######## mm_bus_master ########
Figure 1. Signal wires on met2 (mm_bus_master).
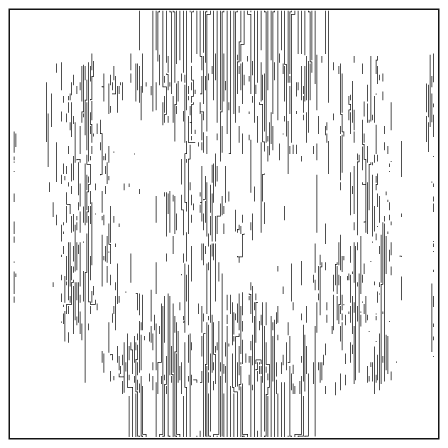

**src/rtl/mm_bus_pkg.sv**
```systemverilog
// mm_bus_pkg: shared types, widths and peripheral base addresses for the memory-mapped bus
package mm_bus_pkg;
  localparam int MM_ADDR_W = 32;
  localparam int MM_DATA_W = 32;
  localparam logic [MM_ADDR_W-1:0] LED_BASE = 32'h4000_0000;
  localparam logic [MM_ADDR_W-1:0] SW_BASE = 32'h4000_0100;
  localparam logic [MM_ADDR_W-1:0] UART_BASE = 32'h4000_0200;
  typedef enum logic [1:0] {IDLE, ACCESS, RESP} state_t;
  typedef struct packed {
    logic we;
    logic [MM_ADDR_W-1:0] addr;
    logic [MM_DATA_W-1:0] wdata;
  } mm_req_t;
endpackage

```
**src/rtl/mm_timeout_ctr.sv**
```systemverilog
// mm_timeout_ctr: clearable cycle counter flagging the last allowed wait cycle
module mm_timeout_ctr #(
  parameter int TIMEOUT_CYCLES = 256
) (
  input  logic clk,
  input  logic rst,
  input  logic clr,
  input  logic en,
  output logic expire
);
  localparam int CW = TIMEOUT_CYCLES > 2 ? $clog2(TIMEOUT_CYCLES) : 1;
  logic [CW-1:0] cnt;
  // counts un-acked access cycles, restarting whenever the access ends
  always_ff @(posedge clk) begin
    if (rst || clr) cnt <= '0;
    else if (en) cnt <= cnt + 1'b1;
  end
  assign expire = en && cnt == CW'(TIMEOUT_CYCLES - 1);
endmodule

```
**src/rtl/mm_bus_master.sv**
```systemverilog
// mm_bus_master: single-outstanding bus initiator; define MM_TIMEOUT_EN to abort accesses that never get an ack
module mm_bus_master
  import mm_bus_pkg::*;
#(
  parameter int ADDR_W = MM_ADDR_W,
  parameter int DATA_W = MM_DATA_W,
  parameter int TIMEOUT_CYCLES = 256,
  parameter logic [DATA_W-1:0] ERR_DATA = DATA_W'(32'hDEAD_BEEF)
) (
  input  logic              clk,
  input  logic              rst,
  input  logic              req_valid,
  output logic              req_ready,
  input  logic              req_we,
  input  logic [ADDR_W-1:0] req_addr,
  input  logic [DATA_W-1:0] req_wdata,
  output logic              rsp_valid,
  input  logic              rsp_ready,
  output logic [DATA_W-1:0] rsp_rdata,
  output logic              rsp_err,
  output logic              write_o,
  output logic              read_o,
  output logic [ADDR_W-1:0] addr_o,
  output logic [DATA_W-1:0] data_o,
  input  logic [DATA_W-1:0] data_i,
  input  logic              ack_i
);
  state_t state;
  logic ack;
  logic expire;
  assign ack = ack_i == 1'b1;
`ifdef MM_TIMEOUT_EN
  mm_timeout_ctr #(.TIMEOUT_CYCLES(TIMEOUT_CYCLES)) u_timeout (
    .clk(clk),
    .rst(rst),
    .clr(state != ACCESS),
    .en(state == ACCESS && !ack),
    .expire(expire)
  );
`else
  assign expire = 1'b0 && TIMEOUT_CYCLES != 0;
`endif
  // request accept, strobe hold until ack/abort, response hold until taken; write_o doubles as the latched we
  always_ff @(posedge clk) begin
    if (rst) begin
      state <= IDLE;
      req_ready <= 1'b1;
      rsp_valid <= 1'b0;
      rsp_err <= 1'b0;
      rsp_rdata <= '0;
      write_o <= 1'b0;
      read_o <= 1'b0;
      addr_o <= '0;
      data_o <= '0;
    end else begin
      case (state)
        IDLE: if (req_valid) begin
          state <= ACCESS;
          req_ready <= 1'b0;
          write_o <= req_we;
          read_o <= !req_we;
          addr_o <= req_addr;
          data_o <= req_we ? req_wdata : '0;
        end
        ACCESS: if (ack || expire) begin
          state <= RESP;
          write_o <= 1'b0;
          read_o <= 1'b0;
          rsp_valid <= 1'b1;
          rsp_err <= !ack;
          rsp_rdata <= write_o ? '0 : ack ? data_i : ERR_DATA;
        end
        RESP: if (rsp_ready) begin
          state <= IDLE;
          rsp_valid <= 1'b0;
          req_ready <= 1'b1;
        end
        default: state <= IDLE;
      endcase
    end
  end
endmodule

```
**config.mk**
```make
export PLATFORM = sky130hd
export DESIGN_NAME = mm_bus_master
export DESIGN_NICKNAME = d
export VERILOG_FILES = /design/src/rtl/mm_bus_pkg.sv /design/src/rtl/mm_timeout_ctr.sv /design/src/rtl/mm_bus_master.sv
export SDC_FILE = /design/constraint.sdc
export NUM_CORES = 1
export LEC_CHECK = 0
export ABC_AREA = 0
export CAP_MARGIN = 20
export CORE_MARGIN = 10
export CORE_UTILIZATION = 38
export DETAILED_ROUTE_END_ITERATION = 10
export HOLD_SLACK_MARGIN = 0.05
export PLACE_DENSITY = 0.8
export SLEW_MARGIN = 10
export SYNTH_ARGS = -nofsm -noshare
export SYNTH_HDL_FRONTEND = slang
export SYNTH_SLANG_ARGS = --single-unit
```
**constraint.sdc**
```tcl
create_clock -name clk -period 1.73 [get_ports clk]
set_input_delay 0.346 -clock clk [delete_from_list [all_inputs] [get_ports clk]]
set_output_delay 0.346 -clock clk [all_outputs]
set_load 0.02 [all_outputs]
```
######## fp_sdiv_mul ########
[src/rtl/fp_sdiv_pkg.sv]
// Shared types and helpers for the signed fixed-point multiply-by-reciprocal divider.
// Define FP_SDIV_ROUND_EN to round the quotient half-up instead of truncating it.
package fp_sdiv_pkg;

  typedef enum logic [1:0] {
    IDLE = 2'd0,
    MUL  = 2'd1,
    DONE = 2'd2
  } state_t;

  // Width of the full unsigned product of the two magnitudes.
  function automatic int prod_width(input int wi, input int wf, input int wir, input int wfr);
    return wi + wf + wir + wfr;
  endfunction

endpackage

[src/rtl/fp_sat_trunc.sv]
// Reduces the unsigned product magnitude to the quotient format, saturates and restores sign.
// FP_SDIV_ROUND_EN selects half-up rounding at the first dropped bit instead of truncation.
module fp_sat_trunc #(
  parameter int WP  = 32,
  parameter int FP  = 16,
  parameter int WQ  = 16,
  parameter int WFQ = 8
) (
  input  logic [WP-1:0] mag_i,
  input  logic          sign_i,
  output logic [WQ-1:0] dout_o,
  output logic          ovf_o
);

  // One spare bit so a rounding carry or a left shift never wraps.
  localparam int MW = WP + WQ + 1;

  logic [MW-1:0] mag_ext;
  logic [MW-1:0] scaled;
  logic [MW-1:0] lim_neg;
  logic [MW-1:0] lim_pos;
  logic [WQ-1:0] mag_q;

  assign mag_ext = MW'(mag_i);

  generate
    if (WFQ >= FP) begin : g_extend
      assign scaled = mag_ext << (WFQ - FP);
    end else begin : g_reduce
`ifdef FP_SDIV_ROUND_EN
      assign scaled = (mag_ext >> (FP - WFQ)) + MW'(mag_i[FP-WFQ-1]);
`else
      assign scaled = mag_ext >> (FP - WFQ);
`endif
    end
  endgenerate

  always_comb begin
    lim_neg = MW'(1) << (WQ - 1);
    lim_pos = lim_neg - 1'b1;
    mag_q   = scaled[WQ-1:0];
    ovf_o   = sign_i ? (scaled > lim_neg) : (scaled > lim_pos);
    if (ovf_o) begin
      dout_o = sign_i ? {1'b1, {(WQ-1){1'b0}}} : {1'b0, {(WQ-1){1'b1}}};
    end else begin
      // Negating a zero magnitude yields zero, so -0 never appears.
      dout_o = sign_i ? (~mag_q + 1'b1) : mag_q;
    end
  end

endmodule

[src/rtl/fp_sdiv_mul.sv]
// Signed fixed-point quotient as dividend times reciprocal, via serial radix-2 shift-add.
// Handshake: a transfer happens on a CE-enabled rising edge where valid and ready are both high;
// in_ready is (state==IDLE)&&CE, out_valid holds with stable dout/ovf until taken by out_ready.
// FP_SDIV_ROUND_EN selects half-up rounding of the quotient (same latency either way).
module fp_sdiv_mul
  import fp_sdiv_pkg::*;
#(
  parameter int WI  = 8,
  parameter int WF  = 8,
  parameter int WIR = 8,
  parameter int WFR = 8,
  parameter int WIQ = WI,
  parameter int WFQ = WF
) (
  input  logic               CLK,
  input  logic               RST,
  input  logic               CE,
  input  logic               in_valid,
  output logic               in_ready,
  input  logic [WI+WF-1:0]   din_a,
  input  logic [WIR+WFR-1:0] din_r,
  output logic               out_valid,
  input  logic               out_ready,
  output logic [WIQ+WFQ-1:0] dout,
  output logic               ovf,
  output state_t             dbg_state
);

  localparam int WA = WI + WF;
  localparam int WR = WIR + WFR;
  localparam int WP = prod_width(WI, WF, WIR, WFR);
  localparam int WQ = WIQ + WFQ;
  localparam int CW = $clog2(WR + 1);

  state_t          state_q, state_d;
  logic [WP-1:0]   a_sh_q, a_sh_d;
  logic [WR-1:0]   r_sh_q, r_sh_d;
  logic [WP-1:0]   acc_q, acc_d;
  logic [CW-1:0]   cnt_q, cnt_d;
  logic            sign_q, sign_d;
  logic            valid_q, valid_d;
  logic [WQ-1:0]   dout_q, dout_d;
  logic            ovf_q, ovf_d;

  logic [WA-1:0]   a_abs;
  logic [WR-1:0]   r_abs;
  logic [WQ-1:0]   sat_dout;
  logic            sat_ovf;

  // Most negative input maps to 2^(W-1) as an unsigned magnitude.
  assign a_abs = din_a[WA-1] ? (~din_a + 1'b1) : din_a;
  assign r_abs = din_r[WR-1] ? (~din_r + 1'b1) : din_r;

  assign in_ready  = (state_q == IDLE) && CE;
  assign out_valid = valid_q;
  assign dout      = dout_q;
  assign ovf       = ovf_q;
  assign dbg_state = state_q;

  fp_sat_trunc #(
    .WP (WP),
    .FP (WF + WFR),
    .WQ (WQ),
    .WFQ(WFQ)
  ) u_sat (
    .mag_i (acc_q),
    .sign_i(sign_q),
    .dout_o(sat_dout),
    .ovf_o (sat_ovf)
  );

  always_ff @(posedge CLK) begin
    if (RST) begin
      state_q <= IDLE;
      a_sh_q  <= '0;
      r_sh_q  <= '0;
      acc_q   <= '0;
      cnt_q   <= '0;
      sign_q  <= 1'b0;
      valid_q <= 1'b0;
      dout_q  <= '0;
      ovf_q   <= 1'b0;
    end else begin
      state_q <= state_d;
      a_sh_q  <= a_sh_d;
      r_sh_q  <= r_sh_d;
      acc_q   <= acc_d;
      cnt_q   <= cnt_d;
      sign_q  <= sign_d;
      valid_q <= valid_d;
      dout_q  <= dout_d;
      ovf_q   <= ovf_d;
    end
  end

  always_comb begin
    state_d = state_q;
    if (CE) begin
      case (state_q)
        IDLE:    if (in_valid) state_d = MUL;
        MUL:     if (cnt_q == CW'(WR - 1)) state_d = DONE;
        DONE:    if (valid_q && out_ready) state_d = IDLE;
        default: state_d = IDLE;
      endcase
    end
  end

  always_comb begin
    a_sh_d  = a_sh_q;
    r_sh_d  = r_sh_q;
    acc_d   = acc_q;
    cnt_d   = cnt_q;
    sign_d  = sign_q;
    valid_d = valid_q;
    dout_d  = dout_q;
    ovf_d   = ovf_q;
    if (CE) begin
      case (state_q)
        IDLE: begin
          if (in_valid) begin
            a_sh_d = WP'(a_abs);
            r_sh_d = r_abs;
            sign_d = din_a[WA-1] ^ din_r[WR-1];
            acc_d  = '0;
            cnt_d  = '0;
          end
        end
        MUL: begin
          if (r_sh_q[0]) acc_d = acc_q + a_sh_q;
          a_sh_d = a_sh_q << 1;
          r_sh_d = r_sh_q >> 1;
          cnt_d  = cnt_q + 1'b1;
        end
        DONE: begin
          // First DONE cycle registers the result; it then holds until taken.
          if (!valid_q) begin
            valid_d = 1'b1;
            dout_d  = sat_dout;
            ovf_d   = sat_ovf;
          end else if (out_ready) begin
            valid_d = 1'b0;
          end
        end
        default: ;
      endcase
    end
  end

endmodule

[config.mk]
export PLATFORM = sky130hd
export DESIGN_NAME = fp_sdiv_mul
export DESIGN_NICKNAME = d
export VERILOG_FILES = /design/src/rtl/fp_sdiv_pkg.sv /design/src/rtl/fp_sat_trunc.sv /design/src/rtl/fp_sdiv_mul.sv
export SDC_FILE = /design/constraint.sdc
export NUM_CORES = 1
export LEC_CHECK = 0
export ABC_AREA = 1
export ABC_CLOCK_PERIOD_IN_PS = 2600
export CAP_MARGIN = 15
export CORE_UTILIZATION = 40
export CTS_BUF_LIST = sky130_fd_sc_hd__clkbuf_8
export CTS_CLUSTER_SIZE = 10
export DETAILED_ROUTE_END_ITERATION = 8
export HOLD_SLACK_MARGIN = 0.1
export PLACE_DENSITY = 0.67
export SLEW_MARGIN = 40
export SYNTH_ARGS = -nofsm -noshare
export SYNTH_HDL_FRONTEND = slang
export SYNTH_SLANG_ARGS = --single-unit
[constraint.sdc]
create_clock -name CLK -period 2.6 [get_ports CLK]
set_input_delay 0.52 -clock CLK [delete_from_list [all_inputs] [get_ports CLK]]
set_output_delay 0.52 -clock CLK [all_outputs]
set_load 0.01 [all_outputs]
######## hazard_ctrl ########
**src/rtl/hazard_ctrl.sv**
```systemverilog
`default_nettype none
// +----------------------------------------------------------------------------+
// | Module   : hazard_ctrl                                                     |
// | Purpose  : Pipeline hazard unit with forwarding, load-use stall, branch    |
// |            flush, memory-wait freeze with timeout and perf counters.       |
// | Revision : 1.0                                                             |
// +----------------------------------------------------------------------------+
module hazard_ctrl #(
    parameter int TIMEOUT = 16
) (
    input  logic        clk,
    input  logic        rst,
    input  logic [4:0]  Ra1D,
    input  logic [4:0]  Ra2D,
    input  logic [4:0]  Ra1E,
    input  logic [4:0]  Ra2E,
    input  logic [4:0]  RdE,
    input  logic [4:0]  RdM,
    input  logic [4:0]  RdW,
    input  logic        RegWriteM,
    input  logic        RegWriteW,
    input  logic [1:0]  ResultSrcE,
    input  logic        PCSrcE,
    input  logic        mem_busy,
    output logic        StallF,
    output logic        StallD,
    output logic        StallE,
    output logic        StallM,
    output logic        FlushD,
    output logic        FlushE,
    output logic [1:0]  ForwardAE,
    output logic [1:0]  ForwardBE,
    output logic        mem_err,
    output logic [15:0] stall_cnt,
    output logic [15:0] flush_cnt
);

    localparam logic [1:0] c_RUN  = 2'd0;
    localparam logic [1:0] c_WAIT = 2'd1;
    localparam logic [1:0] c_ERR  = 2'd2;

    localparam logic [7:0]  c_TIMEOUT = 8'(TIMEOUT);
    localparam logic [15:0] c_CNT_MAX = 16'hFFFF;

    logic [1:0]  r_state;
    logic [7:0]  r_wait_cnt;
    logic [15:0] r_stall_cnt;
    logic [15:0] r_flush_cnt;

    logic w_lw_hazard;
    logic w_freeze;
    logic w_flush_take;

    function automatic logic [1:0] fwd_sel(input logic [4:0] ra, input logic we_m,
                                           input logic [4:0] rd_m, input logic we_w,
                                           input logic [4:0] rd_w);
        if (we_m && (rd_m != 5'd0) && (rd_m == ra))
            return 2'b10;
        else if (we_w && (rd_w != 5'd0) && (rd_w == ra))
            return 2'b01;
        else
            return 2'b00;
    endfunction

    assign w_lw_hazard  = (ResultSrcE == 2'b01) && (RdE != 5'd0) &&
                          ((RdE == Ra1D) || (RdE == Ra2D));
    assign w_freeze     = mem_busy || (r_state == c_ERR);
    assign w_flush_take = !rst && !w_freeze && PCSrcE;

    always_comb begin
        StallF    = 1'b0;
        StallD    = 1'b0;
        StallE    = 1'b0;
        StallM    = 1'b0;
        FlushD    = 1'b0;
        FlushE    = 1'b0;
        ForwardAE = 2'b00;
        ForwardBE = 2'b00;
        if (rst) begin
            FlushD = 1'b1;
            FlushE = 1'b1;
        end else begin
            ForwardAE = fwd_sel(Ra1E, RegWriteM, RdM, RegWriteW, RdW);
            ForwardBE = fwd_sel(Ra2E, RegWriteM, RdM, RegWriteW, RdW);
            // A frozen pipeline must not lose a pending branch, so PCSrcE waits.
            if (w_freeze) begin
                StallF = 1'b1;
                StallD = 1'b1;
                StallE = 1'b1;
                StallM = 1'b1;
            end else if (PCSrcE) begin
                FlushD = 1'b1;
                FlushE = 1'b1;
            end else if (w_lw_hazard) begin
                StallF = 1'b1;
                StallD = 1'b1;
                FlushE = 1'b1;
            end
        end
    end

    always_ff @(posedge clk) begin
        if (rst) begin
            r_state    <= c_RUN;
            r_wait_cnt <= 8'd0;
        end else begin
            case (r_state)
                c_RUN: begin
                    if (mem_busy) begin
                        r_state    <= c_WAIT;
                        r_wait_cnt <= 8'd1;
                    end
                end
                c_WAIT: begin
                    if (!mem_busy) begin
                        r_state    <= c_RUN;
                        r_wait_cnt <= 8'd0;
                    end else if (r_wait_cnt + 8'd1 == c_TIMEOUT) begin
                        r_state <= c_ERR;
                    end else begin
                        r_wait_cnt <= r_wait_cnt + 8'd1;
                    end
                end
                c_ERR:   r_state <= c_ERR;
                default: r_state <= c_RUN;
            endcase
        end
    end

    always_ff @(posedge clk) begin
        if (rst) begin
            r_stall_cnt <= 16'd0;
            r_flush_cnt <= 16'd0;
        end else begin
            if (StallF && (r_stall_cnt != c_CNT_MAX))
                r_stall_cnt <= r_stall_cnt + 16'd1;
            if (w_flush_take && (r_flush_cnt != c_CNT_MAX))
                r_flush_cnt <= r_flush_cnt + 16'd1;
        end
    end

    assign mem_err   = (r_state == c_ERR);
    assign stall_cnt = r_stall_cnt;
    assign flush_cnt = r_flush_cnt;

endmodule
`default_nettype wire

```
**config.mk**
```make
export PLATFORM = sky130hd
export DESIGN_NAME = hazard_ctrl
export DESIGN_NICKNAME = d
export VERILOG_FILES = /design/src/rtl/hazard_ctrl.sv
export SDC_FILE = /design/constraint.sdc
export NUM_CORES = 1
export LEC_CHECK = 0
export ABC_AREA = 1
export CAP_MARGIN = 30
export CORE_MARGIN = 10
export CORE_UTILIZATION = 51
export DETAILED_ROUTE_END_ITERATION = 16
export GPL_ROUTABILITY_DRIVEN = 0
export GPL_TIMING_DRIVEN = 0
export HOLD_SLACK_MARGIN = 0.06
export PLACE_DENSITY = 0.85
export SETUP_SLACK_MARGIN = 0.1
export SYNTH_ARGS = -nofsm -noshare
export SYNTH_HDL_FRONTEND = slang
export SYNTH_SLANG_ARGS = --single-unit
```
**constraint.sdc**
```tcl
create_clock -name clk -period 5.3 [get_ports clk]
set_input_delay 1.06 -clock clk [delete_from_list [all_inputs] [get_ports clk]]
set_output_delay 1.06 -clock clk [all_outputs]
set_load 0.005 [all_outputs]
```
Figure 2. Local utilization (mm_bus_master).
Scale bar: 20 µm. 12 x 12 tiles, from dark blue (low) to red (high), 0 to 100% covered.
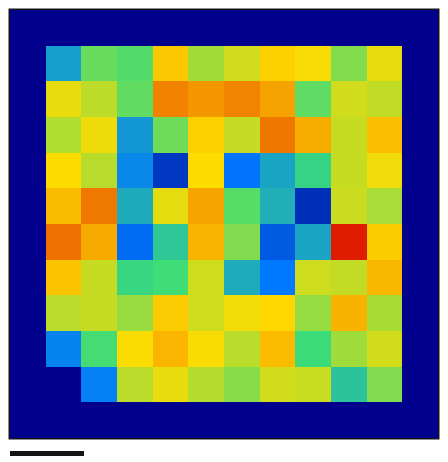
- fullest tile: 97%
- nearly empty tiles: 31%
- emptiest ninth of the die: lower left
- mean over tiles: 43%
- tiles over 75% full: 18%

Figure 3. The metal 1 layer (mm_bus_master).
Cells faint in the background.
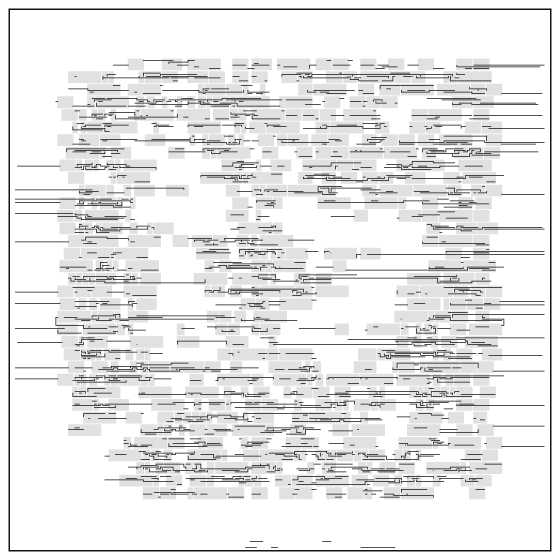
- nets with wire on the layer: 607
- main direction: horizontal
- wire length on this layer: 4560 µm
- share of all routed wire: 38%
total wire length after detailed routing: 11980 µm
vias post-DR: 3485

## Picture notes: Figure 1
- longest straight run: 44.2 µm
- share of all routed wire: 50%
- main direction: vertical
- wire length on this layer: 5940 µm
- nets with wire on the layer: 601
fraction of met2 tracks used by global routing: 0.2862

==> flow_summary.html, mm_bus_master <==
<h3>Run summary</h3>
<table>
<tr><th>Metric</th><th>Value</th></tr>
<tr><th colspan="2">Critical path</th></tr>
<tr><td>CP Class</td><td>reg2out</td></tr>
<tr><td>Top Family by Delay on Critical Path</td><td>buffers and inverters</td></tr>
<tr><td>Category of the worst setup path capture point</td><td>output pin</td></tr>
<tr><td>Slowest library cell on the worst path</td><td>sky130_fd_sc_hd__clkdlybuf4s50_1</td></tr>
<tr><th colspan="2">Drt</th></tr>
<tr><td>Total met3 wirelength after detailed routing</td><td>1303 µm</td></tr>
<tr><th colspan="2">Yosys</th></tr>
<tr><td>Post-synth net total</td><td>roughly 490</td></tr>
<tr><td>Share of synthesized area spent on multiplexers</td><td>0</td></tr>
<tr><td>Library cells used by synthesis</td><td>26</td></tr>
<tr><td>Cells after synthesis</td><td>388</td></tr>
<tr><th colspan="2">Clock network</th></tr>
<tr><td>Total number of H-tree levels</td><td>3</td></tr>
<tr><td>CTS tree</td><td>built</td></tr>
<tr><th colspan="2">Final timing</th></tr>
<tr><td>Post-layout period usage of the worst path</td><td>0.9683</td></tr>
<tr><th colspan="2">Status</th></tr>
<tr><td>Run status</td><td>complete, no violations</td></tr>
<tr><th colspan="2">Place</th></tr>
<tr><td>Worst slack after detailed placement</td><td>-0.2014 ns</td></tr>
</table>
mm_bus_master: cells by family after synthesis:
group / after synthesis
buf+inv: 36
compound gates: 106
flops: 103
simple gates: 143
mm_bus_master: sequential cells by signal (all words and copies together), names as in the netlist:
register,flops
req_ready,1
rsp_err,1
data_o,32
rsp_rdata,32
read_o,1
write_o,1
state,2
rsp_valid,1
addr_o,32
mm_bus_master: path summary, 6_finish.rpt:
kind / depth (start not counted) / slack [ns] / endpoint
worst min-delay path: 2 / 0.45 / data_o[14]
worst min register to register: 2 / 0.45 / data_o[14]
worst max register to register: 4 / 0.20 / data_o[20]
worst max-delay path: 1 / 0.05 / read_o
mm_bus_master: where the power goes:
group	switching [mW]	total (mW)	internal (mW)
combinational	0.478	0.989	0.511
sequential	0.0661	2.56	2.49
clock	0.848	1.39	0.542
mm_bus_master: layout make-up:
cell class / instances / area [µm²]
clock buffer: 9 / 123.9
clock inverter: 7 / 55.05
fill: 738 / 3191
inverter: 2 / 7.507
multi-input combinational: 249 / 1316
sequential: 103 / 2062
tap: 111 / 138.9
timing repair buffer: 216 / 2258
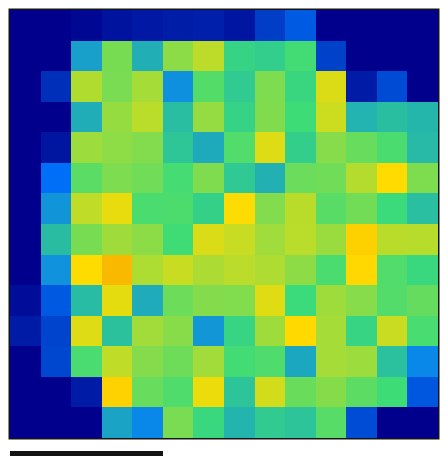
Figure 4: fp_sdiv_mul, local utilization.
Scale bar: 50 µm. 14 x 14 tiles, from dark blue (low) to red (high), 0 to 100% covered.
- tiles over 75% full: 3.6%
- fullest tile: 79%
- nearly empty tiles: 15%
- mean over tiles: 43%

==> flow_summary.html, fp_sdiv_mul <==
<h3>Run summary</h3>
<table>
<tr><th>Metric</th><th>Value</th></tr>
<tr><th colspan="2">Final layout</th></tr>
<tr><td>Antenna Cells</td><td>0</td></tr>
<tr><th colspan="2">Critical path</th></tr>
<tr><td>Crit path max fanout</td><td>4</td></tr>
<tr><td>Crit path required time</td><td>roughly 2.1 ns</td></tr>
<tr><th colspan="2">Final timing</th></tr>
<tr><td>Worst slew pin tran</td><td>0.7099 ns</td></tr>
<tr><td>Final worst hold slack</td><td>~0.45 ns</td></tr>
<tr><th colspan="2">Die</th></tr>
<tr><td>Die y size</td><td>about 140 µm</td></tr>
<tr><td>Die Area</td><td>around 20000 µm²</td></tr>
<tr><td>Number of top-level pins</td><td>slightly below 60</td></tr>
<tr><th colspan="2">Yosys</th></tr>
<tr><td>Yosys cell count</td><td>between 1000 and 1500</td></tr>
<tr><td>Share of synthesized area spent on multiplexers</td><td>0</td></tr>
<tr><td>Commonest flop</td><td>sky130_fd_sc_hd__dfxtp_1</td></tr>
<tr><th colspan="2">Global routing</th></tr>
<tr><td>Antenna violations before repair</td><td>0</td></tr>
<tr><th colspan="2">Clock network</th></tr>
<tr><td>Total number of H-tree levels</td><td>3</td></tr>
<tr><th colspan="2">Status</th></tr>
<tr><td>Run status</td><td>complete, no violations</td></tr>
</table>
[fp_sdiv_mul: path summary, 6_finish.rpt]
check	startpoint	endpoint	slack, ns
worst max-delay path	CE	in_ready	0.24
worst min-delay path	r_sh_q[1]	r_sh_q[0]	0.45
worst max register to register	a_sh_q[0]	acc_q[24]	0.39
worst min register to register	r_sh_q[1]	r_sh_q[0]	0.45
[fp_sdiv_mul: registers in the layout, indices dropped and copies added, names as in the netlist]
signal,count
out_valid,1
dout,16
sign_q,1
a_sh_q,32
acc_q,32
dbg_state,2
r_sh_q,16
cnt_q,5
ovf,1
[fp_sdiv_mul: metal layers]
layer / GRT usage / up-vias / routed length, µm
met5: 0 / - / 0
met4: 0.04858 / 0 / 214
met3: 0.02994 / 17 / 724
met2: 0.3266 / 124 / 8681
met1: 0.3042 / 3406 / 10440
li1: - / 4170 / -
[fp_sdiv_mul: where the power goes]
group	switching, mW	leakage (nW)	internal, mW	total (mW)
clock	0.636	0.0948	0.365	1.00
combinational	0.284	3.13	0.175	0.460
sequential	0.0282	0.858	1.66	1.69
Figure 5. The metal 1 layer (hazard_ctrl).
Cells faint in the background.
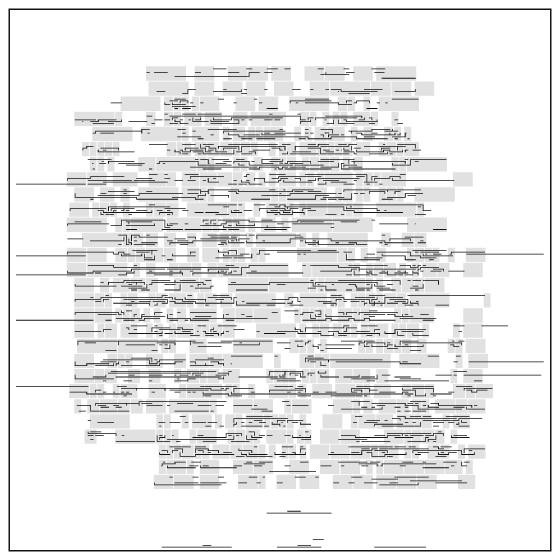
- main direction: horizontal
- share of all routed wire: 42%
vias post-DR: 3395
met1 track demand over resource in global routing: 0.2029
total wire length after detailed routing: 8897 µm

Figure 6. Met4 routing (hazard_ctrl).
Cells faint in the background.
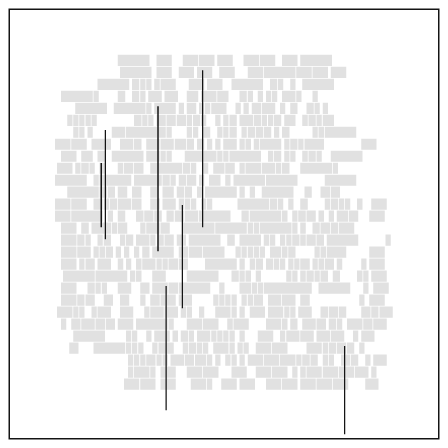
- longest straight run: 35.4 µm
- wire length on this layer: 178 µm
- nets with wire on the layer: 7
- main direction: vertical
- share of all routed wire: 2.0%

==> flow_summary.html, hazard_ctrl <==
<h3>Run summary</h3>
<table>
<tr><th>Metric</th><th>Value</th></tr>
<tr><th colspan="2">Status</th></tr>
<tr><td>Run status</td><td>complete, no violations</td></tr>
<tr><th colspan="2">Drt</th></tr>
<tr><td>Wire length on met2</td><td>around 4500 µm</td></tr>
<tr><td>Per-cell routed wire length</td><td>13.95 µm</td></tr>
<tr><th colspan="2">Global routing</th></tr>
<tr><td>Global-route wire length before repair</td><td>between 10000 and 15000 µm</td></tr>
<tr><td>Number of global-route vias before repair</td><td>about 3200</td></tr>
<tr><th colspan="2">Final timing</th></tr>
<tr><td>Sum Neg Setup Slack</td><td>0 ns</td></tr>
<tr><td>Total count of max-transition violations in the final report</td><td>0</td></tr>
<tr><td>Post-layout period usage of the worst path</td><td>0.7830</td></tr>
<tr><th colspan="2">Yosys</th></tr>
<tr><td>Post-Syn Area per Cell</td><td>6.437 µm²</td></tr>
<tr><td>Yosys top cell by area</td><td>sky130_fd_sc_hd__dfxtp_1</td></tr>
<tr><td>Yosys cell count</td><td>approximately 470</td></tr>
<tr><th colspan="2">Die</th></tr>
<tr><td>Die Area</td><td>~9400 µm²</td></tr>
<tr><td>Number of placement rows</td><td>28</td></tr>
<tr><th colspan="2">Final layout</th></tr>
<tr><td>Area taken by flip-flops and latches</td><td>roughly 840 µm²</td></tr>
<tr><td>Filler Cells Inserted</td><td>~490</td></tr>
<tr><th colspan="2">Critical path</th></tr>
<tr><td>Critical path, cell by cell</td><td>clkdlybuf4s50_1 -&gt; inv_1 -&gt; nand2_1 -&gt; nand2_1 -&gt; nor2_1 -&gt; nand3_1 -&gt; nand2_1 -&gt; nand2_1 -&gt; a21oi_1 -&gt; buf_4 -&gt; clkdlybuf4s50_1</td></tr>
</table>
==> hazard_ctrl: report_power, final <==
part / internal (mW) / leakage (nW) / switching (mW) / total, mW
combinational: 0.0601 / 1.13 / 0.0592 / 0.119
sequential: 0.318 / 0.339 / 0.00440 / 0.323
clock: 0.141 / 0.0585 / 0.122 / 0.263
total: 0.520 / 1.53 / 0.186 / 0.706
==> hazard_ctrl: final timing paths <==
check                startpoint       endpoint  slack [ns]
setup / recovery         RdE[1]         StallF        1.15
hold / removal    r_wait_cnt[7]  r_wait_cnt[7]        0.48
setup reg to reg  r_wait_cnt[0]  r_wait_cnt[4]        3.29
hold reg to reg   r_wait_cnt[7]  r_wait_cnt[7]        0.48
==> hazard_ctrl: through the flow <==
stage | hold WS, ns | setup slack, ns
floorplan | 0.4488 | 2.291
finish | 0.4821 | 1.150
global placement | 0.4563 | 1.218
detailed placement | 0.4738 | 1.209
CTS | 0.4850 | 1.179
global route | 0.4977 | 1.039
==> hazard_ctrl: area by class of cell <==
cell class,instances,share of cell area
sequential,42,0.2061
multi-input combinational,360,0.4644
timing repair buffer,84,0.2061
buffer,14,0.02178
inverter,55,0.05092
tap,75,0.02301
clock buffer,5,0.01687
clock inverter,3,0.01074

######## cpu_run_controller ########
Figure 7. Met4 routing (cpu_run_controller).
Cells faint in the background.
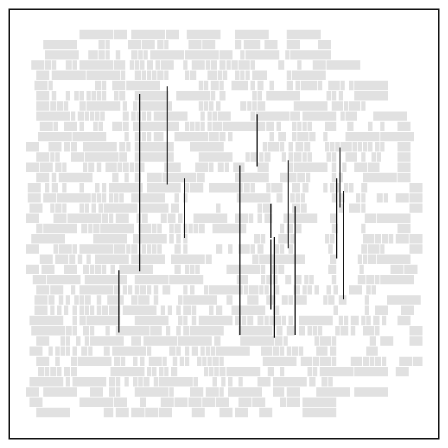

[config.mk]
export PLATFORM = sky130hd
export DESIGN_NAME = cpu_run_controller
export DESIGN_NICKNAME = d
export VERILOG_FILES = /design/src/rtl/run_ctrl_pkg.sv /design/src/rtl/cpu_run_controller_pc_history_buf.sv /design/src/rtl/cpu_run_controller.sv
export SDC_FILE = /design/constraint.sdc
export NUM_CORES = 1
export LEC_CHECK = 0
export ABC_AREA = 1
export CORE_MARGIN = 4
export CORE_UTILIZATION = 50
export DETAILED_ROUTE_END_ITERATION = 10
export GPL_ROUTABILITY_DRIVEN = 1
export PLACE_DENSITY = 0.79
export SETUP_SLACK_MARGIN = 0.4
export SLEW_MARGIN = 20
export SYNTH_ARGS = -nofsm -noshare
export SYNTH_HDL_FRONTEND = slang
export SYNTH_SLANG_ARGS = --single-unit
export TNS_END_PERCENT = 50
[constraint.sdc]
create_clock -name clk -period 3.8 [get_ports clk]
set_input_delay 0.38 -clock clk [delete_from_list [all_inputs] [get_ports clk]]
set_output_delay 0.38 -clock clk [all_outputs]
set_load 0.1 [all_outputs]
[src/rtl/run_ctrl_pkg.sv]
// Shared types and constants for the CPU run controller.
// The optional PC history buffer is enabled by RUN_CTRL_PC_HISTORY_EN.
package run_ctrl_pkg;

  typedef logic [2:0] run_state_t;

  localparam run_state_t ST_IDLE       = 3'd0;
  localparam run_state_t ST_RESET_HOLD = 3'd1;
  localparam run_state_t ST_RUN        = 3'd2;
  localparam run_state_t ST_HALTED     = 3'd3;
  localparam run_state_t ST_TIMEOUT    = 3'd4;

  localparam int DEF_PC_WIDTH     = 32;
  localparam int DEF_CNT_WIDTH    = 32;
  localparam int DEF_RESET_CYCLES = 4;
  localparam int DEF_HALT_REPEAT  = 3;
  localparam int DEF_MAX_CYCLES   = 1000;
  localparam int DEF_HIST_DEPTH   = 8;

  // Ceiling log2, never below 1 so it can size a counter or index directly.
  function automatic int clog2(input int value);
    int r;
    r = 0;
    while ((1 << r) < value) r++;
    return (r < 1) ? 1 : r;
  endfunction

endpackage

[src/rtl/cpu_run_controller_pc_history_buf.sv]
// Ring buffer of recently fetched distinct PCs; read index 0 is the newest entry.
// Only instantiated when RUN_CTRL_PC_HISTORY_EN is defined.
module pc_history_buf
  import run_ctrl_pkg::*;
#(
  parameter int DEPTH = DEF_HIST_DEPTH,
  parameter int WIDTH = DEF_PC_WIDTH,
  parameter int IDX_W = clog2(DEF_HIST_DEPTH)
) (
  input  logic             clk,
  input  logic             rst_n,
  input  logic             clear,
  input  logic             wr_en,
  input  logic [WIDTH-1:0] wr_data,
  input  logic [IDX_W-1:0] rd_idx,
  output logic [WIDTH-1:0] rd_data
);

  logic [WIDTH-1:0] mem [DEPTH];
  logic [IDX_W-1:0] wr_ptr;
  logic [IDX_W-1:0] rd_ptr;

  // Entries are cleared (not just the pointer) so unwritten slots read as zero.
  always_ff @(posedge clk or negedge rst_n) begin
    if (!rst_n) begin
      wr_ptr <= '0;
      for (int i = 0; i < DEPTH; i++) mem[i] <= '0;
    end else if (clear) begin
      wr_ptr <= '0;
      for (int i = 0; i < DEPTH; i++) mem[i] <= '0;
    end else if (wr_en) begin
      mem[wr_ptr] <= wr_data;
      wr_ptr      <= wr_ptr + 1'b1;
    end
  end

  assign rd_ptr  = wr_ptr - IDX_W'(1) - rd_idx;
  assign rd_data = mem[rd_ptr];

endmodule

[src/rtl/cpu_run_controller.sv]
// Run/supervision block: holds the core in reset, runs it, detects PC self-loop halt or watchdog.
// Define RUN_CTRL_PC_HISTORY_EN to add the hist_idx/hist_pc PC history read port.
module cpu_run_controller
  import run_ctrl_pkg::*;
#(
  parameter int PC_WIDTH     = DEF_PC_WIDTH,
  parameter int CNT_WIDTH    = DEF_CNT_WIDTH,
  parameter int RESET_CYCLES = DEF_RESET_CYCLES,
  parameter int HALT_REPEAT  = DEF_HALT_REPEAT,
  parameter int MAX_CYCLES   = DEF_MAX_CYCLES,
  parameter int HIST_DEPTH   = DEF_HIST_DEPTH
) (
  input  logic                 clk,
  input  logic                 rst_n,
  input  logic                 start,
  input  logic [PC_WIDTH-1:0]  pc,
  input  logic                 pc_valid,
  output logic                 cpu_rst_n,
  output logic                 running,
  output logic                 done,
  output logic                 timed_out,
  output logic [PC_WIDTH-1:0]  halt_pc,
  output logic [CNT_WIDTH-1:0] cycle_count
`ifdef RUN_CTRL_PC_HISTORY_EN
  ,
  input  logic [clog2(HIST_DEPTH)-1:0] hist_idx,
  output logic [PC_WIDTH-1:0]          hist_pc
`endif
);

  localparam int HOLD_W = clog2(RESET_CYCLES + 1);
  localparam int SAME_W = clog2(HALT_REPEAT + 1);
  localparam logic [HOLD_W-1:0]    HOLD_LAST = HOLD_W'(RESET_CYCLES - 1);
  localparam logic [SAME_W-1:0]    SAME_HALT = SAME_W'(HALT_REPEAT);
  localparam logic [CNT_WIDTH-1:0] CNT_LAST  = CNT_WIDTH'(MAX_CYCLES - 1);

  run_state_t          state;
  logic [HOLD_W-1:0]   hold_cnt;
  logic [SAME_W-1:0]   same_cnt;
  logic [PC_WIDTH-1:0] last_pc;

  logic                pc_new;
  logic [SAME_W-1:0]   same_inc;
  logic                halt_hit;
  logic                wdog_hit;
  logic                run_entry;

  // same_cnt==0 marks the first valid sample of a run, which always counts as a new PC.
  assign pc_new    = (same_cnt == '0) || (pc != last_pc);
  assign same_inc  = pc_new ? SAME_W'(1) : same_cnt + 1'b1;
  assign halt_hit  = (state == ST_RUN) && pc_valid && (same_inc == SAME_HALT);
  assign wdog_hit  = (state == ST_RUN) && !halt_hit && (cycle_count == CNT_LAST);
  assign run_entry = (state == ST_RESET_HOLD) && (hold_cnt == HOLD_LAST);

  always_ff @(posedge clk or negedge rst_n) begin
    if (!rst_n) begin
      state       <= ST_IDLE;
      hold_cnt    <= '0;
      same_cnt    <= '0;
      last_pc     <= '0;
      cpu_rst_n   <= 1'b0;
      running     <= 1'b0;
      done        <= 1'b0;
      timed_out   <= 1'b0;
      halt_pc     <= '0;
      cycle_count <= '0;
    end else begin
      case (state)
        ST_IDLE: begin
          cpu_rst_n <= 1'b0;
          running   <= 1'b0;
          if (start) begin
            state    <= ST_RESET_HOLD;
            hold_cnt <= '0;
          end
        end
        ST_RESET_HOLD: begin
          hold_cnt <= hold_cnt + 1'b1;
          if (run_entry) begin
            state       <= ST_RUN;
            cpu_rst_n   <= 1'b1;
            running     <= 1'b1;
            cycle_count <= '0;
            same_cnt    <= '0;
            done        <= 1'b0;
            timed_out   <= 1'b0;
            halt_pc     <= '0;
          end
        end
        ST_RUN: begin
          if (pc_valid) begin
            same_cnt <= same_inc;
            if (pc_new) last_pc <= pc;
          end
          // The halting cycle is counted; on watchdog expiry the count stays at MAX_CYCLES-1.
          if (halt_hit) begin
            state       <= ST_HALTED;
            running     <= 1'b0;
            done        <= 1'b1;
            halt_pc     <= pc;
            cycle_count <= cycle_count + 1'b1;
          end else if (wdog_hit) begin
            state     <= ST_TIMEOUT;
            running   <= 1'b0;
            done      <= 1'b1;
            timed_out <= 1'b1;
          end else begin
            cycle_count <= cycle_count + 1'b1;
          end
        end
        ST_HALTED, ST_TIMEOUT: begin
          if (start) begin
            state     <= ST_RESET_HOLD;
            hold_cnt  <= '0;
            cpu_rst_n <= 1'b0;
          end
        end
        default: begin
          state     <= ST_IDLE;
          cpu_rst_n <= 1'b0;
          running   <= 1'b0;
        end
      endcase
    end
  end

`ifdef RUN_CTRL_PC_HISTORY_EN
  logic hist_we;
  assign hist_we = (state == ST_RUN) && pc_valid && pc_new;

  pc_history_buf #(
    .DEPTH (HIST_DEPTH),
    .WIDTH (PC_WIDTH),
    .IDX_W (clog2(HIST_DEPTH))
  ) u_hist (
    .clk     (clk),
    .rst_n   (rst_n),
    .clear   (run_entry),
    .wr_en   (hist_we),
    .wr_data (pc),
    .rd_idx  (hist_idx),
    .rd_data (hist_pc)
  );
`endif

endmodule

######## runner_motion ########
`config.mk`:
```
export PLATFORM = sky130hd
export DESIGN_NAME = runner_motion
export DESIGN_NICKNAME = d
export VERILOG_FILES = /design/src/rtl/runner_motion.sv
export SDC_FILE = /design/constraint.sdc
export NUM_CORES = 1
export LEC_CHECK = 0
export ABC_AREA = 0
export CORE_MARGIN = 2
export CORE_UTILIZATION = 30
export CTS_CLUSTER_SIZE = 20
export DETAILED_ROUTE_END_ITERATION = 10
export GPL_ROUTABILITY_DRIVEN = 0
export PLACE_DENSITY = 0.52
export RECOVER_POWER = 50
export REMOVE_ABC_BUFFERS = 1
export SLEW_MARGIN = 20
export SYNTH_ARGS = -nofsm -noshare
export SYNTH_HDL_FRONTEND = slang
export SYNTH_SLANG_ARGS = --single-unit
```
`constraint.sdc`:
```
create_clock -name clk -period 4.7 [get_ports clk]
set_input_delay 0.94 -clock clk [delete_from_list [all_inputs] [get_ports clk]]
set_output_delay 0.94 -clock clk [all_outputs]
set_load 0.01 [all_outputs]
```
`src/rtl/runner_motion.sv`:
```
`default_nettype none
// ============================================================================
// Module   : runner_motion
// Purpose  : Multi-player runner motion controller. Each player owns an
//            independent channel with a run/jump/duck/crash state machine,
//            integer jump physics (gravity, early-release jump cut, airborne
//            speed drop, ceiling clamp) and a run-cycle animation counter.
//            Motion advances only on the frame `update` strobe; crash and
//            restart act on any cycle. All outputs are registered.
// Ports    : clk      - system clock
//            rst      - asynchronous reset, active-high
//            update   - one-cycle frame strobe
//            jumping  - [PLAYERS] jump button level
//            ducking  - [PLAYERS] duck button level
//            crash    - [PLAYERS] collision pulse
//            restart  - global game restart pulse
//            state    - [PLAYERS*2] 0=RUN 1=JUMP 2=DUCK 3=CRASH, player i at [2i+:2]
//            y        - [PLAYERS*POS_W] vertical position, player i at [POS_W*i+:POS_W]
//            frame    - [PLAYERS] animation frame select
// Revision : 1.0 - initial release
// ============================================================================
module runner_motion #(
    parameter int PLAYERS         = 2,
    parameter int POS_W           = 11,
    parameter int VEL_W           = 8,
    parameter int GROUND_Y        = 93,
    parameter int JUMP_VEL        = 10,
    parameter int GRAVITY         = 1,
    parameter int MIN_JUMP_HEIGHT = 30,
    parameter int CUT_VEL         = 3,
    parameter int DROP_VEL        = 5,
    parameter int ANIM_DIV        = 6
) (
    input  logic                       clk,
    input  logic                       rst,
    input  logic                       update,
    input  logic [PLAYERS-1:0]         jumping,
    input  logic [PLAYERS-1:0]         ducking,
    input  logic [PLAYERS-1:0]         crash,
    input  logic                       restart,
    output logic [2*PLAYERS-1:0]       state,
    output logic [POS_W*PLAYERS-1:0]   y,
    output logic [PLAYERS-1:0]         frame
);

    typedef enum logic [1:0] {
        ST_RUN   = 2'd0,
        ST_JUMP  = 2'd1,
        ST_DUCK  = 2'd2,
        ST_CRASH = 2'd3
    } state_t;

    // Physics is evaluated two bits wider than the position so that both the
    // overshoot past the ground and a negative (above-screen) result are
    // representable as signed values.
    localparam int CALC_W = POS_W + 2;
    localparam int CNT_W  = (ANIM_DIV > 1) ? $clog2(ANIM_DIV) : 1;

    localparam logic signed [CALC_W-1:0] c_ground    = CALC_W'(GROUND_Y);
    localparam logic signed [CALC_W-1:0] c_min_h     = CALC_W'(MIN_JUMP_HEIGHT);
    localparam logic signed [CALC_W-1:0] c_cut       = CALC_W'(CUT_VEL);
    localparam logic signed [CALC_W-1:0] c_drop_neg  = CALC_W'(-DROP_VEL);
    localparam logic signed [CALC_W-1:0] c_grav      = CALC_W'(GRAVITY);
    localparam logic signed [CALC_W-1:0] c_vel_max   = CALC_W'((1 << (VEL_W - 1)) - 1);
    localparam logic signed [CALC_W-1:0] c_vel_min   = CALC_W'(-(1 << (VEL_W - 1)));
    localparam logic        [POS_W-1:0]  c_ground_y  = POS_W'(GROUND_Y);
    localparam logic signed [VEL_W-1:0]  c_jump_vel  = VEL_W'(JUMP_VEL);
    localparam logic        [CNT_W-1:0]  c_cnt_last  = CNT_W'(ANIM_DIV - 1);

    genvar gi;
    generate
        for (gi = 0; gi < PLAYERS; gi++) begin : g_ch
            state_t                    r_state, w_state_n;
            logic [POS_W-1:0]          r_y, w_y_n;
            logic signed [VEL_W-1:0]   r_vel, w_vel_n;
            logic [CNT_W-1:0]          r_cnt, w_cnt_n;
            logic                      r_frame, w_frame_n;

            logic signed [CALC_W-1:0]  w_y_ext, w_vel_ext, w_height;
            logic signed [CALC_W-1:0]  w_vel_e, w_y_calc, w_vel_calc;
            logic signed [VEL_W-1:0]   w_vel_sat;

            // Jump physics for this channel, evaluated every cycle and used
            // only when an update arrives in the JUMP state.
            always_comb begin
                w_y_ext   = {2'b00, r_y};
                w_vel_ext = {{(CALC_W-VEL_W){r_vel[VEL_W-1]}}, r_vel};
                w_height  = c_ground - w_y_ext;

                // Speed drop beats jump cut; the cut only applies once the
                // runner has climbed high enough and is still rising fast.
                if (ducking[gi]) begin
                    w_vel_e = (w_vel_ext < c_drop_neg) ? w_vel_ext : c_drop_neg;
                end else if (!jumping[gi] && (w_vel_ext > c_cut) && (w_height >= c_min_h)) begin
                    w_vel_e = c_cut;
                end else begin
                    w_vel_e = w_vel_ext;
                end

                w_y_calc   = w_y_ext - w_vel_e;
                w_vel_calc = w_vel_e - c_grav;

                if (w_vel_calc > c_vel_max) begin
                    w_vel_sat = c_vel_max[VEL_W-1:0];
                end else if (w_vel_calc < c_vel_min) begin
                    w_vel_sat = c_vel_min[VEL_W-1:0];
                end else begin
                    w_vel_sat = w_vel_calc[VEL_W-1:0];
                end
            end

            // Next-state and datapath update; everything holds by default.
            always_comb begin
                w_state_n = r_state;
                w_y_n     = r_y;
                w_vel_n   = r_vel;
                w_cnt_n   = r_cnt;
                w_frame_n = r_frame;

                if (crash[gi]) begin
                    // Crash freezes the datapath and outranks restart/update.
                    w_state_n = ST_CRASH;
                end else begin
                    case (r_state)
                        ST_CRASH: begin
                            if (restart) begin
                                w_state_n = ST_RUN;
                                w_y_n     = c_ground_y;
                                w_vel_n   = '0;
                                w_cnt_n   = '0;
                                w_frame_n = 1'b0;
                            end
                        end
                        ST_RUN, ST_DUCK: begin
                            if (update) begin
                                if (r_cnt == c_cnt_last) begin
                                    w_cnt_n   = '0;
                                    w_frame_n = ~r_frame;
                                end else begin
                                    w_cnt_n = r_cnt + CNT_W'(1);
                                end
                                if (jumping[gi]) begin
                                    // Takeoff: velocity loaded, y moves next update.
                                    w_state_n = ST_JUMP;
                                    w_vel_n   = c_jump_vel;
                                end else begin
                                    w_state_n = ducking[gi] ? ST_DUCK : ST_RUN;
                                end
                            end
                        end
                        ST_JUMP: begin
                            if (update) begin
                                if (w_y_calc >= c_ground) begin
                                    w_state_n = ducking[gi] ? ST_DUCK : ST_RUN;
                                    w_y_n     = c_ground_y;
                                    w_vel_n   = '0;
                                end else if (w_y_calc[CALC_W-1]) begin
                                    // Hit the top of the screen: stop and let gravity take over.
                                    w_y_n   = '0;
                                    w_vel_n = '0;
                                end else begin
                                    w_y_n   = w_y_calc[POS_W-1:0];
                                    w_vel_n = w_vel_sat;
                                end
                            end
                        end
                        default: begin
                            w_state_n = r_state;
                        end
                    endcase
                end
            end

            always_ff @(posedge clk or posedge rst) begin
                if (rst) begin
                    r_state <= ST_RUN;
                    r_y     <= c_ground_y;
                    r_vel   <= '0;
                    r_cnt   <= '0;
                    r_frame <= 1'b0;
                end else begin
                    r_state <= w_state_n;
                    r_y     <= w_y_n;
                    r_vel   <= w_vel_n;
                    r_cnt   <= w_cnt_n;
                    r_frame <= w_frame_n;
                end
            end

            assign state[2*gi +: 2]        = r_state;
            assign y[POS_W*gi +: POS_W]    = r_y;
            assign frame[gi]               = r_frame;
        end
    endgenerate

endmodule
`default_nettype wire

```
######## spart ########
[src/rtl/spart.sv]
`default_nettype none
// ============================================================================
// spart : memory-mapped 8N1 UART slave with a TX register, an RX FIFO and a
//         status register. Bus requests that cannot complete are stalled.
// Revision: 1.0
// ============================================================================
module spart #(
    parameter logic [31:0] BASE_ADDR  = 32'h0000001C,
    parameter int          BAUD_DIV   = 434,
    parameter int          FIFO_DEPTH = 4
) (
    input  logic        clk,
    input  logic        rst,
    input  logic        write_i,
    input  logic        read_i,
    input  logic [31:0] addr_i,
    input  logic [31:0] data_i,
    output logic [31:0] data_o,
    output logic        ack_o,
    input  logic        rxd,
    output logic        txd
);

    localparam int            CW        = $clog2(BAUD_DIV);
    localparam int            AW        = $clog2(FIFO_DEPTH);
    localparam logic [CW-1:0] BIT_LAST  = CW'(BAUD_DIV - 1);
    localparam logic [CW-1:0] HALF_LAST = CW'(BAUD_DIV / 2 - 1);
    localparam logic [AW:0]   DEPTH_V   = (AW + 1)'(FIFO_DEPTH);
    localparam logic [AW:0]   PTR_ONE   = (AW + 1)'(1);

    typedef enum logic [1:0] {TX_IDLE, TX_START, TX_DATA, TX_STOP} tx_state_t;
    typedef enum logic [1:0] {RX_IDLE, RX_START, RX_DATA, RX_STOP} rx_state_t;

    // ---------------- bus decode ----------------
    logic sel_tx, sel_rx, sel_st, do_wr, do_rd;
    assign sel_tx = (addr_i == BASE_ADDR);
    assign sel_rx = (addr_i == BASE_ADDR + 32'd1);
    assign sel_st = (addr_i == BASE_ADDR + 32'd2);
    assign do_wr  = write_i;
    assign do_rd  = read_i & ~write_i;

    logic unused_data_bits;
    assign unused_data_bits = |data_i[31:8];

    // ---------------- transmitter ----------------
    tx_state_t     tx_state, tx_state_n;
    logic [CW-1:0] tx_cnt, tx_cnt_n;
    logic [2:0]    tx_bit, tx_bit_n;
    logic [7:0]    tx_shift, tx_shift_n;
    logic          txd_q, txd_n;
    logic          tx_busy, tx_load;

    assign tx_busy = (tx_state != TX_IDLE);
    assign tx_load = do_wr & sel_tx & ~tx_busy & ~rst;
    assign txd     = txd_q;

    always_ff @(posedge clk) begin
        if (rst) begin
            tx_state <= TX_IDLE;
            tx_cnt   <= '0;
            tx_bit   <= '0;
            tx_shift <= '0;
            txd_q    <= 1'b1;
        end else begin
            tx_state <= tx_state_n;
            tx_cnt   <= tx_cnt_n;
            tx_bit   <= tx_bit_n;
            tx_shift <= tx_shift_n;
            txd_q    <= txd_n;
        end
    end

    always_comb begin
        tx_state_n = tx_state;
        tx_cnt_n   = tx_cnt;
        tx_bit_n   = tx_bit;
        tx_shift_n = tx_shift;
        case (tx_state)
            TX_IDLE: begin
                if (tx_load) begin
                    tx_state_n = TX_START;
                    tx_cnt_n   = '0;
                    tx_shift_n = data_i[7:0];
                end
            end
            TX_START: begin
                if (tx_cnt == BIT_LAST) begin
                    tx_state_n = TX_DATA;
                    tx_cnt_n   = '0;
                    tx_bit_n   = '0;
                end else begin
                    tx_cnt_n = tx_cnt + CW'(1);
                end
            end
            TX_DATA: begin
                if (tx_cnt == BIT_LAST) begin
                    tx_cnt_n   = '0;
                    tx_shift_n = {1'b0, tx_shift[7:1]};
                    if (tx_bit == 3'd7) tx_state_n = TX_STOP;
                    else                tx_bit_n   = tx_bit + 3'd1;
                end else begin
                    tx_cnt_n = tx_cnt + CW'(1);
                end
            end
            TX_STOP: begin
                if (tx_cnt == BIT_LAST) begin
                    tx_state_n = TX_IDLE;
                    tx_cnt_n   = '0;
                end else begin
                    tx_cnt_n = tx_cnt + CW'(1);
                end
            end
            default: tx_state_n = TX_IDLE;
        endcase
        // txd is registered from the next state so the line never glitches
        case (tx_state_n)
            TX_START: txd_n = 1'b0;
            TX_DATA:  txd_n = tx_shift_n[0];
            default:  txd_n = 1'b1;
        endcase
    end

    // ---------------- receiver ----------------
    logic          sync1, sync2, rx_prev;
    rx_state_t     rx_state, rx_state_n;
    logic [CW-1:0] rx_cnt, rx_cnt_n;
    logic [2:0]    rx_bit, rx_bit_n;
    logic [7:0]    rx_shift, rx_shift_n;
    logic          rx_push, rx_ferr_set;

    always_ff @(posedge clk) begin
        if (rst) begin
            sync1    <= 1'b1;
            sync2    <= 1'b1;
            rx_prev  <= 1'b1;
            rx_state <= RX_IDLE;
            rx_cnt   <= '0;
            rx_bit   <= '0;
            rx_shift <= '0;
        end else begin
            sync1    <= rxd;
            sync2    <= sync1;
            rx_prev  <= sync2;
            rx_state <= rx_state_n;
            rx_cnt   <= rx_cnt_n;
            rx_bit   <= rx_bit_n;
            rx_shift <= rx_shift_n;
        end
    end

    always_comb begin
        rx_state_n  = rx_state;
        rx_cnt_n    = rx_cnt;
        rx_bit_n    = rx_bit;
        rx_shift_n  = rx_shift;
        rx_push     = 1'b0;
        rx_ferr_set = 1'b0;
        case (rx_state)
            RX_IDLE: begin
                if (rx_prev & ~sync2) begin
                    rx_state_n = RX_START;
                    rx_cnt_n   = '0;
                end
            end
            RX_START: begin
                if (rx_cnt == HALF_LAST) begin
                    rx_cnt_n   = '0;
                    rx_bit_n   = '0;
                    rx_state_n = sync2 ? RX_IDLE : RX_DATA;
                end else begin
                    rx_cnt_n = rx_cnt + CW'(1);
                end
            end
            RX_DATA: begin
                if (rx_cnt == BIT_LAST) begin
                    rx_cnt_n   = '0;
                    rx_shift_n = {sync2, rx_shift[7:1]};
                    if (rx_bit == 3'd7) rx_state_n = RX_STOP;
                    else                rx_bit_n   = rx_bit + 3'd1;
                end else begin
                    rx_cnt_n = rx_cnt + CW'(1);
                end
            end
            RX_STOP: begin
                if (rx_cnt == BIT_LAST) begin
                    rx_cnt_n    = '0;
                    rx_state_n  = RX_IDLE;
                    rx_push     = sync2;
                    rx_ferr_set = ~sync2;
                end else begin
                    rx_cnt_n = rx_cnt + CW'(1);
                end
            end
            default: rx_state_n = RX_IDLE;
        endcase
    end

    // ---------------- RX FIFO and sticky flags ----------------
    logic [7:0]  mem [FIFO_DEPTH];
    logic [AW:0] wr_ptr, rd_ptr, count;
    logic        rx_full, rx_avail, pop, push_ok, overrun_set, stat_rd;
    logic        overrun, ferr;

    assign count       = wr_ptr - rd_ptr;
    assign rx_full     = (count == DEPTH_V);
    assign rx_avail    = (count != '0);
    assign pop         = do_rd & sel_rx & rx_avail;
    // a pop on the same edge frees the slot the push needs
    assign push_ok     = rx_push & (~rx_full | pop);
    assign overrun_set = rx_push & rx_full & ~pop;
    assign stat_rd     = do_rd & sel_st;

    always_ff @(posedge clk) begin
        if (push_ok) mem[wr_ptr[AW-1:0]] <= rx_shift;
    end

    always_ff @(posedge clk) begin
        if (rst) begin
            wr_ptr  <= '0;
            rd_ptr  <= '0;
            overrun <= 1'b0;
            ferr    <= 1'b0;
        end else begin
            if (push_ok) wr_ptr <= wr_ptr + PTR_ONE;
            if (pop)     rd_ptr <= rd_ptr + PTR_ONE;
            if (overrun_set)  overrun <= 1'b1;
            else if (stat_rd) overrun <= 1'b0;
            if (rx_ferr_set)  ferr <= 1'b1;
            else if (stat_rd) ferr <= 1'b0;
        end
    end

    // ---------------- bus response ----------------
    always_comb begin
        ack_o  = 1'b0;
        data_o = '0;
        if (!rst) begin
            if (do_wr) begin
                if (sel_tx)               ack_o = ~tx_busy;
                else if (sel_rx | sel_st) ack_o = 1'b1;
            end else if (do_rd) begin
                if (sel_tx) begin
                    ack_o = 1'b1;
                end else if (sel_rx) begin
                    ack_o = rx_avail;
                    if (rx_avail) data_o = {24'b0, mem[rd_ptr[AW-1:0]]};
                end else if (sel_st) begin
                    ack_o  = 1'b1;
                    data_o = {27'b0, ferr, overrun, rx_full, rx_avail, tx_busy};
                end
            end
        end
    end

endmodule
`default_nettype wire
[config.mk]
export PLATFORM = sky130hd
export DESIGN_NAME = spart
export DESIGN_NICKNAME = d
export VERILOG_FILES = /design/src/rtl/spart.sv
export SDC_FILE = /design/constraint.sdc
export NUM_CORES = 1
export LEC_CHECK = 0
export CORE_MARGIN = 1.5
export CORE_UTILIZATION = 55
export DETAILED_ROUTE_END_ITERATION = 16
export PLACE_DENSITY_LB_ADDON = 0.12
export SETUP_SLACK_MARGIN = 0.1
export SYNTH_ARGS = -nofsm -noshare
export SYNTH_HDL_FRONTEND = slang
export SYNTH_SLANG_ARGS = --single-unit
[constraint.sdc]
create_clock -name clk -period 4.95 [get_ports clk]
set_clock_uncertainty 0.05 [all_clocks]
set_input_delay 0.495 -clock clk [delete_from_list [all_inputs] [get_ports clk]]
set_output_delay 0.495 -clock clk [all_outputs]
set_load 0.01 [all_outputs]
Figure 8. Met4 routing (runner_motion).
Cells faint in the background.
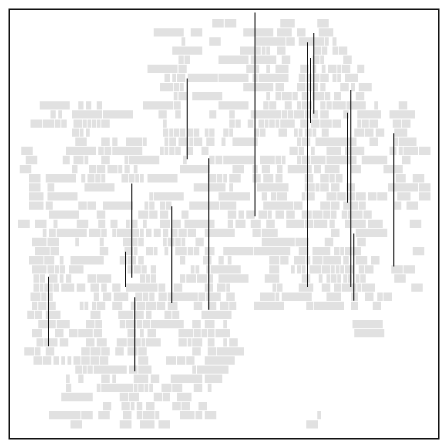
- main direction: vertical
- longest straight run: 72.8 µm
- nets with wire on the layer: 14
- wire length on this layer: 498 µm

Figure 9. Local utilization (runner_motion).
Scale bar: 50 µm. 13 x 13 tiles, from dark blue (low) to red (high), 0 to 100% covered.
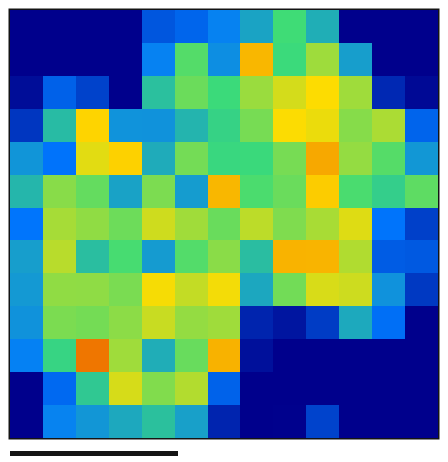
- fullest tile: 87%
- tiles over 75% full: 5.9%
- nearly empty tiles: 20%
- densest ninth of the die: centre
- mean over tiles: 38%
share of the core filled with cells: 0.4252
placeable core region: 15090 µm²
effective utilization at floorplan: 0.3043

==> flow_summary.html, runner_motion <==
<h3>Run summary</h3>
<table>
<tr><th>Metric</th><th>Value</th></tr>
<tr><th colspan="2">Status</th></tr>
<tr><td>Run status</td><td>complete, no violations</td></tr>
<tr><th colspan="2">Power</th></tr>
<tr><td>Clock-net power</td><td>~450 µW</td></tr>
<tr><td>Clock power frac</td><td>0.189</td></tr>
<tr><th colspan="2">Min path</th></tr>
<tr><td>Hold depth</td><td>2</td></tr>
<tr><td>Hold path startpoint</td><td>g_ch[1].r_frame</td></tr>
<tr><th colspan="2">Yosys</th></tr>
<tr><td>Count of yosys warnings during synthesis</td><td>0</td></tr>
<tr><td>Library cells used by synthesis</td><td>slightly above 70</td></tr>
<tr><th colspan="2">Die</th></tr>
<tr><td>Die Area</td><td>approximately 16000 µm²</td></tr>
<tr><td>Number of placement rows</td><td>approximately 45</td></tr>
<tr><th colspan="2">Global routing</th></tr>
<tr><td>Number of global-route vias before repair</td><td>~4700</td></tr>
<tr><td>Fraction of met2 tracks used by global routing</td><td>0.2828</td></tr>
<tr><th colspan="2">Drt</th></tr>
<tr><td>Antenna-violating nets left</td><td>0</td></tr>
<tr><td>DRC Markers</td><td>0</td></tr>
<tr><th colspan="2">Clock network</th></tr>
<tr><td>Clock tree root buffer cell</td><td>sky130_fd_sc_hd__clkbuf_16</td></tr>
<tr><td>Number of sinks on the clock net</td><td>roughly 50</td></tr>
<tr><th colspan="2">Place</th></tr>
<tr><td>Number of buffer cells added on primary ports</td><td>37</td></tr>
<tr><td>Post-detail-place hpwl</td><td>between 10000 and 15000 µm</td></tr>
<tr><th colspan="2">Final layout</th></tr>
<tr><td>Antenna Cells</td><td>0</td></tr>
<tr><th colspan="2">Critical path</th></tr>
<tr><td>Stages on the worst setup path</td><td>21</td></tr>
<tr><td>CP Capture Point</td><td>g_ch[0].r_vel[2]</td></tr>
</table>
-- runner_motion: registers in the layout, summed over array words and instances, names as in the netlist --
signal,count
g_ch.r_vel,16
g_ch.r_y,22
g_ch.r_frame,2
g_ch.r_cnt,6
g_ch.r_state,4
-- runner_motion: logic make-up after synthesis --
group                    after synthesis  share of synthesized area
adder cells (fa/ha/maj)               33                    0.09292
XOR/XNOR                              26                    0.04959
multiplexers                           7                    0.01580
buffers and inverters                 50                    0.04714
flip-flops                            50                     0.2752
AND-OR/OR-AND                        185                     0.2733
AND/OR/NAND/NOR                      220                     0.2461
-- runner_motion: area by class of cell --
| cell class | count | area (µm²) | share of cell area |
|---|---|---|---|
| multi-input cells | 471 | 3412 | 0.5318 |
| clock inverters | 2 | 38.79 | 0.006045 |
| well taps | 188 | 235.2 | 0.03666 |
| inverters | 31 | 116.4 | 0.01814 |
| clock buffers | 6 | 138.9 | 0.02165 |
| flip-flops and latches | 50 | 1265 | 0.1972 |
| repair buffers | 147 | 1210 | 0.1886 |
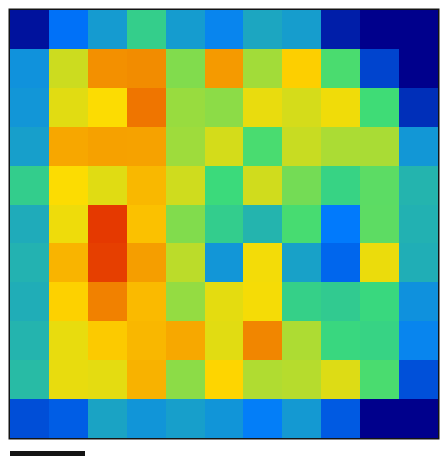
Figure 10: cpu_run_controller, local utilization.
Scale bar: 20 µm. 11 x 11 tiles, from dark blue (low) to red (high), 0 to 100% covered.
- mean over tiles: 53%
- fullest tile: 94%
- densest ninth of the die: middle left

## Picture notes: Figure 7
- share of all routed wire: 2.3%
- main direction: vertical
- wire length on this layer: 339 µm
- longest straight run: 46.9 µm

==> flow_summary.html, cpu_run_controller <==
<h3>Run summary</h3>
<table>
<tr><th>Metric</th><th>Value</th></tr>
<tr><th colspan="2">Status</th></tr>
<tr><td>Run status</td><td>complete, no violations</td></tr>
<tr><th colspan="2">Global routing</th></tr>
<tr><td>Largest net degree at the start of global routing</td><td>~67</td></tr>
<tr><th colspan="2">Yosys</th></tr>
<tr><td>Basic Gates by Area</td><td>0.2664</td></tr>
<tr><td>Commonest flop</td><td>sky130_fd_sc_hd__dfrtp_1</td></tr>
<tr><th colspan="2">Final timing</th></tr>
<tr><td>Total count of max-transition violations in the final report</td><td>0</td></tr>
<tr><td>Final worst hold slack</td><td>roughly 0.16 ns</td></tr>
<tr><td>Fin crit period</td><td>~2.5 ns</td></tr>
<tr><th colspan="2">Final layout</th></tr>
<tr><td>#MultiIn Comb</td><td>roughly 510</td></tr>
<tr><td>Clock buffer count in the final layout</td><td>10</td></tr>
<tr><td>Fraction of standard cell area in multi-input logic</td><td>0.3476</td></tr>
<tr><th colspan="2">Clock network</th></tr>
<tr><td>CTS tree</td><td>built</td></tr>
<tr><th colspan="2">Critical path</th></tr>
<tr><td>Crit path max fanout</td><td>33</td></tr>
<tr><td>Internal reg-to-reg setup slack</td><td>between 1 and 1.5 ns</td></tr>
<tr><td>CP Capture Point</td><td>halt_pc[26]</td></tr>
<tr><th colspan="2">Drt</th></tr>
<tr><td>DRT iter0 DRCs</td><td>between 300 and 400</td></tr>
<tr><td>Initial DRT Pass Iterations</td><td>5</td></tr>
</table>
==> cpu_run_controller: power by group through the flow <==
stage / sequential, mW / clock (mW) / combinational [mW]
after floorplan: 2.46 / 0 / 0.961
after global placement: 1.76 / 0 / 2.13
after detailed placement: 1.77 / 0 / 2.19
after CTS: 1.76 / 0.934 / 2.20
after global routing: 1.82 / 0.988 / 2.38
final: 1.77 / 0.929 / 2.19
==> cpu_run_controller: worst register-to-register path, cell delays in order (launching register included) <==
cell and delay (ns):
sky130_fd_sc_hd__dfrtp_1 0.40, sky130_fd_sc_hd__inv_1 0.09, sky130_fd_sc_hd__ha_1 0.22, sky130_fd_sc_hd__nor2_1 0.10, sky130_fd_sc_hd__nand3_1 0.09, sky130_fd_sc_hd__nor2_1 0.11, sky130_fd_sc_hd__nand2_1 0.06, sky130_fd_sc_hd__nor2_2 0.20
sky130_fd_sc_hd__nand4_4 0.17, sky130_fd_sc_hd__nand2_2 0.11, sky130_fd_sc_hd__nand2_2 0.40, sky130_fd_sc_hd__nand2_1 0.23, sky130_fd_sc_hd__o21ai_1 0.09
Figure 11. Routing congestion map (spart).
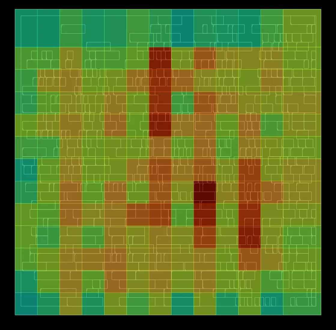
share of the core filled with cells: 0.6518
per-cell routed wire length: 15.75 µm

Figure 12. Signal wires on met2 (spart).
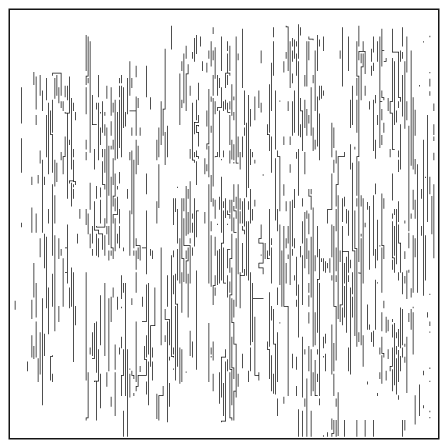
- nets with wire on the layer: 501
- wire length on this layer: 4760 µm
- longest straight run: 34.3 µm
- main direction: vertical

==> flow_summary.html, spart <==
<h3>Run summary</h3>
<table>
<tr><th>Metric</th><th>Value</th></tr>
<tr><th colspan="2">Status</th></tr>
<tr><td>Run status</td><td>complete, no violations</td></tr>
<tr><th colspan="2">Final timing</th></tr>
<tr><td>Fin crit period</td><td>3.645 ns</td></tr>
<tr><td>Worst slew pin tran</td><td>1.044 ns</td></tr>
<tr><th colspan="2">Final layout</th></tr>
<tr><td>Layout Area Growth over Synthesis</td><td>15.73%</td></tr>
<tr><td>Most frequent logic cells in the routed design</td><td>sky130_fd_sc_hd__dfxtp_1 (58), sky130_fd_sc_hd__clkdlybuf4s50_1 (53), sky130_fd_sc_hd__nor2_1 (46), sky130_fd_sc_hd__nand2_1 (33), sky130_fd_sc_hd__edfxtp_1 (32)</td></tr>
<tr><td>Fraction of standard cell area in multi-input logic</td><td>0.4269</td></tr>
<tr><td>Share of post-route cells with drive strength above 1</td><td>0.06513</td></tr>
<tr><th colspan="2">Drt</th></tr>
<tr><td>DRT iter0 DRCs</td><td>about 280</td></tr>
<tr><th colspan="2">Critical path</th></tr>
<tr><td>Crit path required time</td><td>4.41 ns</td></tr>
<tr><td>Critical path's most frequent cell</td><td>sky130_fd_sc_hd__clkdlybuf4s50_1</td></tr>
<tr><td>Beginning of the worst register-to-register path</td><td>rx_cnt[0]</td></tr>
<tr><td>Stages on the worst setup path</td><td>6</td></tr>
<tr><th colspan="2">Die</th></tr>
<tr><td>Number of placement rows</td><td>33</td></tr>
<tr><th colspan="2">Yosys</th></tr>
<tr><td>Yosys top cell by area</td><td>sky130_fd_sc_hd__dfxtp_1</td></tr>
<tr><th colspan="2">Power</th></tr>
<tr><td>Switching power of the nets</td><td>~320 µW</td></tr>
<tr><td>Power per Cell Area</td><td>257.4 nW/µm²</td></tr>
<tr><th colspan="2">Global routing</th></tr>
<tr><td>Global routing's busiest layer</td><td>met2</td></tr>
<tr><td>Met1 track demand over resource in global routing</td><td>0.2798</td></tr>
</table>
## spart: state kept, by name (all words and copies together), names as in the netlist, named ones only
register / flops
mem: 32
rx_cnt: 9
tx_cnt: 9
rx_shift: 8
tx_shift: 8
rd_ptr: 3
rx_bit: 3
tx_bit: 3
wr_ptr: 3
tx_state: 2
ferr: 1
overrun: 1
rx_prev: 1
rx_state: 1
sync1: 1
sync2: 1
txd: 1
## spart: per-stage QoR
step                      cell area, µm²  std cells  worst slack (ns)  hold slack [ns]
final                               5329        627             1.305           0.3787
after global routing                5329        627             1.040           0.4055
after CTS                           5329        627             1.260           0.3865
after detailed placement            5124        611             1.263           0.3583
after global placement              5124        611             1.319           0.3491
after floorplan                     4691        491             2.270           0.3395
## spart: cell families after synthesis
family          Yosys count  share of synthesized area
mux                      20                    0.06522
xor+xnor                  5                   0.009513
flops                    90                     0.4609
simple gates            182                     0.2101
buf+inv                  54                    0.06386
compound gates          100                     0.1462
fa+ha+maj                16                    0.04348
other cells               1                  0.0008144

==> screenshots <==
The metal 1 layer.
Cells faint in the background.
(a)
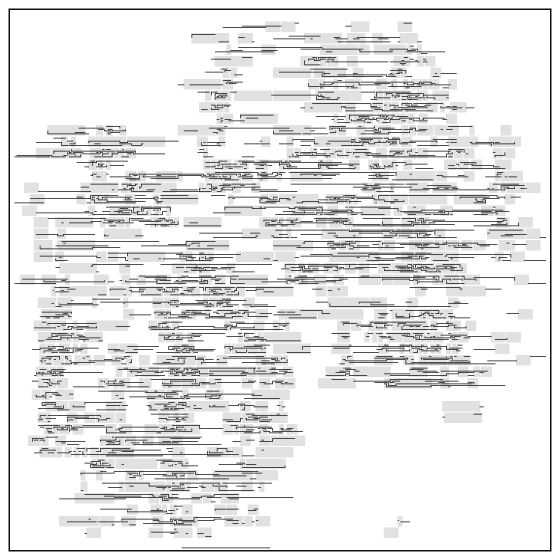
(b)
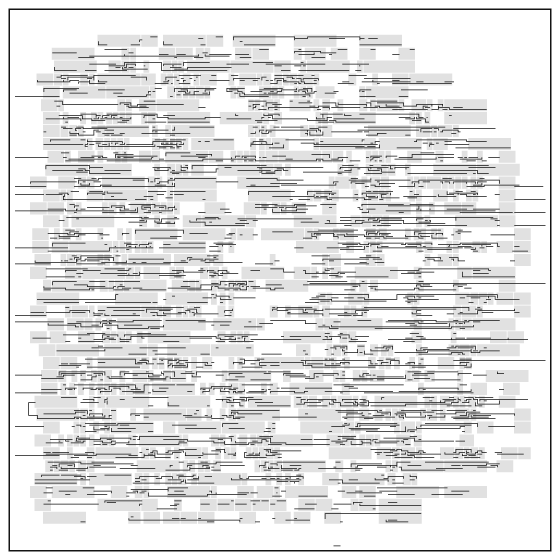
(c)
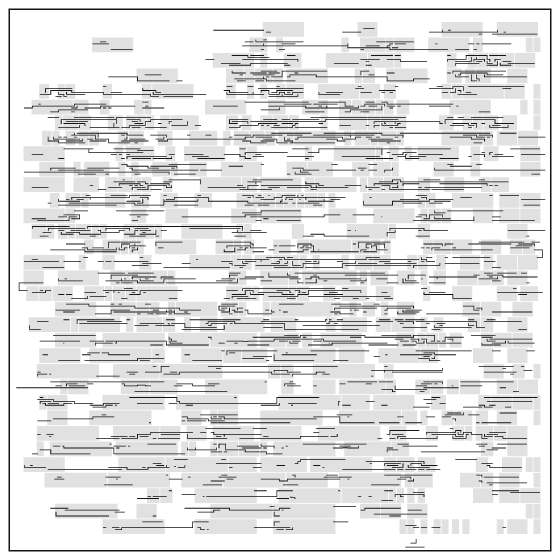
For spart, see (c).
For runner_motion, see (a).
For cpu_run_controller, see (b).

Key to (c):
- main direction: horizontal
- share of all routed wire: 44%
- nets with wire on the layer: 499


######## secuenciador_estado ########
Figure 13. Local utilization (secuenciador_estado).
Scale bar: 20 µm. 7 x 7 tiles, from dark blue (low) to red (high), 0 to 100% covered.
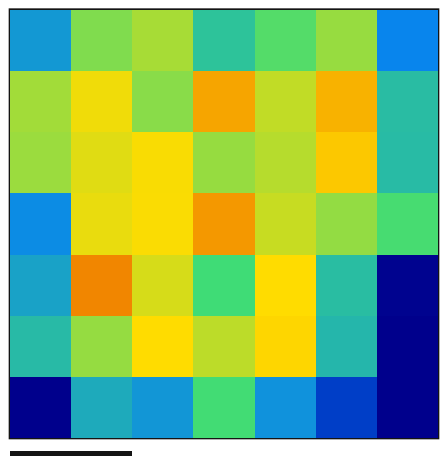

<file path="src/rtl/secuenciador_estado.sv">
// secuenciador_estado: motion-command sequencer feeding the wheel-motor decoder.
// Inserts stop dead-time between motions, runs a refresh watchdog, applies obstacle/e-stop overrides.
module secuenciador_estado #(
  parameter int unsigned DEAD_CYCLES = 50_000,
  parameter int unsigned WDT_CYCLES  = 25_000_000,
  parameter int unsigned CNT_W       = 25
) (
  input  logic       clk,
  input  logic       rst_n,
  input  logic [2:0] cmd,
  input  logic       cmd_valid,
  output logic       cmd_ready,
  input  logic       obstaculo,
  input  logic       parada_emerg,
  output logic [2:0] estado,
  output logic       busy,
  output logic       timeout,
  output logic       obst_block
);

  localparam logic [2:0] MOV_STOP    = 3'b000;
  localparam logic [2:0] MOV_AVANZAR = 3'b001;
  localparam logic [2:0] MOV_MAX     = 3'b100;

  localparam logic [CNT_W-1:0] DEAD_LAST = CNT_W'(DEAD_CYCLES - 1);
  localparam logic [CNT_W-1:0] WDT_LAST  = CNT_W'(WDT_CYCLES - 1);

  typedef enum logic [1:0] {
    ST_IDLE,
    ST_RUN,
    ST_DEAD,
    ST_ESTOP
  } state_t;

  state_t           r_state;
  logic [2:0]       r_estado;
  logic [2:0]       r_pending;
  logic             r_ready;
  logic             r_busy;
  logic             r_timeout;
  logic             r_obst_block;
  logic [CNT_W-1:0] r_cnt;
  logic             r_obst_m;
  logic             r_obst_s;
  logic             r_emerg_m;
  logic             r_emerg_s;

  logic             w_accept;
  logic [2:0]       w_cmd;
  logic             w_obst_hit;
  logic [CNT_W-1:0] w_cnt_inc;

  assign w_accept   = cmd_valid & r_ready;
  // Undefined codes 101..111 collapse to stop.
  assign w_cmd      = (cmd > MOV_MAX) ? MOV_STOP : cmd;
  assign w_obst_hit = r_obst_s &
                      ((r_estado == MOV_AVANZAR) |
                       ((r_state == ST_DEAD) & (r_pending == MOV_AVANZAR)));
  assign w_cnt_inc  = (r_cnt == '1) ? r_cnt : r_cnt + 1'b1;

  always_ff @(posedge clk or negedge rst_n) begin
    if (!rst_n) begin
      r_state      <= ST_IDLE;
      r_estado     <= MOV_STOP;
      r_pending    <= MOV_STOP;
      r_ready      <= 1'b0;
      r_busy       <= 1'b0;
      r_timeout    <= 1'b0;
      r_obst_block <= 1'b0;
      r_cnt        <= '0;
      r_obst_m     <= 1'b0;
      r_obst_s     <= 1'b0;
      r_emerg_m    <= 1'b0;
      r_emerg_s    <= 1'b0;
    end else begin
      r_obst_m  <= obstaculo;
      r_obst_s  <= r_obst_m;
      r_emerg_m <= parada_emerg;
      r_emerg_s <= r_emerg_m;

      if (r_emerg_s) begin
        r_state   <= ST_ESTOP;
        r_estado  <= MOV_STOP;
        r_pending <= MOV_STOP;
        r_ready   <= 1'b0;
        r_busy    <= 1'b0;
        r_cnt     <= '0;
      end else if (r_state == ST_ESTOP) begin
        r_state   <= ST_IDLE;
        r_estado  <= MOV_STOP;
        r_ready   <= 1'b1;
        r_busy    <= 1'b0;
        r_cnt     <= '0;
      end else if (w_obst_hit) begin
        r_state      <= ST_IDLE;
        r_estado     <= MOV_STOP;
        r_pending    <= MOV_STOP;
        r_ready      <= 1'b1;
        r_busy       <= 1'b0;
        r_cnt        <= '0;
        r_obst_block <= 1'b1;
      end else begin
        case (r_state)
          ST_DEAD: begin
            if (r_cnt == DEAD_LAST) begin
              r_state   <= ST_RUN;
              r_estado  <= r_pending;
              r_pending <= MOV_STOP;
              r_ready   <= 1'b1;
              r_busy    <= 1'b0;
              r_cnt     <= '0;
            end else begin
              r_cnt <= w_cnt_inc;
            end
          end
          ST_IDLE, ST_RUN: begin
            r_ready <= 1'b1;
            // Watchdog expiry outranks a command accepted on the same edge.
            if ((r_state == ST_RUN) && (r_cnt == WDT_LAST)) begin
              r_state   <= ST_IDLE;
              r_estado  <= MOV_STOP;
              r_cnt     <= '0;
              r_timeout <= 1'b1;
            end else if (w_accept) begin
              r_timeout <= 1'b0;
              r_cnt     <= '0;
              if (w_cmd != MOV_AVANZAR) begin
                r_obst_block <= 1'b0;
              end
              if ((w_cmd == MOV_AVANZAR) && r_obst_s) begin
                r_state      <= ST_IDLE;
                r_estado     <= MOV_STOP;
                r_obst_block <= 1'b1;
              end else if (w_cmd == MOV_STOP) begin
                r_state  <= ST_IDLE;
                r_estado <= MOV_STOP;
              end else if ((r_state == ST_RUN) && (w_cmd == r_estado)) begin
                r_state <= ST_RUN;
              end else begin
                r_state   <= ST_DEAD;
                r_estado  <= MOV_STOP;
                r_pending <= w_cmd;
                r_ready   <= 1'b0;
                r_busy    <= 1'b1;
              end
            end else if (r_state == ST_RUN) begin
              r_cnt <= w_cnt_inc;
            end
          end
          default: begin
            r_state <= ST_IDLE;
          end
        endcase
      end
    end
  end

  assign estado     = r_estado;
  assign cmd_ready  = r_ready;
  assign busy       = r_busy;
  assign timeout    = r_timeout;
  assign obst_block = r_obst_block;

endmodule

</file>
<file path="config.mk">
export PLATFORM = sky130hd
export DESIGN_NAME = secuenciador_estado
export DESIGN_NICKNAME = d
export VERILOG_FILES = /design/src/rtl/secuenciador_estado.sv
export SDC_FILE = /design/constraint.sdc
export NUM_CORES = 1
export LEC_CHECK = 0
export CORE_MARGIN = 2
export CORE_UTILIZATION = 53
export DETAILED_ROUTE_END_ITERATION = 10
export GPL_TIMING_DRIVEN = 0
export PLACE_DENSITY = 0.73
export SLEW_MARGIN = 20
export SYNTH_ARGS = -nofsm -noshare
export SYNTH_HDL_FRONTEND = slang
export SYNTH_SLANG_ARGS = --single-unit
</file>
<file path="constraint.sdc">
create_clock -name clk -period 2.67 [get_ports clk]
set_input_delay 0.801 -clock clk [delete_from_list [all_inputs] [get_ports clk]]
set_output_delay 0.801 -clock clk [all_outputs]
set_load 0.05 [all_outputs]
</file>
######## multipler_job_sequencer ########
===== config.mk =====
export PLATFORM = sky130hd
export DESIGN_NAME = multipler_job_sequencer
export DESIGN_NICKNAME = d
export VERILOG_FILES = /design/src/rtl/multipler_job_sequencer.sv
export SDC_FILE = /design/constraint.sdc
export NUM_CORES = 1
export LEC_CHECK = 0
export CORE_ASPECT_RATIO = 0.8
export CORE_MARGIN = 1.5
export CORE_UTILIZATION = 50
export CTS_CLUSTER_DIAMETER = 200
export DETAILED_ROUTE_END_ITERATION = 10
export PLACE_DENSITY = 0.75
export SETUP_SLACK_MARGIN = 0.05
export SYNTH_ARGS = -nofsm -noshare
export SYNTH_HDL_FRONTEND = slang
export SYNTH_SLANG_ARGS = --single-unit
export TNS_END_PERCENT = 100

===== constraint.sdc =====
create_clock -name clk_i -period 6.1 [get_ports clk_i]
set_input_delay 0.61 -clock clk_i [delete_from_list [all_inputs] [get_ports clk_i]]
set_output_delay 0.61 -clock clk_i [all_outputs]
set_load 0.05 [all_outputs]

===== src/rtl/multipler_job_sequencer.sv =====
// multipler_job_sequencer
// Queues operand pairs in a small FIFO, launches each pair on the multiplier with a
// one-cycle start pulse, holds the operands until finish, then presents the captured
// product on a valid/ready result port.
module multipler_job_sequencer #(
  parameter int DATA_LENGTH = 32,
  parameter int FIFO_DEPTH  = 4,
  parameter int CNT_WIDTH   = 16
) (
  input  logic                     clk_i,
  input  logic                     rst_i,
  input  logic                     in_valid_i,
  output logic                     in_ready_o,
  input  logic [DATA_LENGTH-1:0]   in_a_i,
  input  logic [DATA_LENGTH-1:0]   in_b_i,
  output logic                     mul_start_o,
  output logic [DATA_LENGTH-1:0]   mul_a_o,
  output logic [DATA_LENGTH-1:0]   mul_b_o,
  input  logic                     mul_busy_i,
  input  logic                     mul_finish_i,
  input  logic [2*DATA_LENGTH-1:0] mul_result_i,
  output logic                     res_valid_o,
  input  logic                     res_ready_i,
  output logic [2*DATA_LENGTH-1:0] res_data_o,
  output logic [CNT_WIDTH-1:0]     jobs_done_o,
  output logic                     idle_o
);

  localparam int PTR_W = $clog2(FIFO_DEPTH);
  localparam logic [PTR_W:0] FULL_COUNT = (PTR_W+1)'(FIFO_DEPTH);

  typedef enum logic [1:0] {
    ST_IDLE  = 2'd0,
    ST_START = 2'd1,
    ST_WAIT  = 2'd2
  } state_t;

  // Operand storage; pointers wrap naturally because FIFO_DEPTH is a power of two.
  logic [DATA_LENGTH-1:0] mem_a_q [FIFO_DEPTH];
  logic [DATA_LENGTH-1:0] mem_b_q [FIFO_DEPTH];

  state_t                   state_q,     state_d;
  logic [PTR_W:0]           count_q,     count_d;
  logic [PTR_W-1:0]         wr_ptr_q,    wr_ptr_d;
  logic [PTR_W-1:0]         rd_ptr_q,    rd_ptr_d;
  logic                     mul_start_q, mul_start_d;
  logic [DATA_LENGTH-1:0]   mul_a_q,     mul_a_d;
  logic [DATA_LENGTH-1:0]   mul_b_q,     mul_b_d;
  logic                     res_valid_q, res_valid_d;
  logic [2*DATA_LENGTH-1:0] res_data_q,  res_data_d;
  logic [CNT_WIDTH-1:0]     jobs_done_q, jobs_done_d;

  logic push;
  logic launch;

  // Ready depends only on the registered count, so a full FIFO refuses a push even while popping.
  assign in_ready_o = (count_q != FULL_COUNT);
  assign push       = in_valid_i && in_ready_o;

  // A job may start only when the result slot is free now or is being drained on this edge.
  assign launch = (state_q == ST_IDLE) && (count_q != '0) && !mul_busy_i &&
                  (!res_valid_q || res_ready_i);

  // FIFO storage write; contents need no reset since the count qualifies every read.
  always_ff @(posedge clk_i) begin
    if (push) begin
      mem_a_q[wr_ptr_q] <= in_a_i;
      mem_b_q[wr_ptr_q] <= in_b_i;
    end
  end

  // Next-state logic for the FIFO bookkeeping, the launch FSM and the result port.
  always_comb begin
    state_d     = state_q;
    count_d     = count_q;
    wr_ptr_d    = wr_ptr_q;
    rd_ptr_d    = rd_ptr_q;
    mul_start_d = 1'b0;
    mul_a_d     = mul_a_q;
    mul_b_d     = mul_b_q;
    res_valid_d = res_valid_q;
    res_data_d  = res_data_q;
    jobs_done_d = jobs_done_q;

    if (push) begin
      wr_ptr_d = wr_ptr_q + PTR_W'(1);
    end

    case ({push, launch})
      2'b10:   count_d = count_q + (PTR_W+1)'(1);
      2'b01:   count_d = count_q - (PTR_W+1)'(1);
      default: count_d = count_q;
    endcase

    if (res_valid_q && res_ready_i) begin
      res_valid_d = 1'b0;
    end

    case (state_q)
      ST_IDLE: begin
        if (launch) begin
          mul_a_d     = mem_a_q[rd_ptr_q];
          mul_b_d     = mem_b_q[rd_ptr_q];
          rd_ptr_d    = rd_ptr_q + PTR_W'(1);
          mul_start_d = 1'b1;
          state_d     = ST_START;
        end
      end
      ST_START: begin
        state_d = ST_WAIT;
      end
      ST_WAIT: begin
        // Busy is deliberately ignored here; only finish ends the job.
        if (mul_finish_i) begin
          res_data_d  = mul_result_i;
          res_valid_d = 1'b1;
          jobs_done_d = jobs_done_q + CNT_WIDTH'(1);
          state_d     = ST_IDLE;
        end
      end
      default: begin
        state_d = ST_IDLE;
      end
    endcase
  end

  // State and registered outputs; reset abandons any job in flight.
  always_ff @(posedge clk_i or posedge rst_i) begin
    if (rst_i) begin
      state_q     <= ST_IDLE;
      count_q     <= '0;
      wr_ptr_q    <= '0;
      rd_ptr_q    <= '0;
      mul_start_q <= 1'b0;
      mul_a_q     <= '0;
      mul_b_q     <= '0;
      res_valid_q <= 1'b0;
      res_data_q  <= '0;
      jobs_done_q <= '0;
    end else begin
      state_q     <= state_d;
      count_q     <= count_d;
      wr_ptr_q    <= wr_ptr_d;
      rd_ptr_q    <= rd_ptr_d;
      mul_start_q <= mul_start_d;
      mul_a_q     <= mul_a_d;
      mul_b_q     <= mul_b_d;
      res_valid_q <= res_valid_d;
      res_data_q  <= res_data_d;
      jobs_done_q <= jobs_done_d;
    end
  end

  assign mul_start_o = mul_start_q;
  assign mul_a_o     = mul_a_q;
  assign mul_b_o     = mul_b_q;
  assign res_valid_o = res_valid_q;
  assign res_data_o  = res_data_q;
  assign jobs_done_o = jobs_done_q;
  assign idle_o      = (count_q == '0) && (state_q == ST_IDLE) && !res_valid_q;

endmodule


######## traffic_phase_ctrl ########
File: config.mk
export PLATFORM = sky130hd
export DESIGN_NAME = traffic_phase_ctrl
export DESIGN_NICKNAME = d
export VERILOG_FILES = /design/src/rtl/traffic_pkg.sv /design/src/rtl/traffic_interval_timer.sv /design/src/rtl/traffic_phase_ctrl.sv
export SDC_FILE = /design/constraint.sdc
export NUM_CORES = 1
export LEC_CHECK = 0
export ABC_CLOCK_PERIOD_IN_PS = 2700
export CAP_MARGIN = 10
export CORE_MARGIN = 8
export CORE_UTILIZATION = 30
export DETAILED_ROUTE_END_ITERATION = 10
export PLACE_DENSITY_LB_ADDON = 0.2
export SLEW_MARGIN = 30
export SYNTH_ARGS = -nofsm -noshare
export SYNTH_HDL_FRONTEND = slang
export SYNTH_HIERARCHICAL = 1
export SYNTH_SLANG_ARGS = --single-unit
File: constraint.sdc
create_clock -name clk -period 2.7 [get_ports clk]
set_input_delay 0.675 -clock clk [delete_from_list [all_inputs] [get_ports clk]]
set_output_delay 0.675 -clock clk [all_outputs]
set_load 0.01 [all_outputs]
File: src/rtl/traffic_pkg.sv
// Shared types and constants for the traffic phase controller slice.
package traffic_pkg;

  typedef enum logic [1:0] {
    PH_GREEN,
    PH_EXT,
    PH_YELLOW,
    PH_WALK
  } phase_t;

  // Per-road lamp codes, packed as {R,Y,G}
  localparam logic [2:0] LAMP_R = 3'b100;
  localparam logic [2:0] LAMP_Y = 3'b010;
  localparam logic [2:0] LAMP_G = 3'b001;

  localparam logic [1:0] SEL_BASE = 2'd0;
  localparam logic [1:0] SEL_EXT  = 2'd1;
  localparam logic [1:0] SEL_YEL  = 2'd2;
  localparam logic [1:0] SEL_NONE = 2'd3;

endpackage

File: src/rtl/traffic_interval_timer.sv
// Tick-driven down counter: a load of N gives N ticks before expiry (0 acts as 1).
module traffic_interval_timer #(
  parameter int TW = 4
) (
  input  logic          clk,
  input  logic          load,
  input  logic [TW-1:0] load_val,
  input  logic          tick,
  output logic [TW-1:0] count,
  output logic          expired
);

  always_ff @(posedge clk) begin
    if (load)
      count <= (load_val == '0) ? '0 : load_val - TW'(1);
    else if (tick && count != '0)
      count <= count - TW'(1);
  end

  assign expired = tick && (count == '0);

endmodule

File: src/rtl/traffic_phase_ctrl.sv
// Round-robin traffic light controller with sensor extension and pedestrian walk phase.
module traffic_phase_ctrl
  import traffic_pkg::*;
#(
  parameter int NUM_ROADS = 2,
  parameter int TW        = 4,
  parameter int T_BASE    = 6,
  parameter int T_EXT     = 3,
  parameter int T_YEL     = 2
) (
  input  logic                   clk,
  input  logic                   reset_sync,
  input  logic                   tick,
  input  logic [NUM_ROADS-1:0]   sensor_sync,
  input  logic                   wr,
  input  logic                   prog_sync,
  input  logic [1:0]             prog_sel,
  input  logic [TW-1:0]          prog_val,
  output logic [3*NUM_ROADS-1:0] lights,
  output logic                   walk,
  output logic [1:0]             active_road,
  output logic                   wr_pending
);

  phase_t        state, next_state;
  logic [1:0]    road, next_road, road_inc;
  logic [TW-1:0] base_int, ext_int, yel_int;
  logic          timer_load, expired, cur_sensor, enter_walk;
  logic [TW-1:0] timer_val, timer_count;

  traffic_interval_timer #(.TW(TW)) u_timer (
    .clk      (clk),
    .load     (timer_load),
    .load_val (timer_val),
    .tick     (tick),
    .count    (timer_count),
    .expired  (expired)
  );

  always_ff @(posedge clk) begin
    if (reset_sync) begin
      state      <= PH_GREEN;
      road       <= 2'd0;
      base_int   <= TW'(T_BASE);
      ext_int    <= TW'(T_EXT);
      yel_int    <= TW'(T_YEL);
      wr_pending <= 1'b0;
    end else begin
      state <= next_state;
      road  <= next_road;
      if (prog_sync) begin
        case (prog_sel)
          SEL_BASE: base_int <= prog_val;
          SEL_EXT:  ext_int  <= prog_val;
          SEL_YEL:  yel_int  <= prog_val;
          SEL_NONE: ;
          default:  ;
        endcase
      end
      // A request arriving on the walk entry edge is kept for the next cycle
      if (enter_walk)
        wr_pending <= wr;
      else if (wr)
        wr_pending <= 1'b1;
    end
  end

  always_comb begin
    next_state = state;
    next_road  = road;
    timer_load = 1'b0;
    timer_val  = base_int;
    cur_sensor = 1'b0;
    for (int k = 0; k < NUM_ROADS; k++)
      if (road == 2'(k)) cur_sensor = sensor_sync[k];
    road_inc = (road == 2'(NUM_ROADS - 1)) ? 2'd0 : road + 2'd1;

    // The timer has no reset of its own, so reset reloads it with the default green
    if (reset_sync) begin
      timer_load = 1'b1;
      timer_val  = TW'(T_BASE);
    end else if (prog_sync) begin
      next_state = PH_GREEN;
      next_road  = 2'd0;
      timer_load = 1'b1;
      timer_val  = (prog_sel == SEL_BASE) ? prog_val : base_int;
    end else if (expired) begin
      timer_load = 1'b1;
      case (state)
        PH_GREEN:
          if (cur_sensor) begin
            next_state = PH_EXT;
            timer_val  = ext_int;
          end else begin
            next_state = PH_YELLOW;
            timer_val  = yel_int;
          end
        PH_EXT: begin
          next_state = PH_YELLOW;
          timer_val  = yel_int;
        end
        PH_YELLOW:
          if (wr_pending) begin
            next_state = PH_WALK;
          end else begin
            next_state = PH_GREEN;
            next_road  = road_inc;
          end
        PH_WALK: begin
          next_state = PH_GREEN;
          next_road  = road_inc;
        end
        default: next_state = PH_GREEN;
      endcase
    end
    enter_walk = (next_state == PH_WALK) && (state != PH_WALK);
  end

  always_comb begin
    lights = '0;
    for (int k = 0; k < NUM_ROADS; k++) begin
      if (state == PH_WALK || road != 2'(k))
        lights[3*k +: 3] = LAMP_R;
      else if (state == PH_YELLOW)
        lights[3*k +: 3] = LAMP_Y;
      else
        lights[3*k +: 3] = LAMP_G;
    end
  end

  assign walk        = (state == PH_WALK);
  assign active_road = road;

  a_expiry_at_zero : assert property (@(posedge clk) expired |-> (timer_count == '0));

endmodule

######## memrow_param ########
==> src/rtl/memrow_param.sv <==
// memrow_param: one playfield row of WIDTH colour cells.
// The row stores per-cell colours and accepts single-cell writes and a
// whole-row load from the row above. It reports fullness, occupancy and
// four hitbox probes, and drives a registered pixel read port. A small
// sequencer flashes a full row, wipes it and pulses clear_done.
module memrow_param #(
  parameter int WIDTH     = 13,
  parameter int COLOR_W   = 3,
  parameter int IDX_W     = 6,
  parameter int FLASH_LEN = 8,
  parameter int BLINK_BIT = 1
) (
  input  logic                       clk,
  input  logic                       reset,
  input  logic                       advance,
  input  logic [WIDTH*COLOR_W-1:0]   shift_in,
  output logic [WIDTH*COLOR_W-1:0]   shift_out,
  input  logic                       wr_en,
  input  logic [IDX_W-1:0]           wr_col,
  input  logic [COLOR_W-1:0]         wr_color,
  input  logic                       clear_arm,
  output logic                       clear_busy,
  output logic                       clear_done,
  output logic                       row_full,
  output logic [$clog2(WIDTH+1)-1:0] occupancy,
  input  logic [4*IDX_W-1:0]         hit_cols,
  output logic [3:0]                 hit_status,
  input  logic [IDX_W-1:0]           rd_col,
  output logic [COLOR_W-1:0]         rd_color
);

  localparam int OCC_W    = $clog2(WIDTH + 1);
  // The counter must span FLASH_LEN-1 and also contain the blink bit.
  localparam int CNT_BASE = (FLASH_LEN > 1) ? $clog2(FLASH_LEN) : 1;
  localparam int CNT_W    = (CNT_BASE > BLINK_BIT) ? CNT_BASE : (BLINK_BIT + 1);
  localparam logic [CNT_W-1:0] CNT_LAST = CNT_W'(FLASH_LEN - 1);

  typedef enum logic [1:0] {
    IDLE  = 2'd0,
    FLASH = 2'd1,
    DONE  = 2'd2
  } state_t;

  // Packed storage: cell i sits at [i*COLOR_W +: COLOR_W], matching shift_in.
  logic [WIDTH-1:0][COLOR_W-1:0] cells_r;
  logic [WIDTH-1:0][COLOR_W-1:0] cells_nxt_s;
  logic [WIDTH-1:0][COLOR_W-1:0] shift_in_s;
  state_t                        state_r;
  logic [CNT_W-1:0]              cnt_r;
  logic                          busy_r;
  logic                          done_r;
  logic [COLOR_W-1:0]            rd_color_r;
  logic [COLOR_W-1:0]            rd_nxt_s;
  logic                          rd_in_range_s;
  logic                          full_s;
  logic [OCC_W-1:0]              occ_s;
  logic [3:0]                    hit_s;
  logic                          flash_last_s;

  assign shift_in_s   = shift_in;
  assign shift_out    = cells_r;
  assign clear_busy   = busy_r;
  assign clear_done   = done_r;
  assign rd_color     = rd_color_r;
  assign row_full     = full_s;
  assign occupancy    = occ_s;
  assign hit_status   = hit_s;
  assign flash_last_s = (state_r == FLASH) && (cnt_r == CNT_LAST);

  // Next cell contents: wipe at the end of the flash, hold during it,
  // otherwise row load beats a single-cell write.
  always_comb begin
    cells_nxt_s = cells_r;
    if (state_r == FLASH) begin
      if (flash_last_s) begin
        cells_nxt_s = {WIDTH{{COLOR_W{1'b0}}}};
      end else begin
        cells_nxt_s = cells_r;
      end
    end else if (advance) begin
      cells_nxt_s = shift_in_s;
    end else if (wr_en) begin
      // Out-of-range columns match no cell, so the write falls away.
      for (int i = 0; i < WIDTH; i++) begin
        if (wr_col == IDX_W'(i)) begin
          cells_nxt_s[i] = wr_color;
        end else begin
          cells_nxt_s[i] = cells_r[i];
        end
      end
    end else begin
      cells_nxt_s = cells_r;
    end
  end

  // Cell storage register.
  always_ff @(posedge clk or posedge reset) begin
    if (reset) begin
      cells_r <= {WIDTH{{COLOR_W{1'b0}}}};
    end else begin
      cells_r <= cells_nxt_s;
    end
  end

  // Line-clear sequencer with registered busy/done outputs.
  always_ff @(posedge clk or posedge reset) begin
    if (reset) begin
      state_r <= IDLE;
      cnt_r   <= {CNT_W{1'b0}};
      busy_r  <= 1'b0;
      done_r  <= 1'b0;
    end else begin
      case (state_r)
        IDLE: begin
          done_r <= 1'b0;
          if (clear_arm && full_s) begin
            state_r <= FLASH;
            cnt_r   <= {CNT_W{1'b0}};
            busy_r  <= 1'b1;
          end else begin
            state_r <= IDLE;
            busy_r  <= 1'b0;
          end
        end
        FLASH: begin
          if (flash_last_s) begin
            state_r <= DONE;
            cnt_r   <= {CNT_W{1'b0}};
            busy_r  <= 1'b0;
            done_r  <= 1'b1;
          end else begin
            state_r <= FLASH;
            cnt_r   <= cnt_r + CNT_W'(1);
            busy_r  <= 1'b1;
            done_r  <= 1'b0;
          end
        end
        DONE: begin
          // clear_arm is ignored here; the row is empty anyway.
          state_r <= IDLE;
          busy_r  <= 1'b0;
          done_r  <= 1'b0;
        end
        default: begin
          state_r <= IDLE;
          cnt_r   <= {CNT_W{1'b0}};
          busy_r  <= 1'b0;
          done_r  <= 1'b0;
        end
      endcase
    end
  end

  // Read-port mux: out-of-range reads give 0, flash blink forces all-ones.
  always_comb begin
    rd_nxt_s      = {COLOR_W{1'b0}};
    rd_in_range_s = 1'b0;
    for (int i = 0; i < WIDTH; i++) begin
      if (rd_col == IDX_W'(i)) begin
        rd_nxt_s      = cells_r[i];
        rd_in_range_s = 1'b1;
      end else begin
        rd_in_range_s = rd_in_range_s;
      end
    end
    if ((state_r == FLASH) && cnt_r[BLINK_BIT] && rd_in_range_s) begin
      rd_nxt_s = {COLOR_W{1'b1}};
    end else begin
      rd_nxt_s = rd_nxt_s;
    end
  end

  // Registered pixel colour towards the GPU.
  always_ff @(posedge clk or posedge reset) begin
    if (reset) begin
      rd_color_r <= {COLOR_W{1'b0}};
    end else begin
      rd_color_r <= rd_nxt_s;
    end
  end

  // Fullness and occupancy straight from stored cells (never blinked).
  always_comb begin
    full_s = 1'b1;
    occ_s  = {OCC_W{1'b0}};
    for (int i = 0; i < WIDTH; i++) begin
      if (cells_r[i] != {COLOR_W{1'b0}}) begin
        occ_s = occ_s + OCC_W'(1);
      end else begin
        full_s = 1'b0;
      end
    end
  end

  // Hitbox probes: out-of-range probe columns behave as walls.
  always_comb begin
    hit_s = 4'b1111;
    for (int j = 0; j < 4; j++) begin
      for (int i = 0; i < WIDTH; i++) begin
        if (hit_cols[j*IDX_W +: IDX_W] == IDX_W'(i)) begin
          hit_s[j] = (cells_r[i] != {COLOR_W{1'b0}});
        end else begin
          hit_s[j] = hit_s[j];
        end
      end
    end
  end

endmodule

==> config.mk <==
export PLATFORM = sky130hd
export DESIGN_NAME = memrow_param
export DESIGN_NICKNAME = d
export VERILOG_FILES = /design/src/rtl/memrow_param.sv
export SDC_FILE = /design/constraint.sdc
export NUM_CORES = 1
export LEC_CHECK = 0
export ABC_AREA = 1
export CORE_MARGIN = 2
export CORE_UTILIZATION = 35
export DETAILED_ROUTE_END_ITERATION = 10
export DONT_BUFFER_PORTS = 1
export PLACE_DENSITY = 0.55
export SLEW_MARGIN = 20
export SYNTH_ARGS = -nofsm -noshare
export SYNTH_HDL_FRONTEND = slang
export SYNTH_SLANG_ARGS = --single-unit
export TNS_END_PERCENT = 30
==> constraint.sdc <==
create_clock -name clk -period 23.9 [get_ports clk]
set_input_delay 7.17 -clock clk [delete_from_list [all_inputs] [get_ports clk]]
set_output_delay 7.17 -clock clk [all_outputs]
set_load 0.1 [all_outputs]
Figure 14. Routing congestion map (memrow_param).
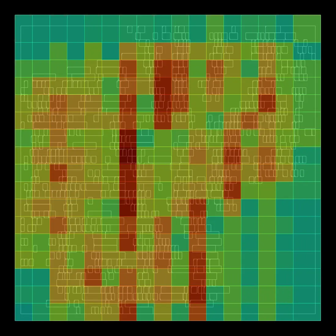
per-cell routed wire length: 16.23 µm
met1 track demand over resource in global routing: 0.2763
share of the core filled with cells: 0.3953
GR Layer Usage met3: 0.04370

Figure 15. Local utilization (memrow_param).
Scale bar: 20 µm. 12 x 12 tiles, from dark blue (low) to red (high), 0 to 100% covered.
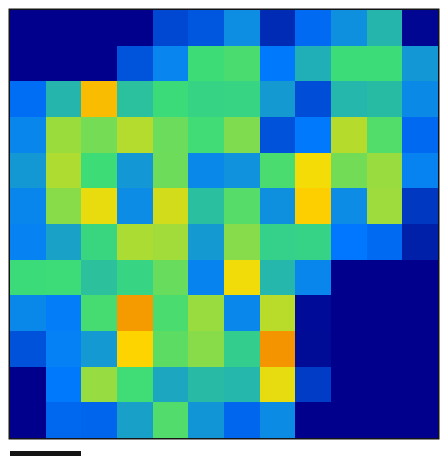
- mean over tiles: 34%
- fullest tile: 83%
- tiles over 75% full: 3.5%
effective utilization at floorplan: 0.3607
placeable core region: 13350 µm²

==> flow_summary.html, memrow_param <==
<h3>Run summary</h3>
<table>
<tr><th>Metric</th><th>Value</th></tr>
<tr><th colspan="2">Yosys</th></tr>
<tr><td>Commonest flop</td><td>sky130_fd_sc_hd__dfrtp_1</td></tr>
<tr><td>Cells after synthesis</td><td>between 700 and 800</td></tr>
<tr><td>Leading post-synthesis cells by cell area</td><td>sky130_fd_sc_hd__dfrtp_1 (24%), sky130_fd_sc_hd__nand2_1 (12%), sky130_fd_sc_hd__o21ai_0 (11%), sky130_fd_sc_hd__nand3_1 (10%), sky130_fd_sc_hd__inv_1 (10%)</td></tr>
<tr><th colspan="2">Die</th></tr>
<tr><td>Die Area</td><td>~15000 µm²</td></tr>
<tr><th colspan="2">Min path</th></tr>
<tr><td>Worst hold endpoint</td><td>cnt_r[0]</td></tr>
<tr><th colspan="2">Status</th></tr>
<tr><td>Run status</td><td>complete, no violations</td></tr>
<tr><th colspan="2">Job</th></tr>
<tr><td>Max-capacitance violation count</td><td>0</td></tr>
<tr><th colspan="2">Final timing</th></tr>
<tr><td>Final WS setup</td><td>7.880 ns</td></tr>
<tr><td>Post-layout period usage of the worst path</td><td>0.6703</td></tr>
<tr><th colspan="2">Clock network</th></tr>
<tr><td>TritonCTS Buffers</td><td>5</td></tr>
<tr><td>Post-CTS Hold Fix Bufs</td><td>0</td></tr>
<tr><th colspan="2">Final layout</th></tr>
<tr><td>Area taken by flip-flops and latches</td><td>between 1000 and 1500 µm²</td></tr>
<tr><td>Number of non-clock inverters</td><td>between 100 and 150</td></tr>
<tr><td>Number of cells in the finished layout apart from fillers</td><td>between 900 and 1000</td></tr>
<tr><td>Flip-flop and latch share of the layout cell area</td><td>0.2229</td></tr>
</table>
## memrow_param: worst max-delay path: cells and delay by family, from the launching register on
| kind | cells | cell delay, ns |
|---|---|---|
| adders and majority gates | 11 | 3.01 |
| xor gates and xnor gates | 1 | 0.89 |
| DFF | 1 | 0.93 |
| AOI/OAI and AO/OA | 1 | 0.39 |
| and+or+nand+nor | 21 | 2.62 |
| buffers and inverters | 7 | 0.70 |
## memrow_param: layer usage
| layer | global-route usage | wire, µm | vias to the layer above |
|---|---|---|---|
| met5 | 0 | 0 | - |
| met1 | 0.2763 | 6905 | 2440 |
| li1 | - | - | 2626 |
| met4 | 0.04813 | 259 | 0 |
| met2 | 0.3711 | 7371 | 163 |
| met3 | 0.04370 | 1064 | 19 |
## memrow_param: through the flow
| stage | hold slack (ns) | util |
|---|---|---|
| 2_1_floorplan | 0.4643 | - |
| 3_3_place_gp | 0.4958 | 0.3831 |
| 3_5_place_dp | 0.5169 | 0.3831 |
| 4_1_cts | 0.5295 | 0.3948 |
| 5_1_grt | 0.5543 | 0.3953 |
| 6_report | 0.5227 | 0.3953 |
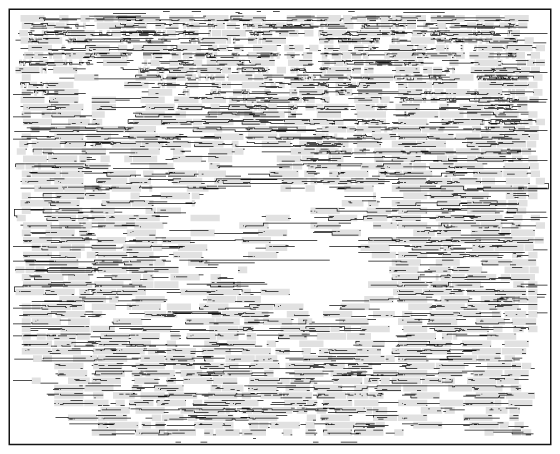
Figure 16: multipler_job_sequencer, the metal 1 layer.
Cells faint in the background.
- wire length on this layer: 13600 µm
- main direction: horizontal
- share of all routed wire: 44%
- longest straight run: 55.2 µm
- nets with wire on the layer: 1153

Figure 17. Signal wires on met2 (multipler_job_sequencer).
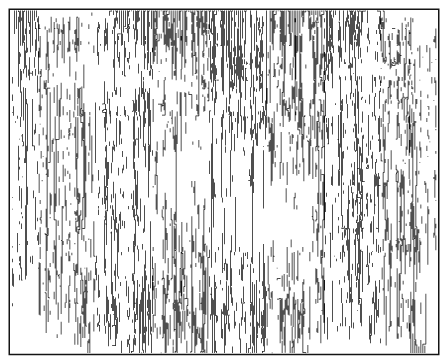
- longest straight run: 67.8 µm
- main direction: vertical
- wire length on this layer: 15400 µm

==> flow_summary.html, multipler_job_sequencer <==
<h3>Run summary</h3>
<table>
<tr><th>Metric</th><th>Value</th></tr>
<tr><th colspan="2">Yosys</th></tr>
<tr><td>Async set or reset register ratio after synthesis</td><td>0.3771</td></tr>
<tr><td>Post-synth net total</td><td>roughly 990</td></tr>
<tr><td>EDFF count, synth</td><td>256</td></tr>
<tr><td>Synth top cells by count</td><td>sky130_fd_sc_hd__edfxtp_1 (256), sky130_fd_sc_hd__nand2_1 (202), sky130_fd_sc_hd__dfrtp_1 (155), sky130_fd_sc_hd__mux4_2 (64), sky130_fd_sc_hd__mux2_2 (56)</td></tr>
<tr><td>Yosys cell count</td><td>between 800 and 900</td></tr>
<tr><th colspan="2">Global routing</th></tr>
<tr><td>Antenna violations before repair</td><td>2</td></tr>
<tr><th colspan="2">Critical path</th></tr>
<tr><td>CP Capture Point</td><td>idle_o</td></tr>
<tr><td>Slowest library cell on the worst path</td><td>sky130_fd_sc_hd__clkdlybuf4s50_1</td></tr>
<tr><th colspan="2">Place</th></tr>
<tr><td>Number of buffer cells added on primary ports</td><td>approximately 280</td></tr>
<tr><th colspan="2">Clock network</th></tr>
<tr><td>Clock Latency Late Sink</td><td>0.53 ns</td></tr>
<tr><th colspan="2">Die</th></tr>
<tr><td>Number of placement rows</td><td>around 57</td></tr>
<tr><th colspan="2">Status</th></tr>
<tr><td>Run status</td><td>complete, no violations</td></tr>
</table>
==> multipler_job_sequencer: per-layer routing <==
layer  vias to the layer above  part of all wire  track usage
li1                       3730                 -            -
met1                      4211              0.44       0.2823
met2                       203              0.49       0.3301
met3                        35             0.053      0.04363
met4                         0             0.016      0.05028
met5                         -                 0            0
==> multipler_job_sequencer: layout make-up <==
class | count | area [µm²]
clock buffer | 58 | 1222
fill | 2165 | 10260
sequential | 411 | 11570
timing repair buffer | 287 | 2858
multi-input combinational | 396 | 3517
clock inverter | 18 | 249.0
tap | 413 | 516.7
antenna | 1 | 2.502
inverter | 8 | 35.03
==> multipler_job_sequencer: cells in the final DEF, fill, tap and decap left out, types with 7 or more instances in the layout <==
cell type and count:
sky130_fd_sc_hd__xnor2_1 17, sky130_fd_sc_hd__nand2_1 202, sky130_fd_sc_hd__dfrtp_1 153, sky130_fd_sc_hd__mux2_2 56, sky130_fd_sc_hd__clkbuf_8 9, sky130_fd_sc_hd__mux2_4 10
sky130_fd_sc_hd__clkdlybuf4s50_1 281, sky130_fd_sc_hd__clkbuf_16 43, sky130_fd_sc_hd__edfxtp_1 256, sky130_fd_sc_hd__mux4_2 64, sky130_fd_sc_hd__inv_1 7
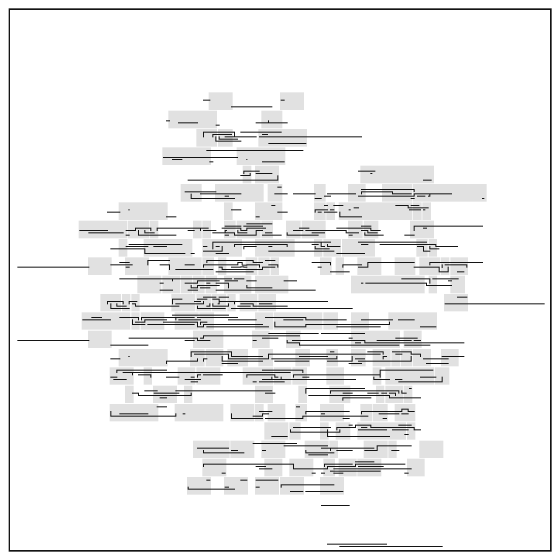
Figure 18: traffic_phase_ctrl, the metal 1 layer.
Cells faint in the background.
- nets with wire on the layer: 176
- longest straight run: 24.8 µm
- main direction: horizontal
- wire length on this layer: 1550 µm
met1 track demand over resource in global routing: 0.1271
vias post-DR: 1077
total wire length after detailed routing: 3143 µm

Figure 19. Signal wires on met2 (traffic_phase_ctrl).
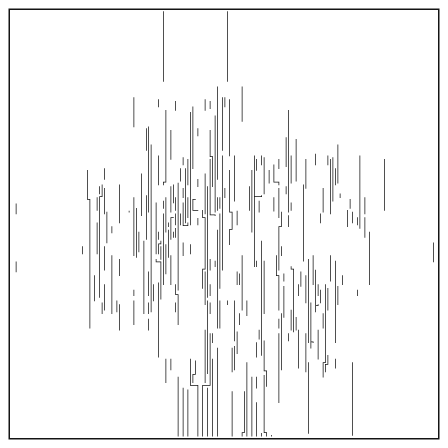
- share of all routed wire: 47%
- nets with wire on the layer: 160
fraction of met2 tracks used by global routing: 0.1746

==> flow_summary.html, traffic_phase_ctrl <==
<h3>Run summary</h3>
<table>
<tr><th>Metric</th><th>Value</th></tr>
<tr><th colspan="2">Status</th></tr>
<tr><td>Run status</td><td>complete, no violations</td></tr>
<tr><th colspan="2">Global routing</th></tr>
<tr><td>Global route total overflow</td><td>0</td></tr>
<tr><td>Aggregate global-route resource usage</td><td>0.1042</td></tr>
<tr><th colspan="2">Final layout</th></tr>
<tr><td>Share of post-route cells with drive strength above 1</td><td>0.1479</td></tr>
<tr><td>Final non-filler cell area</td><td>1605 µm²</td></tr>
<tr><td>Number of cells in the finished layout apart from fillers</td><td>around 220</td></tr>
<tr><td>Fraction of standard cell area in multi-input logic</td><td>0.4458</td></tr>
<tr><th colspan="2">Die</th></tr>
<tr><td>Die W</td><td>80.19 µm</td></tr>
<tr><th colspan="2">Final timing</th></tr>
<tr><td>Final WS setup</td><td>0.1035 ns</td></tr>
<tr><td>Final setup violation count</td><td>0</td></tr>
<tr><th colspan="2">Critical path</th></tr>
<tr><td>Category of the worst setup path capture point</td><td>flip-flop</td></tr>
<tr><th colspan="2">Drt</th></tr>
<tr><td>Per-cell routed wire length</td><td>between 10 and 15 µm</td></tr>
<tr><td>DRC Markers</td><td>0</td></tr>
<tr><th colspan="2">Clock network</th></tr>
<tr><td>Number of sinks on the clock net</td><td>21</td></tr>
<tr><th colspan="2">Min path</th></tr>
<tr><td>Worst hold endpoint</td><td>ext_int[1]</td></tr>
<tr><th colspan="2">Yosys</th></tr>
<tr><td>Yosys cell count</td><td>139</td></tr>
</table>
==> traffic_phase_ctrl: Yosys cell counts (2+ instances only) <==
master	count	area, µm²
sky130_fd_sc_hd__a211o_1	5	43.79
sky130_fd_sc_hd__a21boi_1	2	15.01
sky130_fd_sc_hd__a21oi_1	6	30.03
sky130_fd_sc_hd__a31oi_1	2	12.51
sky130_fd_sc_hd__buf_2	3	15.01
sky130_fd_sc_hd__dfxtp_1	17	340.3
sky130_fd_sc_hd__edfxtp_1	4	120.1
sky130_fd_sc_hd__inv_1	7	26.28
sky130_fd_sc_hd__mux2_2	2	22.52
sky130_fd_sc_hd__mux2i_1	11	110.1
sky130_fd_sc_hd__nand2_1	4	15.01
sky130_fd_sc_hd__nand2b_1	4	25.02
sky130_fd_sc_hd__nand3b_1	2	15.01
sky130_fd_sc_hd__nor2_1	21	78.83
sky130_fd_sc_hd__nor2b_1	6	37.54
sky130_fd_sc_hd__nor3_1	8	40.04
sky130_fd_sc_hd__o21a_1	2	15.01
sky130_fd_sc_hd__o21ai_0	4	20.02
sky130_fd_sc_hd__o22ai_1	2	12.51
sky130_fd_sc_hd__o41ai_2	2	32.53
sky130_fd_sc_hd__xor2_1	2	17.52
Figure 20. Signal wires on met2 (secuenciador_estado).
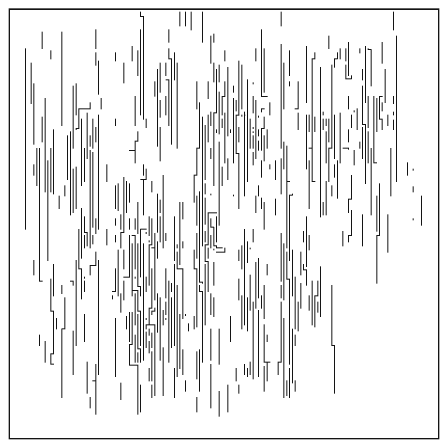
- wire length on this layer: 2240 µm
- share of all routed wire: 45%
- longest straight run: 29.6 µm
vias post-DR: 1934
total wire length after detailed routing: 4935 µm

Notes on Figure 13 above:
- tiles over 75% full: 12%
- nearly empty tiles: 8.2%
- emptiest ninth of the die: lower right
share of the core filled with cells: 0.6229
placeable core region: 4264 µm²

==> flow_summary.html, secuenciador_estado <==
<h3>Run summary</h3>
<table>
<tr><th>Metric</th><th>Value</th></tr>
<tr><th colspan="2">Status</th></tr>
<tr><td>Run status</td><td>complete, no violations</td></tr>
<tr><th colspan="2">Drt</th></tr>
<tr><td>Per-cell routed wire length</td><td>about 15 µm</td></tr>
<tr><th colspan="2">Yosys</th></tr>
<tr><td>Complex Gates by Area</td><td>0.1125</td></tr>
<tr><td>Synthesized registers</td><td>about 41</td></tr>
<tr><td>Leading post-synthesis cells by cell area</td><td>sky130_fd_sc_hd__dfrtp_1 (44%), sky130_fd_sc_hd__xnor2_1 (6.8%), sky130_fd_sc_hd__nor2_1 (4.9%), sky130_fd_sc_hd__nand2_1 (4.5%), sky130_fd_sc_hd__nand3_1 (2.8%)</td></tr>
<tr><td>Yosys top cell by area</td><td>sky130_fd_sc_hd__dfrtp_1</td></tr>
<tr><td>Post-Synth XOR/XNOR Area</td><td>0.07950</td></tr>
<tr><th colspan="2">Final layout</th></tr>
<tr><td>Clock buffer count in the final layout</td><td>5</td></tr>
<tr><td>Number of ordinary and repair buffers in the finished layout</td><td>20</td></tr>
<tr><td>Flip-flop and latch share of the layout cell area</td><td>0.3862</td></tr>
<tr><td>Number of cells in the finished layout apart from fillers</td><td>~330</td></tr>
<tr><th colspan="2">Place</th></tr>
<tr><td>Instance area at placement</td><td>2541 µm²</td></tr>
<tr><th colspan="2">Die</th></tr>
<tr><td>Number of placement rows</td><td>24</td></tr>
<tr><td>Die y size</td><td>70.07 µm</td></tr>
<tr><th colspan="2">Critical path</th></tr>
<tr><td>CP startpoint kind</td><td>flip-flop</td></tr>
</table>
==> secuenciador_estado: critical path: cells and delay by family (launching register included) <==
family | cells | cell delay (ns)
simple gates | 3 | 0.88
compound gates | 2 | 0.49
flops | 1 | 0.43
buf+inv | 1 | 0.29
fa+ha+maj | 1 | 0.25
==> secuenciador_estado: routing by layer <==
layer  vias to the layer above  routed length (µm)  track usage
met2                        49                2237       0.3323
li1                        954                   -            -
met3                         7                 185      0.04473
met4                         0                  79      0.07479
met1                       924                2432       0.3283
met5                         -                   0            0
==> secuenciador_estado: final timing paths <==
| kind | from | endpoint | slack (ns) | depth (start not counted) |
|---|---|---|---|---|
| max in group asynchronous | rst_n | r_cnt[24] | 1.71 | 2 |
| max | r_cnt[0] | r_cnt[17] | 0.21 | 7 |
| min | r_emerg_m | r_emerg_s | 0.36 | 0 |
| max reg2reg | r_cnt[0] | r_cnt[17] | 0.21 | 7 |
| min in group asynchronous | rst_n | r_pending[2] | 0.47 | 1 |
| min reg2reg | r_emerg_m | r_emerg_s | 0.36 | 0 |

######## icache ########
Figure 21. The metal 1 layer (icache).
Cells faint in the background.
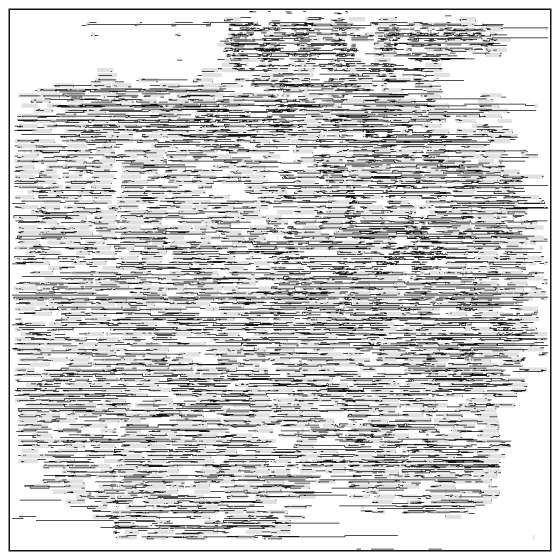
Figure 22. Signal wires on met2 (icache).
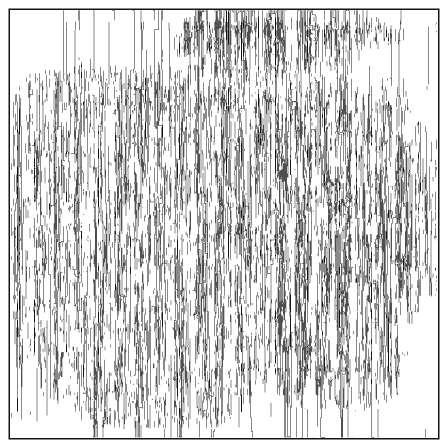
<file path="config.mk">
export PLATFORM = sky130hd
export DESIGN_NAME = icache
export DESIGN_NICKNAME = d
export VERILOG_FILES = /design/src/rtl/icache.sv
export SDC_FILE = /design/constraint.sdc
export NUM_CORES = 1
export LEC_CHECK = 0
export ABC_AREA = 0
export CORE_UTILIZATION = 50
export DETAILED_ROUTE_END_ITERATION = 7
export DONT_BUFFER_PORTS = 1
export PLACE_DENSITY_LB_ADDON = 0.2
export SYNTH_ARGS = -nofsm -noshare
export SYNTH_HDL_FRONTEND = slang
export SYNTH_SLANG_ARGS = --single-unit
</file>
<file path="constraint.sdc">
create_clock -name CLK -period 10.6 [get_ports CLK]
set_clock_uncertainty 0.05 [all_clocks]
set_input_delay 2.65 -clock CLK [delete_from_list [all_inputs] [get_ports CLK]]
set_output_delay 2.65 -clock CLK [all_outputs]
set_load 0.005 [all_outputs]
</file>
<file path="src/rtl/icache.sv">
// icache: direct-mapped, read-only instruction cache with one-word frames.
// Hits are served combinationally (ihit/imemload); a miss issues a single
// word read on iREN/iaddr, fills the frame, then the fetch hits next cycle.
// Ports:
//   CLK, nRST             clock (rising edge), async active-low reset
//   imemREN, imemaddr     datapath fetch request and byte address
//   ihit, imemload        fetch served this cycle and its instruction word
//   iREN, iaddr           memory read request and word-aligned address
//   iwait, iload          memory busy flag and read data
//   hit_count, miss_count hit cycles and fills started since reset
module icache #(
  parameter int unsigned SETS = 16
) (
  input  logic        CLK,
  input  logic        nRST,
  input  logic        imemREN,
  input  logic [31:0] imemaddr,
  output logic        ihit,
  output logic [31:0] imemload,
  output logic        iREN,
  output logic [31:0] iaddr,
  input  logic        iwait,
  input  logic [31:0] iload,
  output logic [31:0] hit_count,
  output logic [31:0] miss_count
);

  localparam int unsigned IDX_W = $clog2(SETS);
  localparam int unsigned TAG_W = 30 - IDX_W;

  typedef enum logic {IDLE, FILL} state_t;

  state_t state, next_state;

  logic [SETS-1:0]  valid;
  logic [TAG_W-1:0] tags [SETS];
  logic [31:0]      data [SETS];

  logic [31:0]      miss_addr;
  logic [IDX_W-1:0] idx, miss_idx;
  logic [TAG_W-1:0] tag, miss_tag;
  logic             hit_c;
  logic             miss_start;
  logic             fill_en;

  // Byte-offset bits carry no information for word fetches.
  logic unused_addr_lsb;
  assign unused_addr_lsb = ^imemaddr[1:0];

  assign idx      = imemaddr[IDX_W+1:2];
  assign tag      = imemaddr[31:IDX_W+2];
  assign miss_idx = miss_addr[IDX_W+1:2];
  assign miss_tag = miss_addr[31:IDX_W+2];
  assign hit_c    = imemREN && valid[idx] && (tags[idx] == tag);

  // State register
  always_ff @(posedge CLK or negedge nRST) begin
    if (!nRST) state <= IDLE;
    else       state <= next_state;
  end

  // Next-state and output decode
  always_comb begin
    next_state = state;
    ihit       = 1'b0;
    imemload   = 32'd0;
    iREN       = 1'b0;
    iaddr      = 32'd0;
    miss_start = 1'b0;
    fill_en    = 1'b0;
    case (state)
      IDLE: begin
        if (hit_c) begin
          ihit     = 1'b1;
          imemload = data[idx];
        end else if (imemREN) begin
          miss_start = 1'b1;
          next_state = FILL;
        end
      end
      FILL: begin
        // Fetch inputs are ignored here; a started fill always completes.
        iREN  = 1'b1;
        iaddr = miss_addr;
        if (!iwait) begin
          fill_en    = 1'b1;
          next_state = IDLE;
        end
      end
      default: next_state = IDLE;
    endcase
  end

  // Miss address, valid bits and statistics counters
  always_ff @(posedge CLK or negedge nRST) begin
    if (!nRST) begin
      miss_addr  <= 32'd0;
      valid      <= '0;
      hit_count  <= 32'd0;
      miss_count <= 32'd0;
    end else begin
      if (miss_start) begin
        miss_addr  <= {imemaddr[31:2], 2'b00};
        miss_count <= miss_count + 32'd1;
      end
      if (ihit)    hit_count       <= hit_count + 32'd1;
      if (fill_en) valid[miss_idx] <= 1'b1;
    end
  end

  // Tag and data arrays; contents are meaningless until valid is set
  always_ff @(posedge CLK) begin
    if (fill_en) begin
      tags[miss_idx] <= miss_tag;
      data[miss_idx] <= iload;
    end
  end

endmodule

</file>
==> flow_summary.html <==
<h3>Run summary</h3>
<table>
<tr><th>Metric</th><th>Value</th></tr>
<tr><th colspan="2">Status</th></tr>
<tr><td>Run status</td><td>finished with violations</td></tr>
<tr><td>Violated checks</td><td>max-slew violations</td></tr>
<tr><th colspan="2">Die</th></tr>
<tr><td>Die W</td><td>between 200 and 300 µm</td></tr>
<tr><th colspan="2">Clock network</th></tr>
<tr><td>Clock Latency Late Sink</td><td>between 0.6 and 0.7 ns</td></tr>
<tr><td>Number of sinks on the clock net</td><td>between 1000 and 1500</td></tr>
<tr><th colspan="2">Final timing</th></tr>
<tr><td>Total count of max-transition violations in the final report</td><td>between 90 and 100</td></tr>
<tr><td>Final worst hold slack</td><td>0.4142 ns</td></tr>
<tr><td>Sum Neg Setup Slack</td><td>0 ns</td></tr>
<tr><th colspan="2">Critical path</th></tr>
<tr><td>Stages on the worst setup path</td><td>9</td></tr>
<tr><td>Number of cells on the worst reg-to-reg path</td><td>11</td></tr>
<tr><td>Internal reg-to-reg setup slack</td><td>about 6.3 ns</td></tr>
<tr><th colspan="2">Final layout</th></tr>
<tr><td>Final non-filler cell area</td><td>~46000 µm²</td></tr>
<tr><th colspan="2">Global routing</th></tr>
<tr><td>Global routing's busiest layer</td><td>met2</td></tr>
<tr><th colspan="2">Drt</th></tr>
<tr><td>Total met3 wirelength after detailed routing</td><td>between 5000 and 6000 µm</td></tr>
<tr><td>DRT iter0 DRCs</td><td>1911</td></tr>
<tr><th colspan="2">Place</th></tr>
<tr><td>Final GP Congestion</td><td>0.7563</td></tr>
<tr><th colspan="2">Power</th></tr>
<tr><td>Leakage power</td><td>between 15 and 20 nW</td></tr>
</table>
About Figure 21:
- share of all routed wire: 41%
- main direction: horizontal
- nets with wire on the layer: 2070

About Figure 22:
- main direction: vertical
- share of all routed wire: 51%

[cell usage in the layout, fill, tap and decap left out, types with 17 or more instances in the layout]
cell type / count
sky130_fd_sc_hd__a22oi_1: 23
sky130_fd_sc_hd__buf_4: 31
sky130_fd_sc_hd__nand4_1: 23
sky130_fd_sc_hd__xor2_1: 36
sky130_fd_sc_hd__nor2b_1: 49
sky130_fd_sc_hd__and3_1: 22
sky130_fd_sc_hd__dfrtp_1: 110
sky130_fd_sc_hd__clkbuf_16: 104
sky130_fd_sc_hd__mux2i_1: 89
sky130_fd_sc_hd__clkinv_1: 22
sky130_fd_sc_hd__mux4_2: 223
sky130_fd_sc_hd__xnor2_1: 46
sky130_fd_sc_hd__nor3_1: 25
sky130_fd_sc_hd__and2_1: 36
sky130_fd_sc_hd__nand3_1: 43
sky130_fd_sc_hd__or2_2: 17
sky130_fd_sc_hd__clkinv_2: 22
sky130_fd_sc_hd__nor2_1: 23
sky130_fd_sc_hd__mux2_2: 44
sky130_fd_sc_hd__nand2_1: 38
sky130_fd_sc_hd__edfxtp_1: 928
sky130_fd_sc_hd__clkbuf_1: 22


==> notes/layouts.md <==
Pictures saved along the way, in no particular order.

Signal wires on met2.
image #1
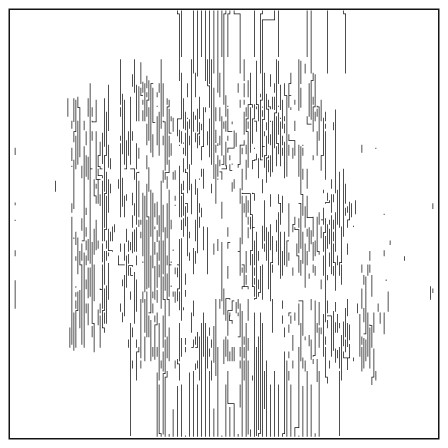
image #2
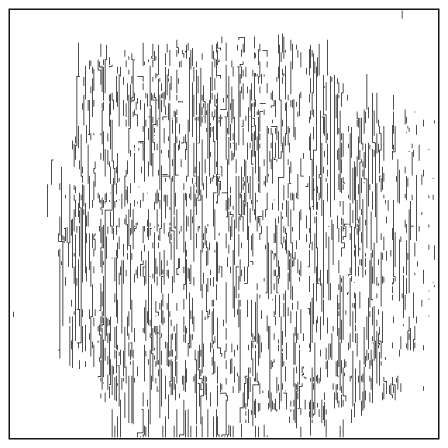
image #3
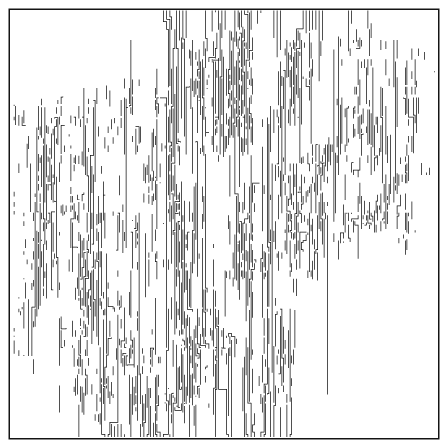
image #4
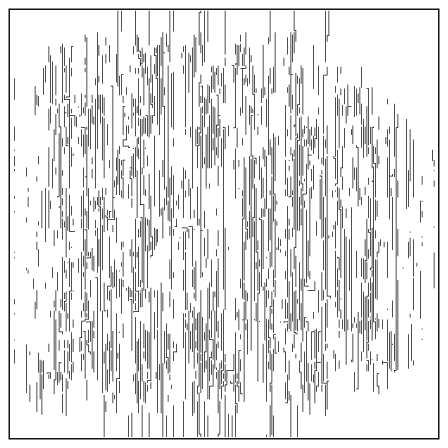
image #5
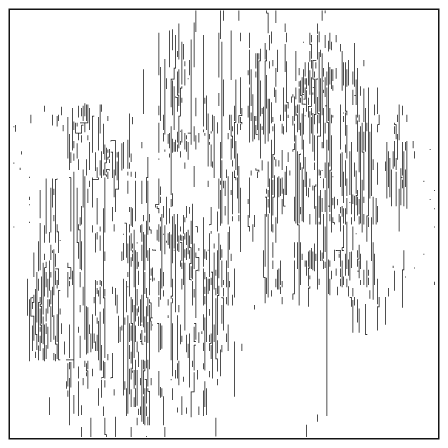
- cpu_run_controller = image #4
- runner_motion = image #5
- memrow_param = image #3
- fp_sdiv_mul = image #2
- hazard_ctrl = image #1


==> gallery <==
Routing congestion map.
panel A
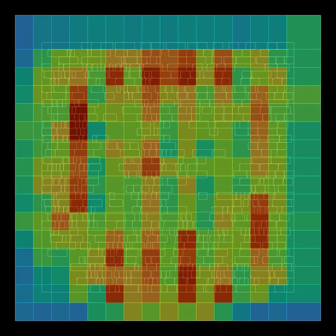
panel B
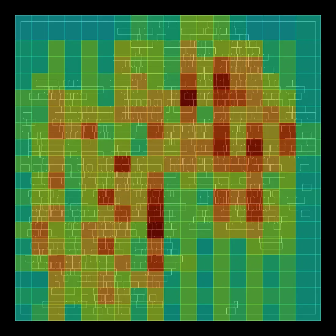
panel C
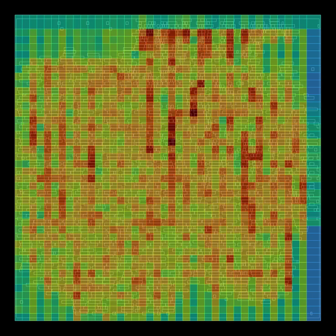
panel D
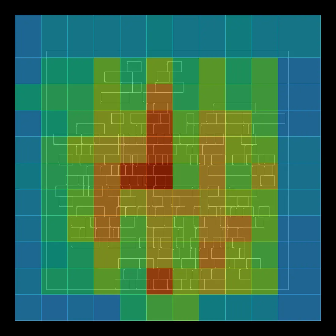
panel E
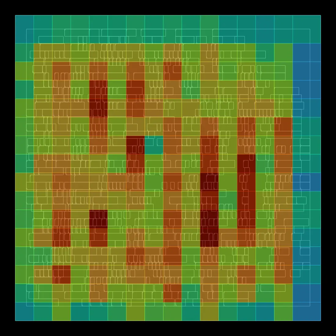
panel F
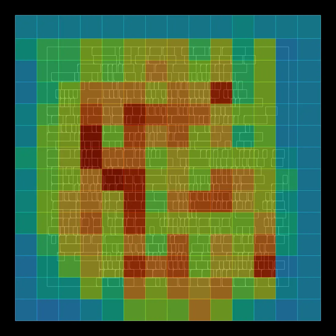
The one with the most wire per cell is panel C.
| picture | from |
|---|---|
| panel C | icache |
| panel A | mm_bus_master |
| panel E | cpu_run_controller |
| panel D | traffic_phase_ctrl |
| panel F | hazard_ctrl |
| panel B | runner_motion |

Power is estimated from default activity; no workload was simulated.
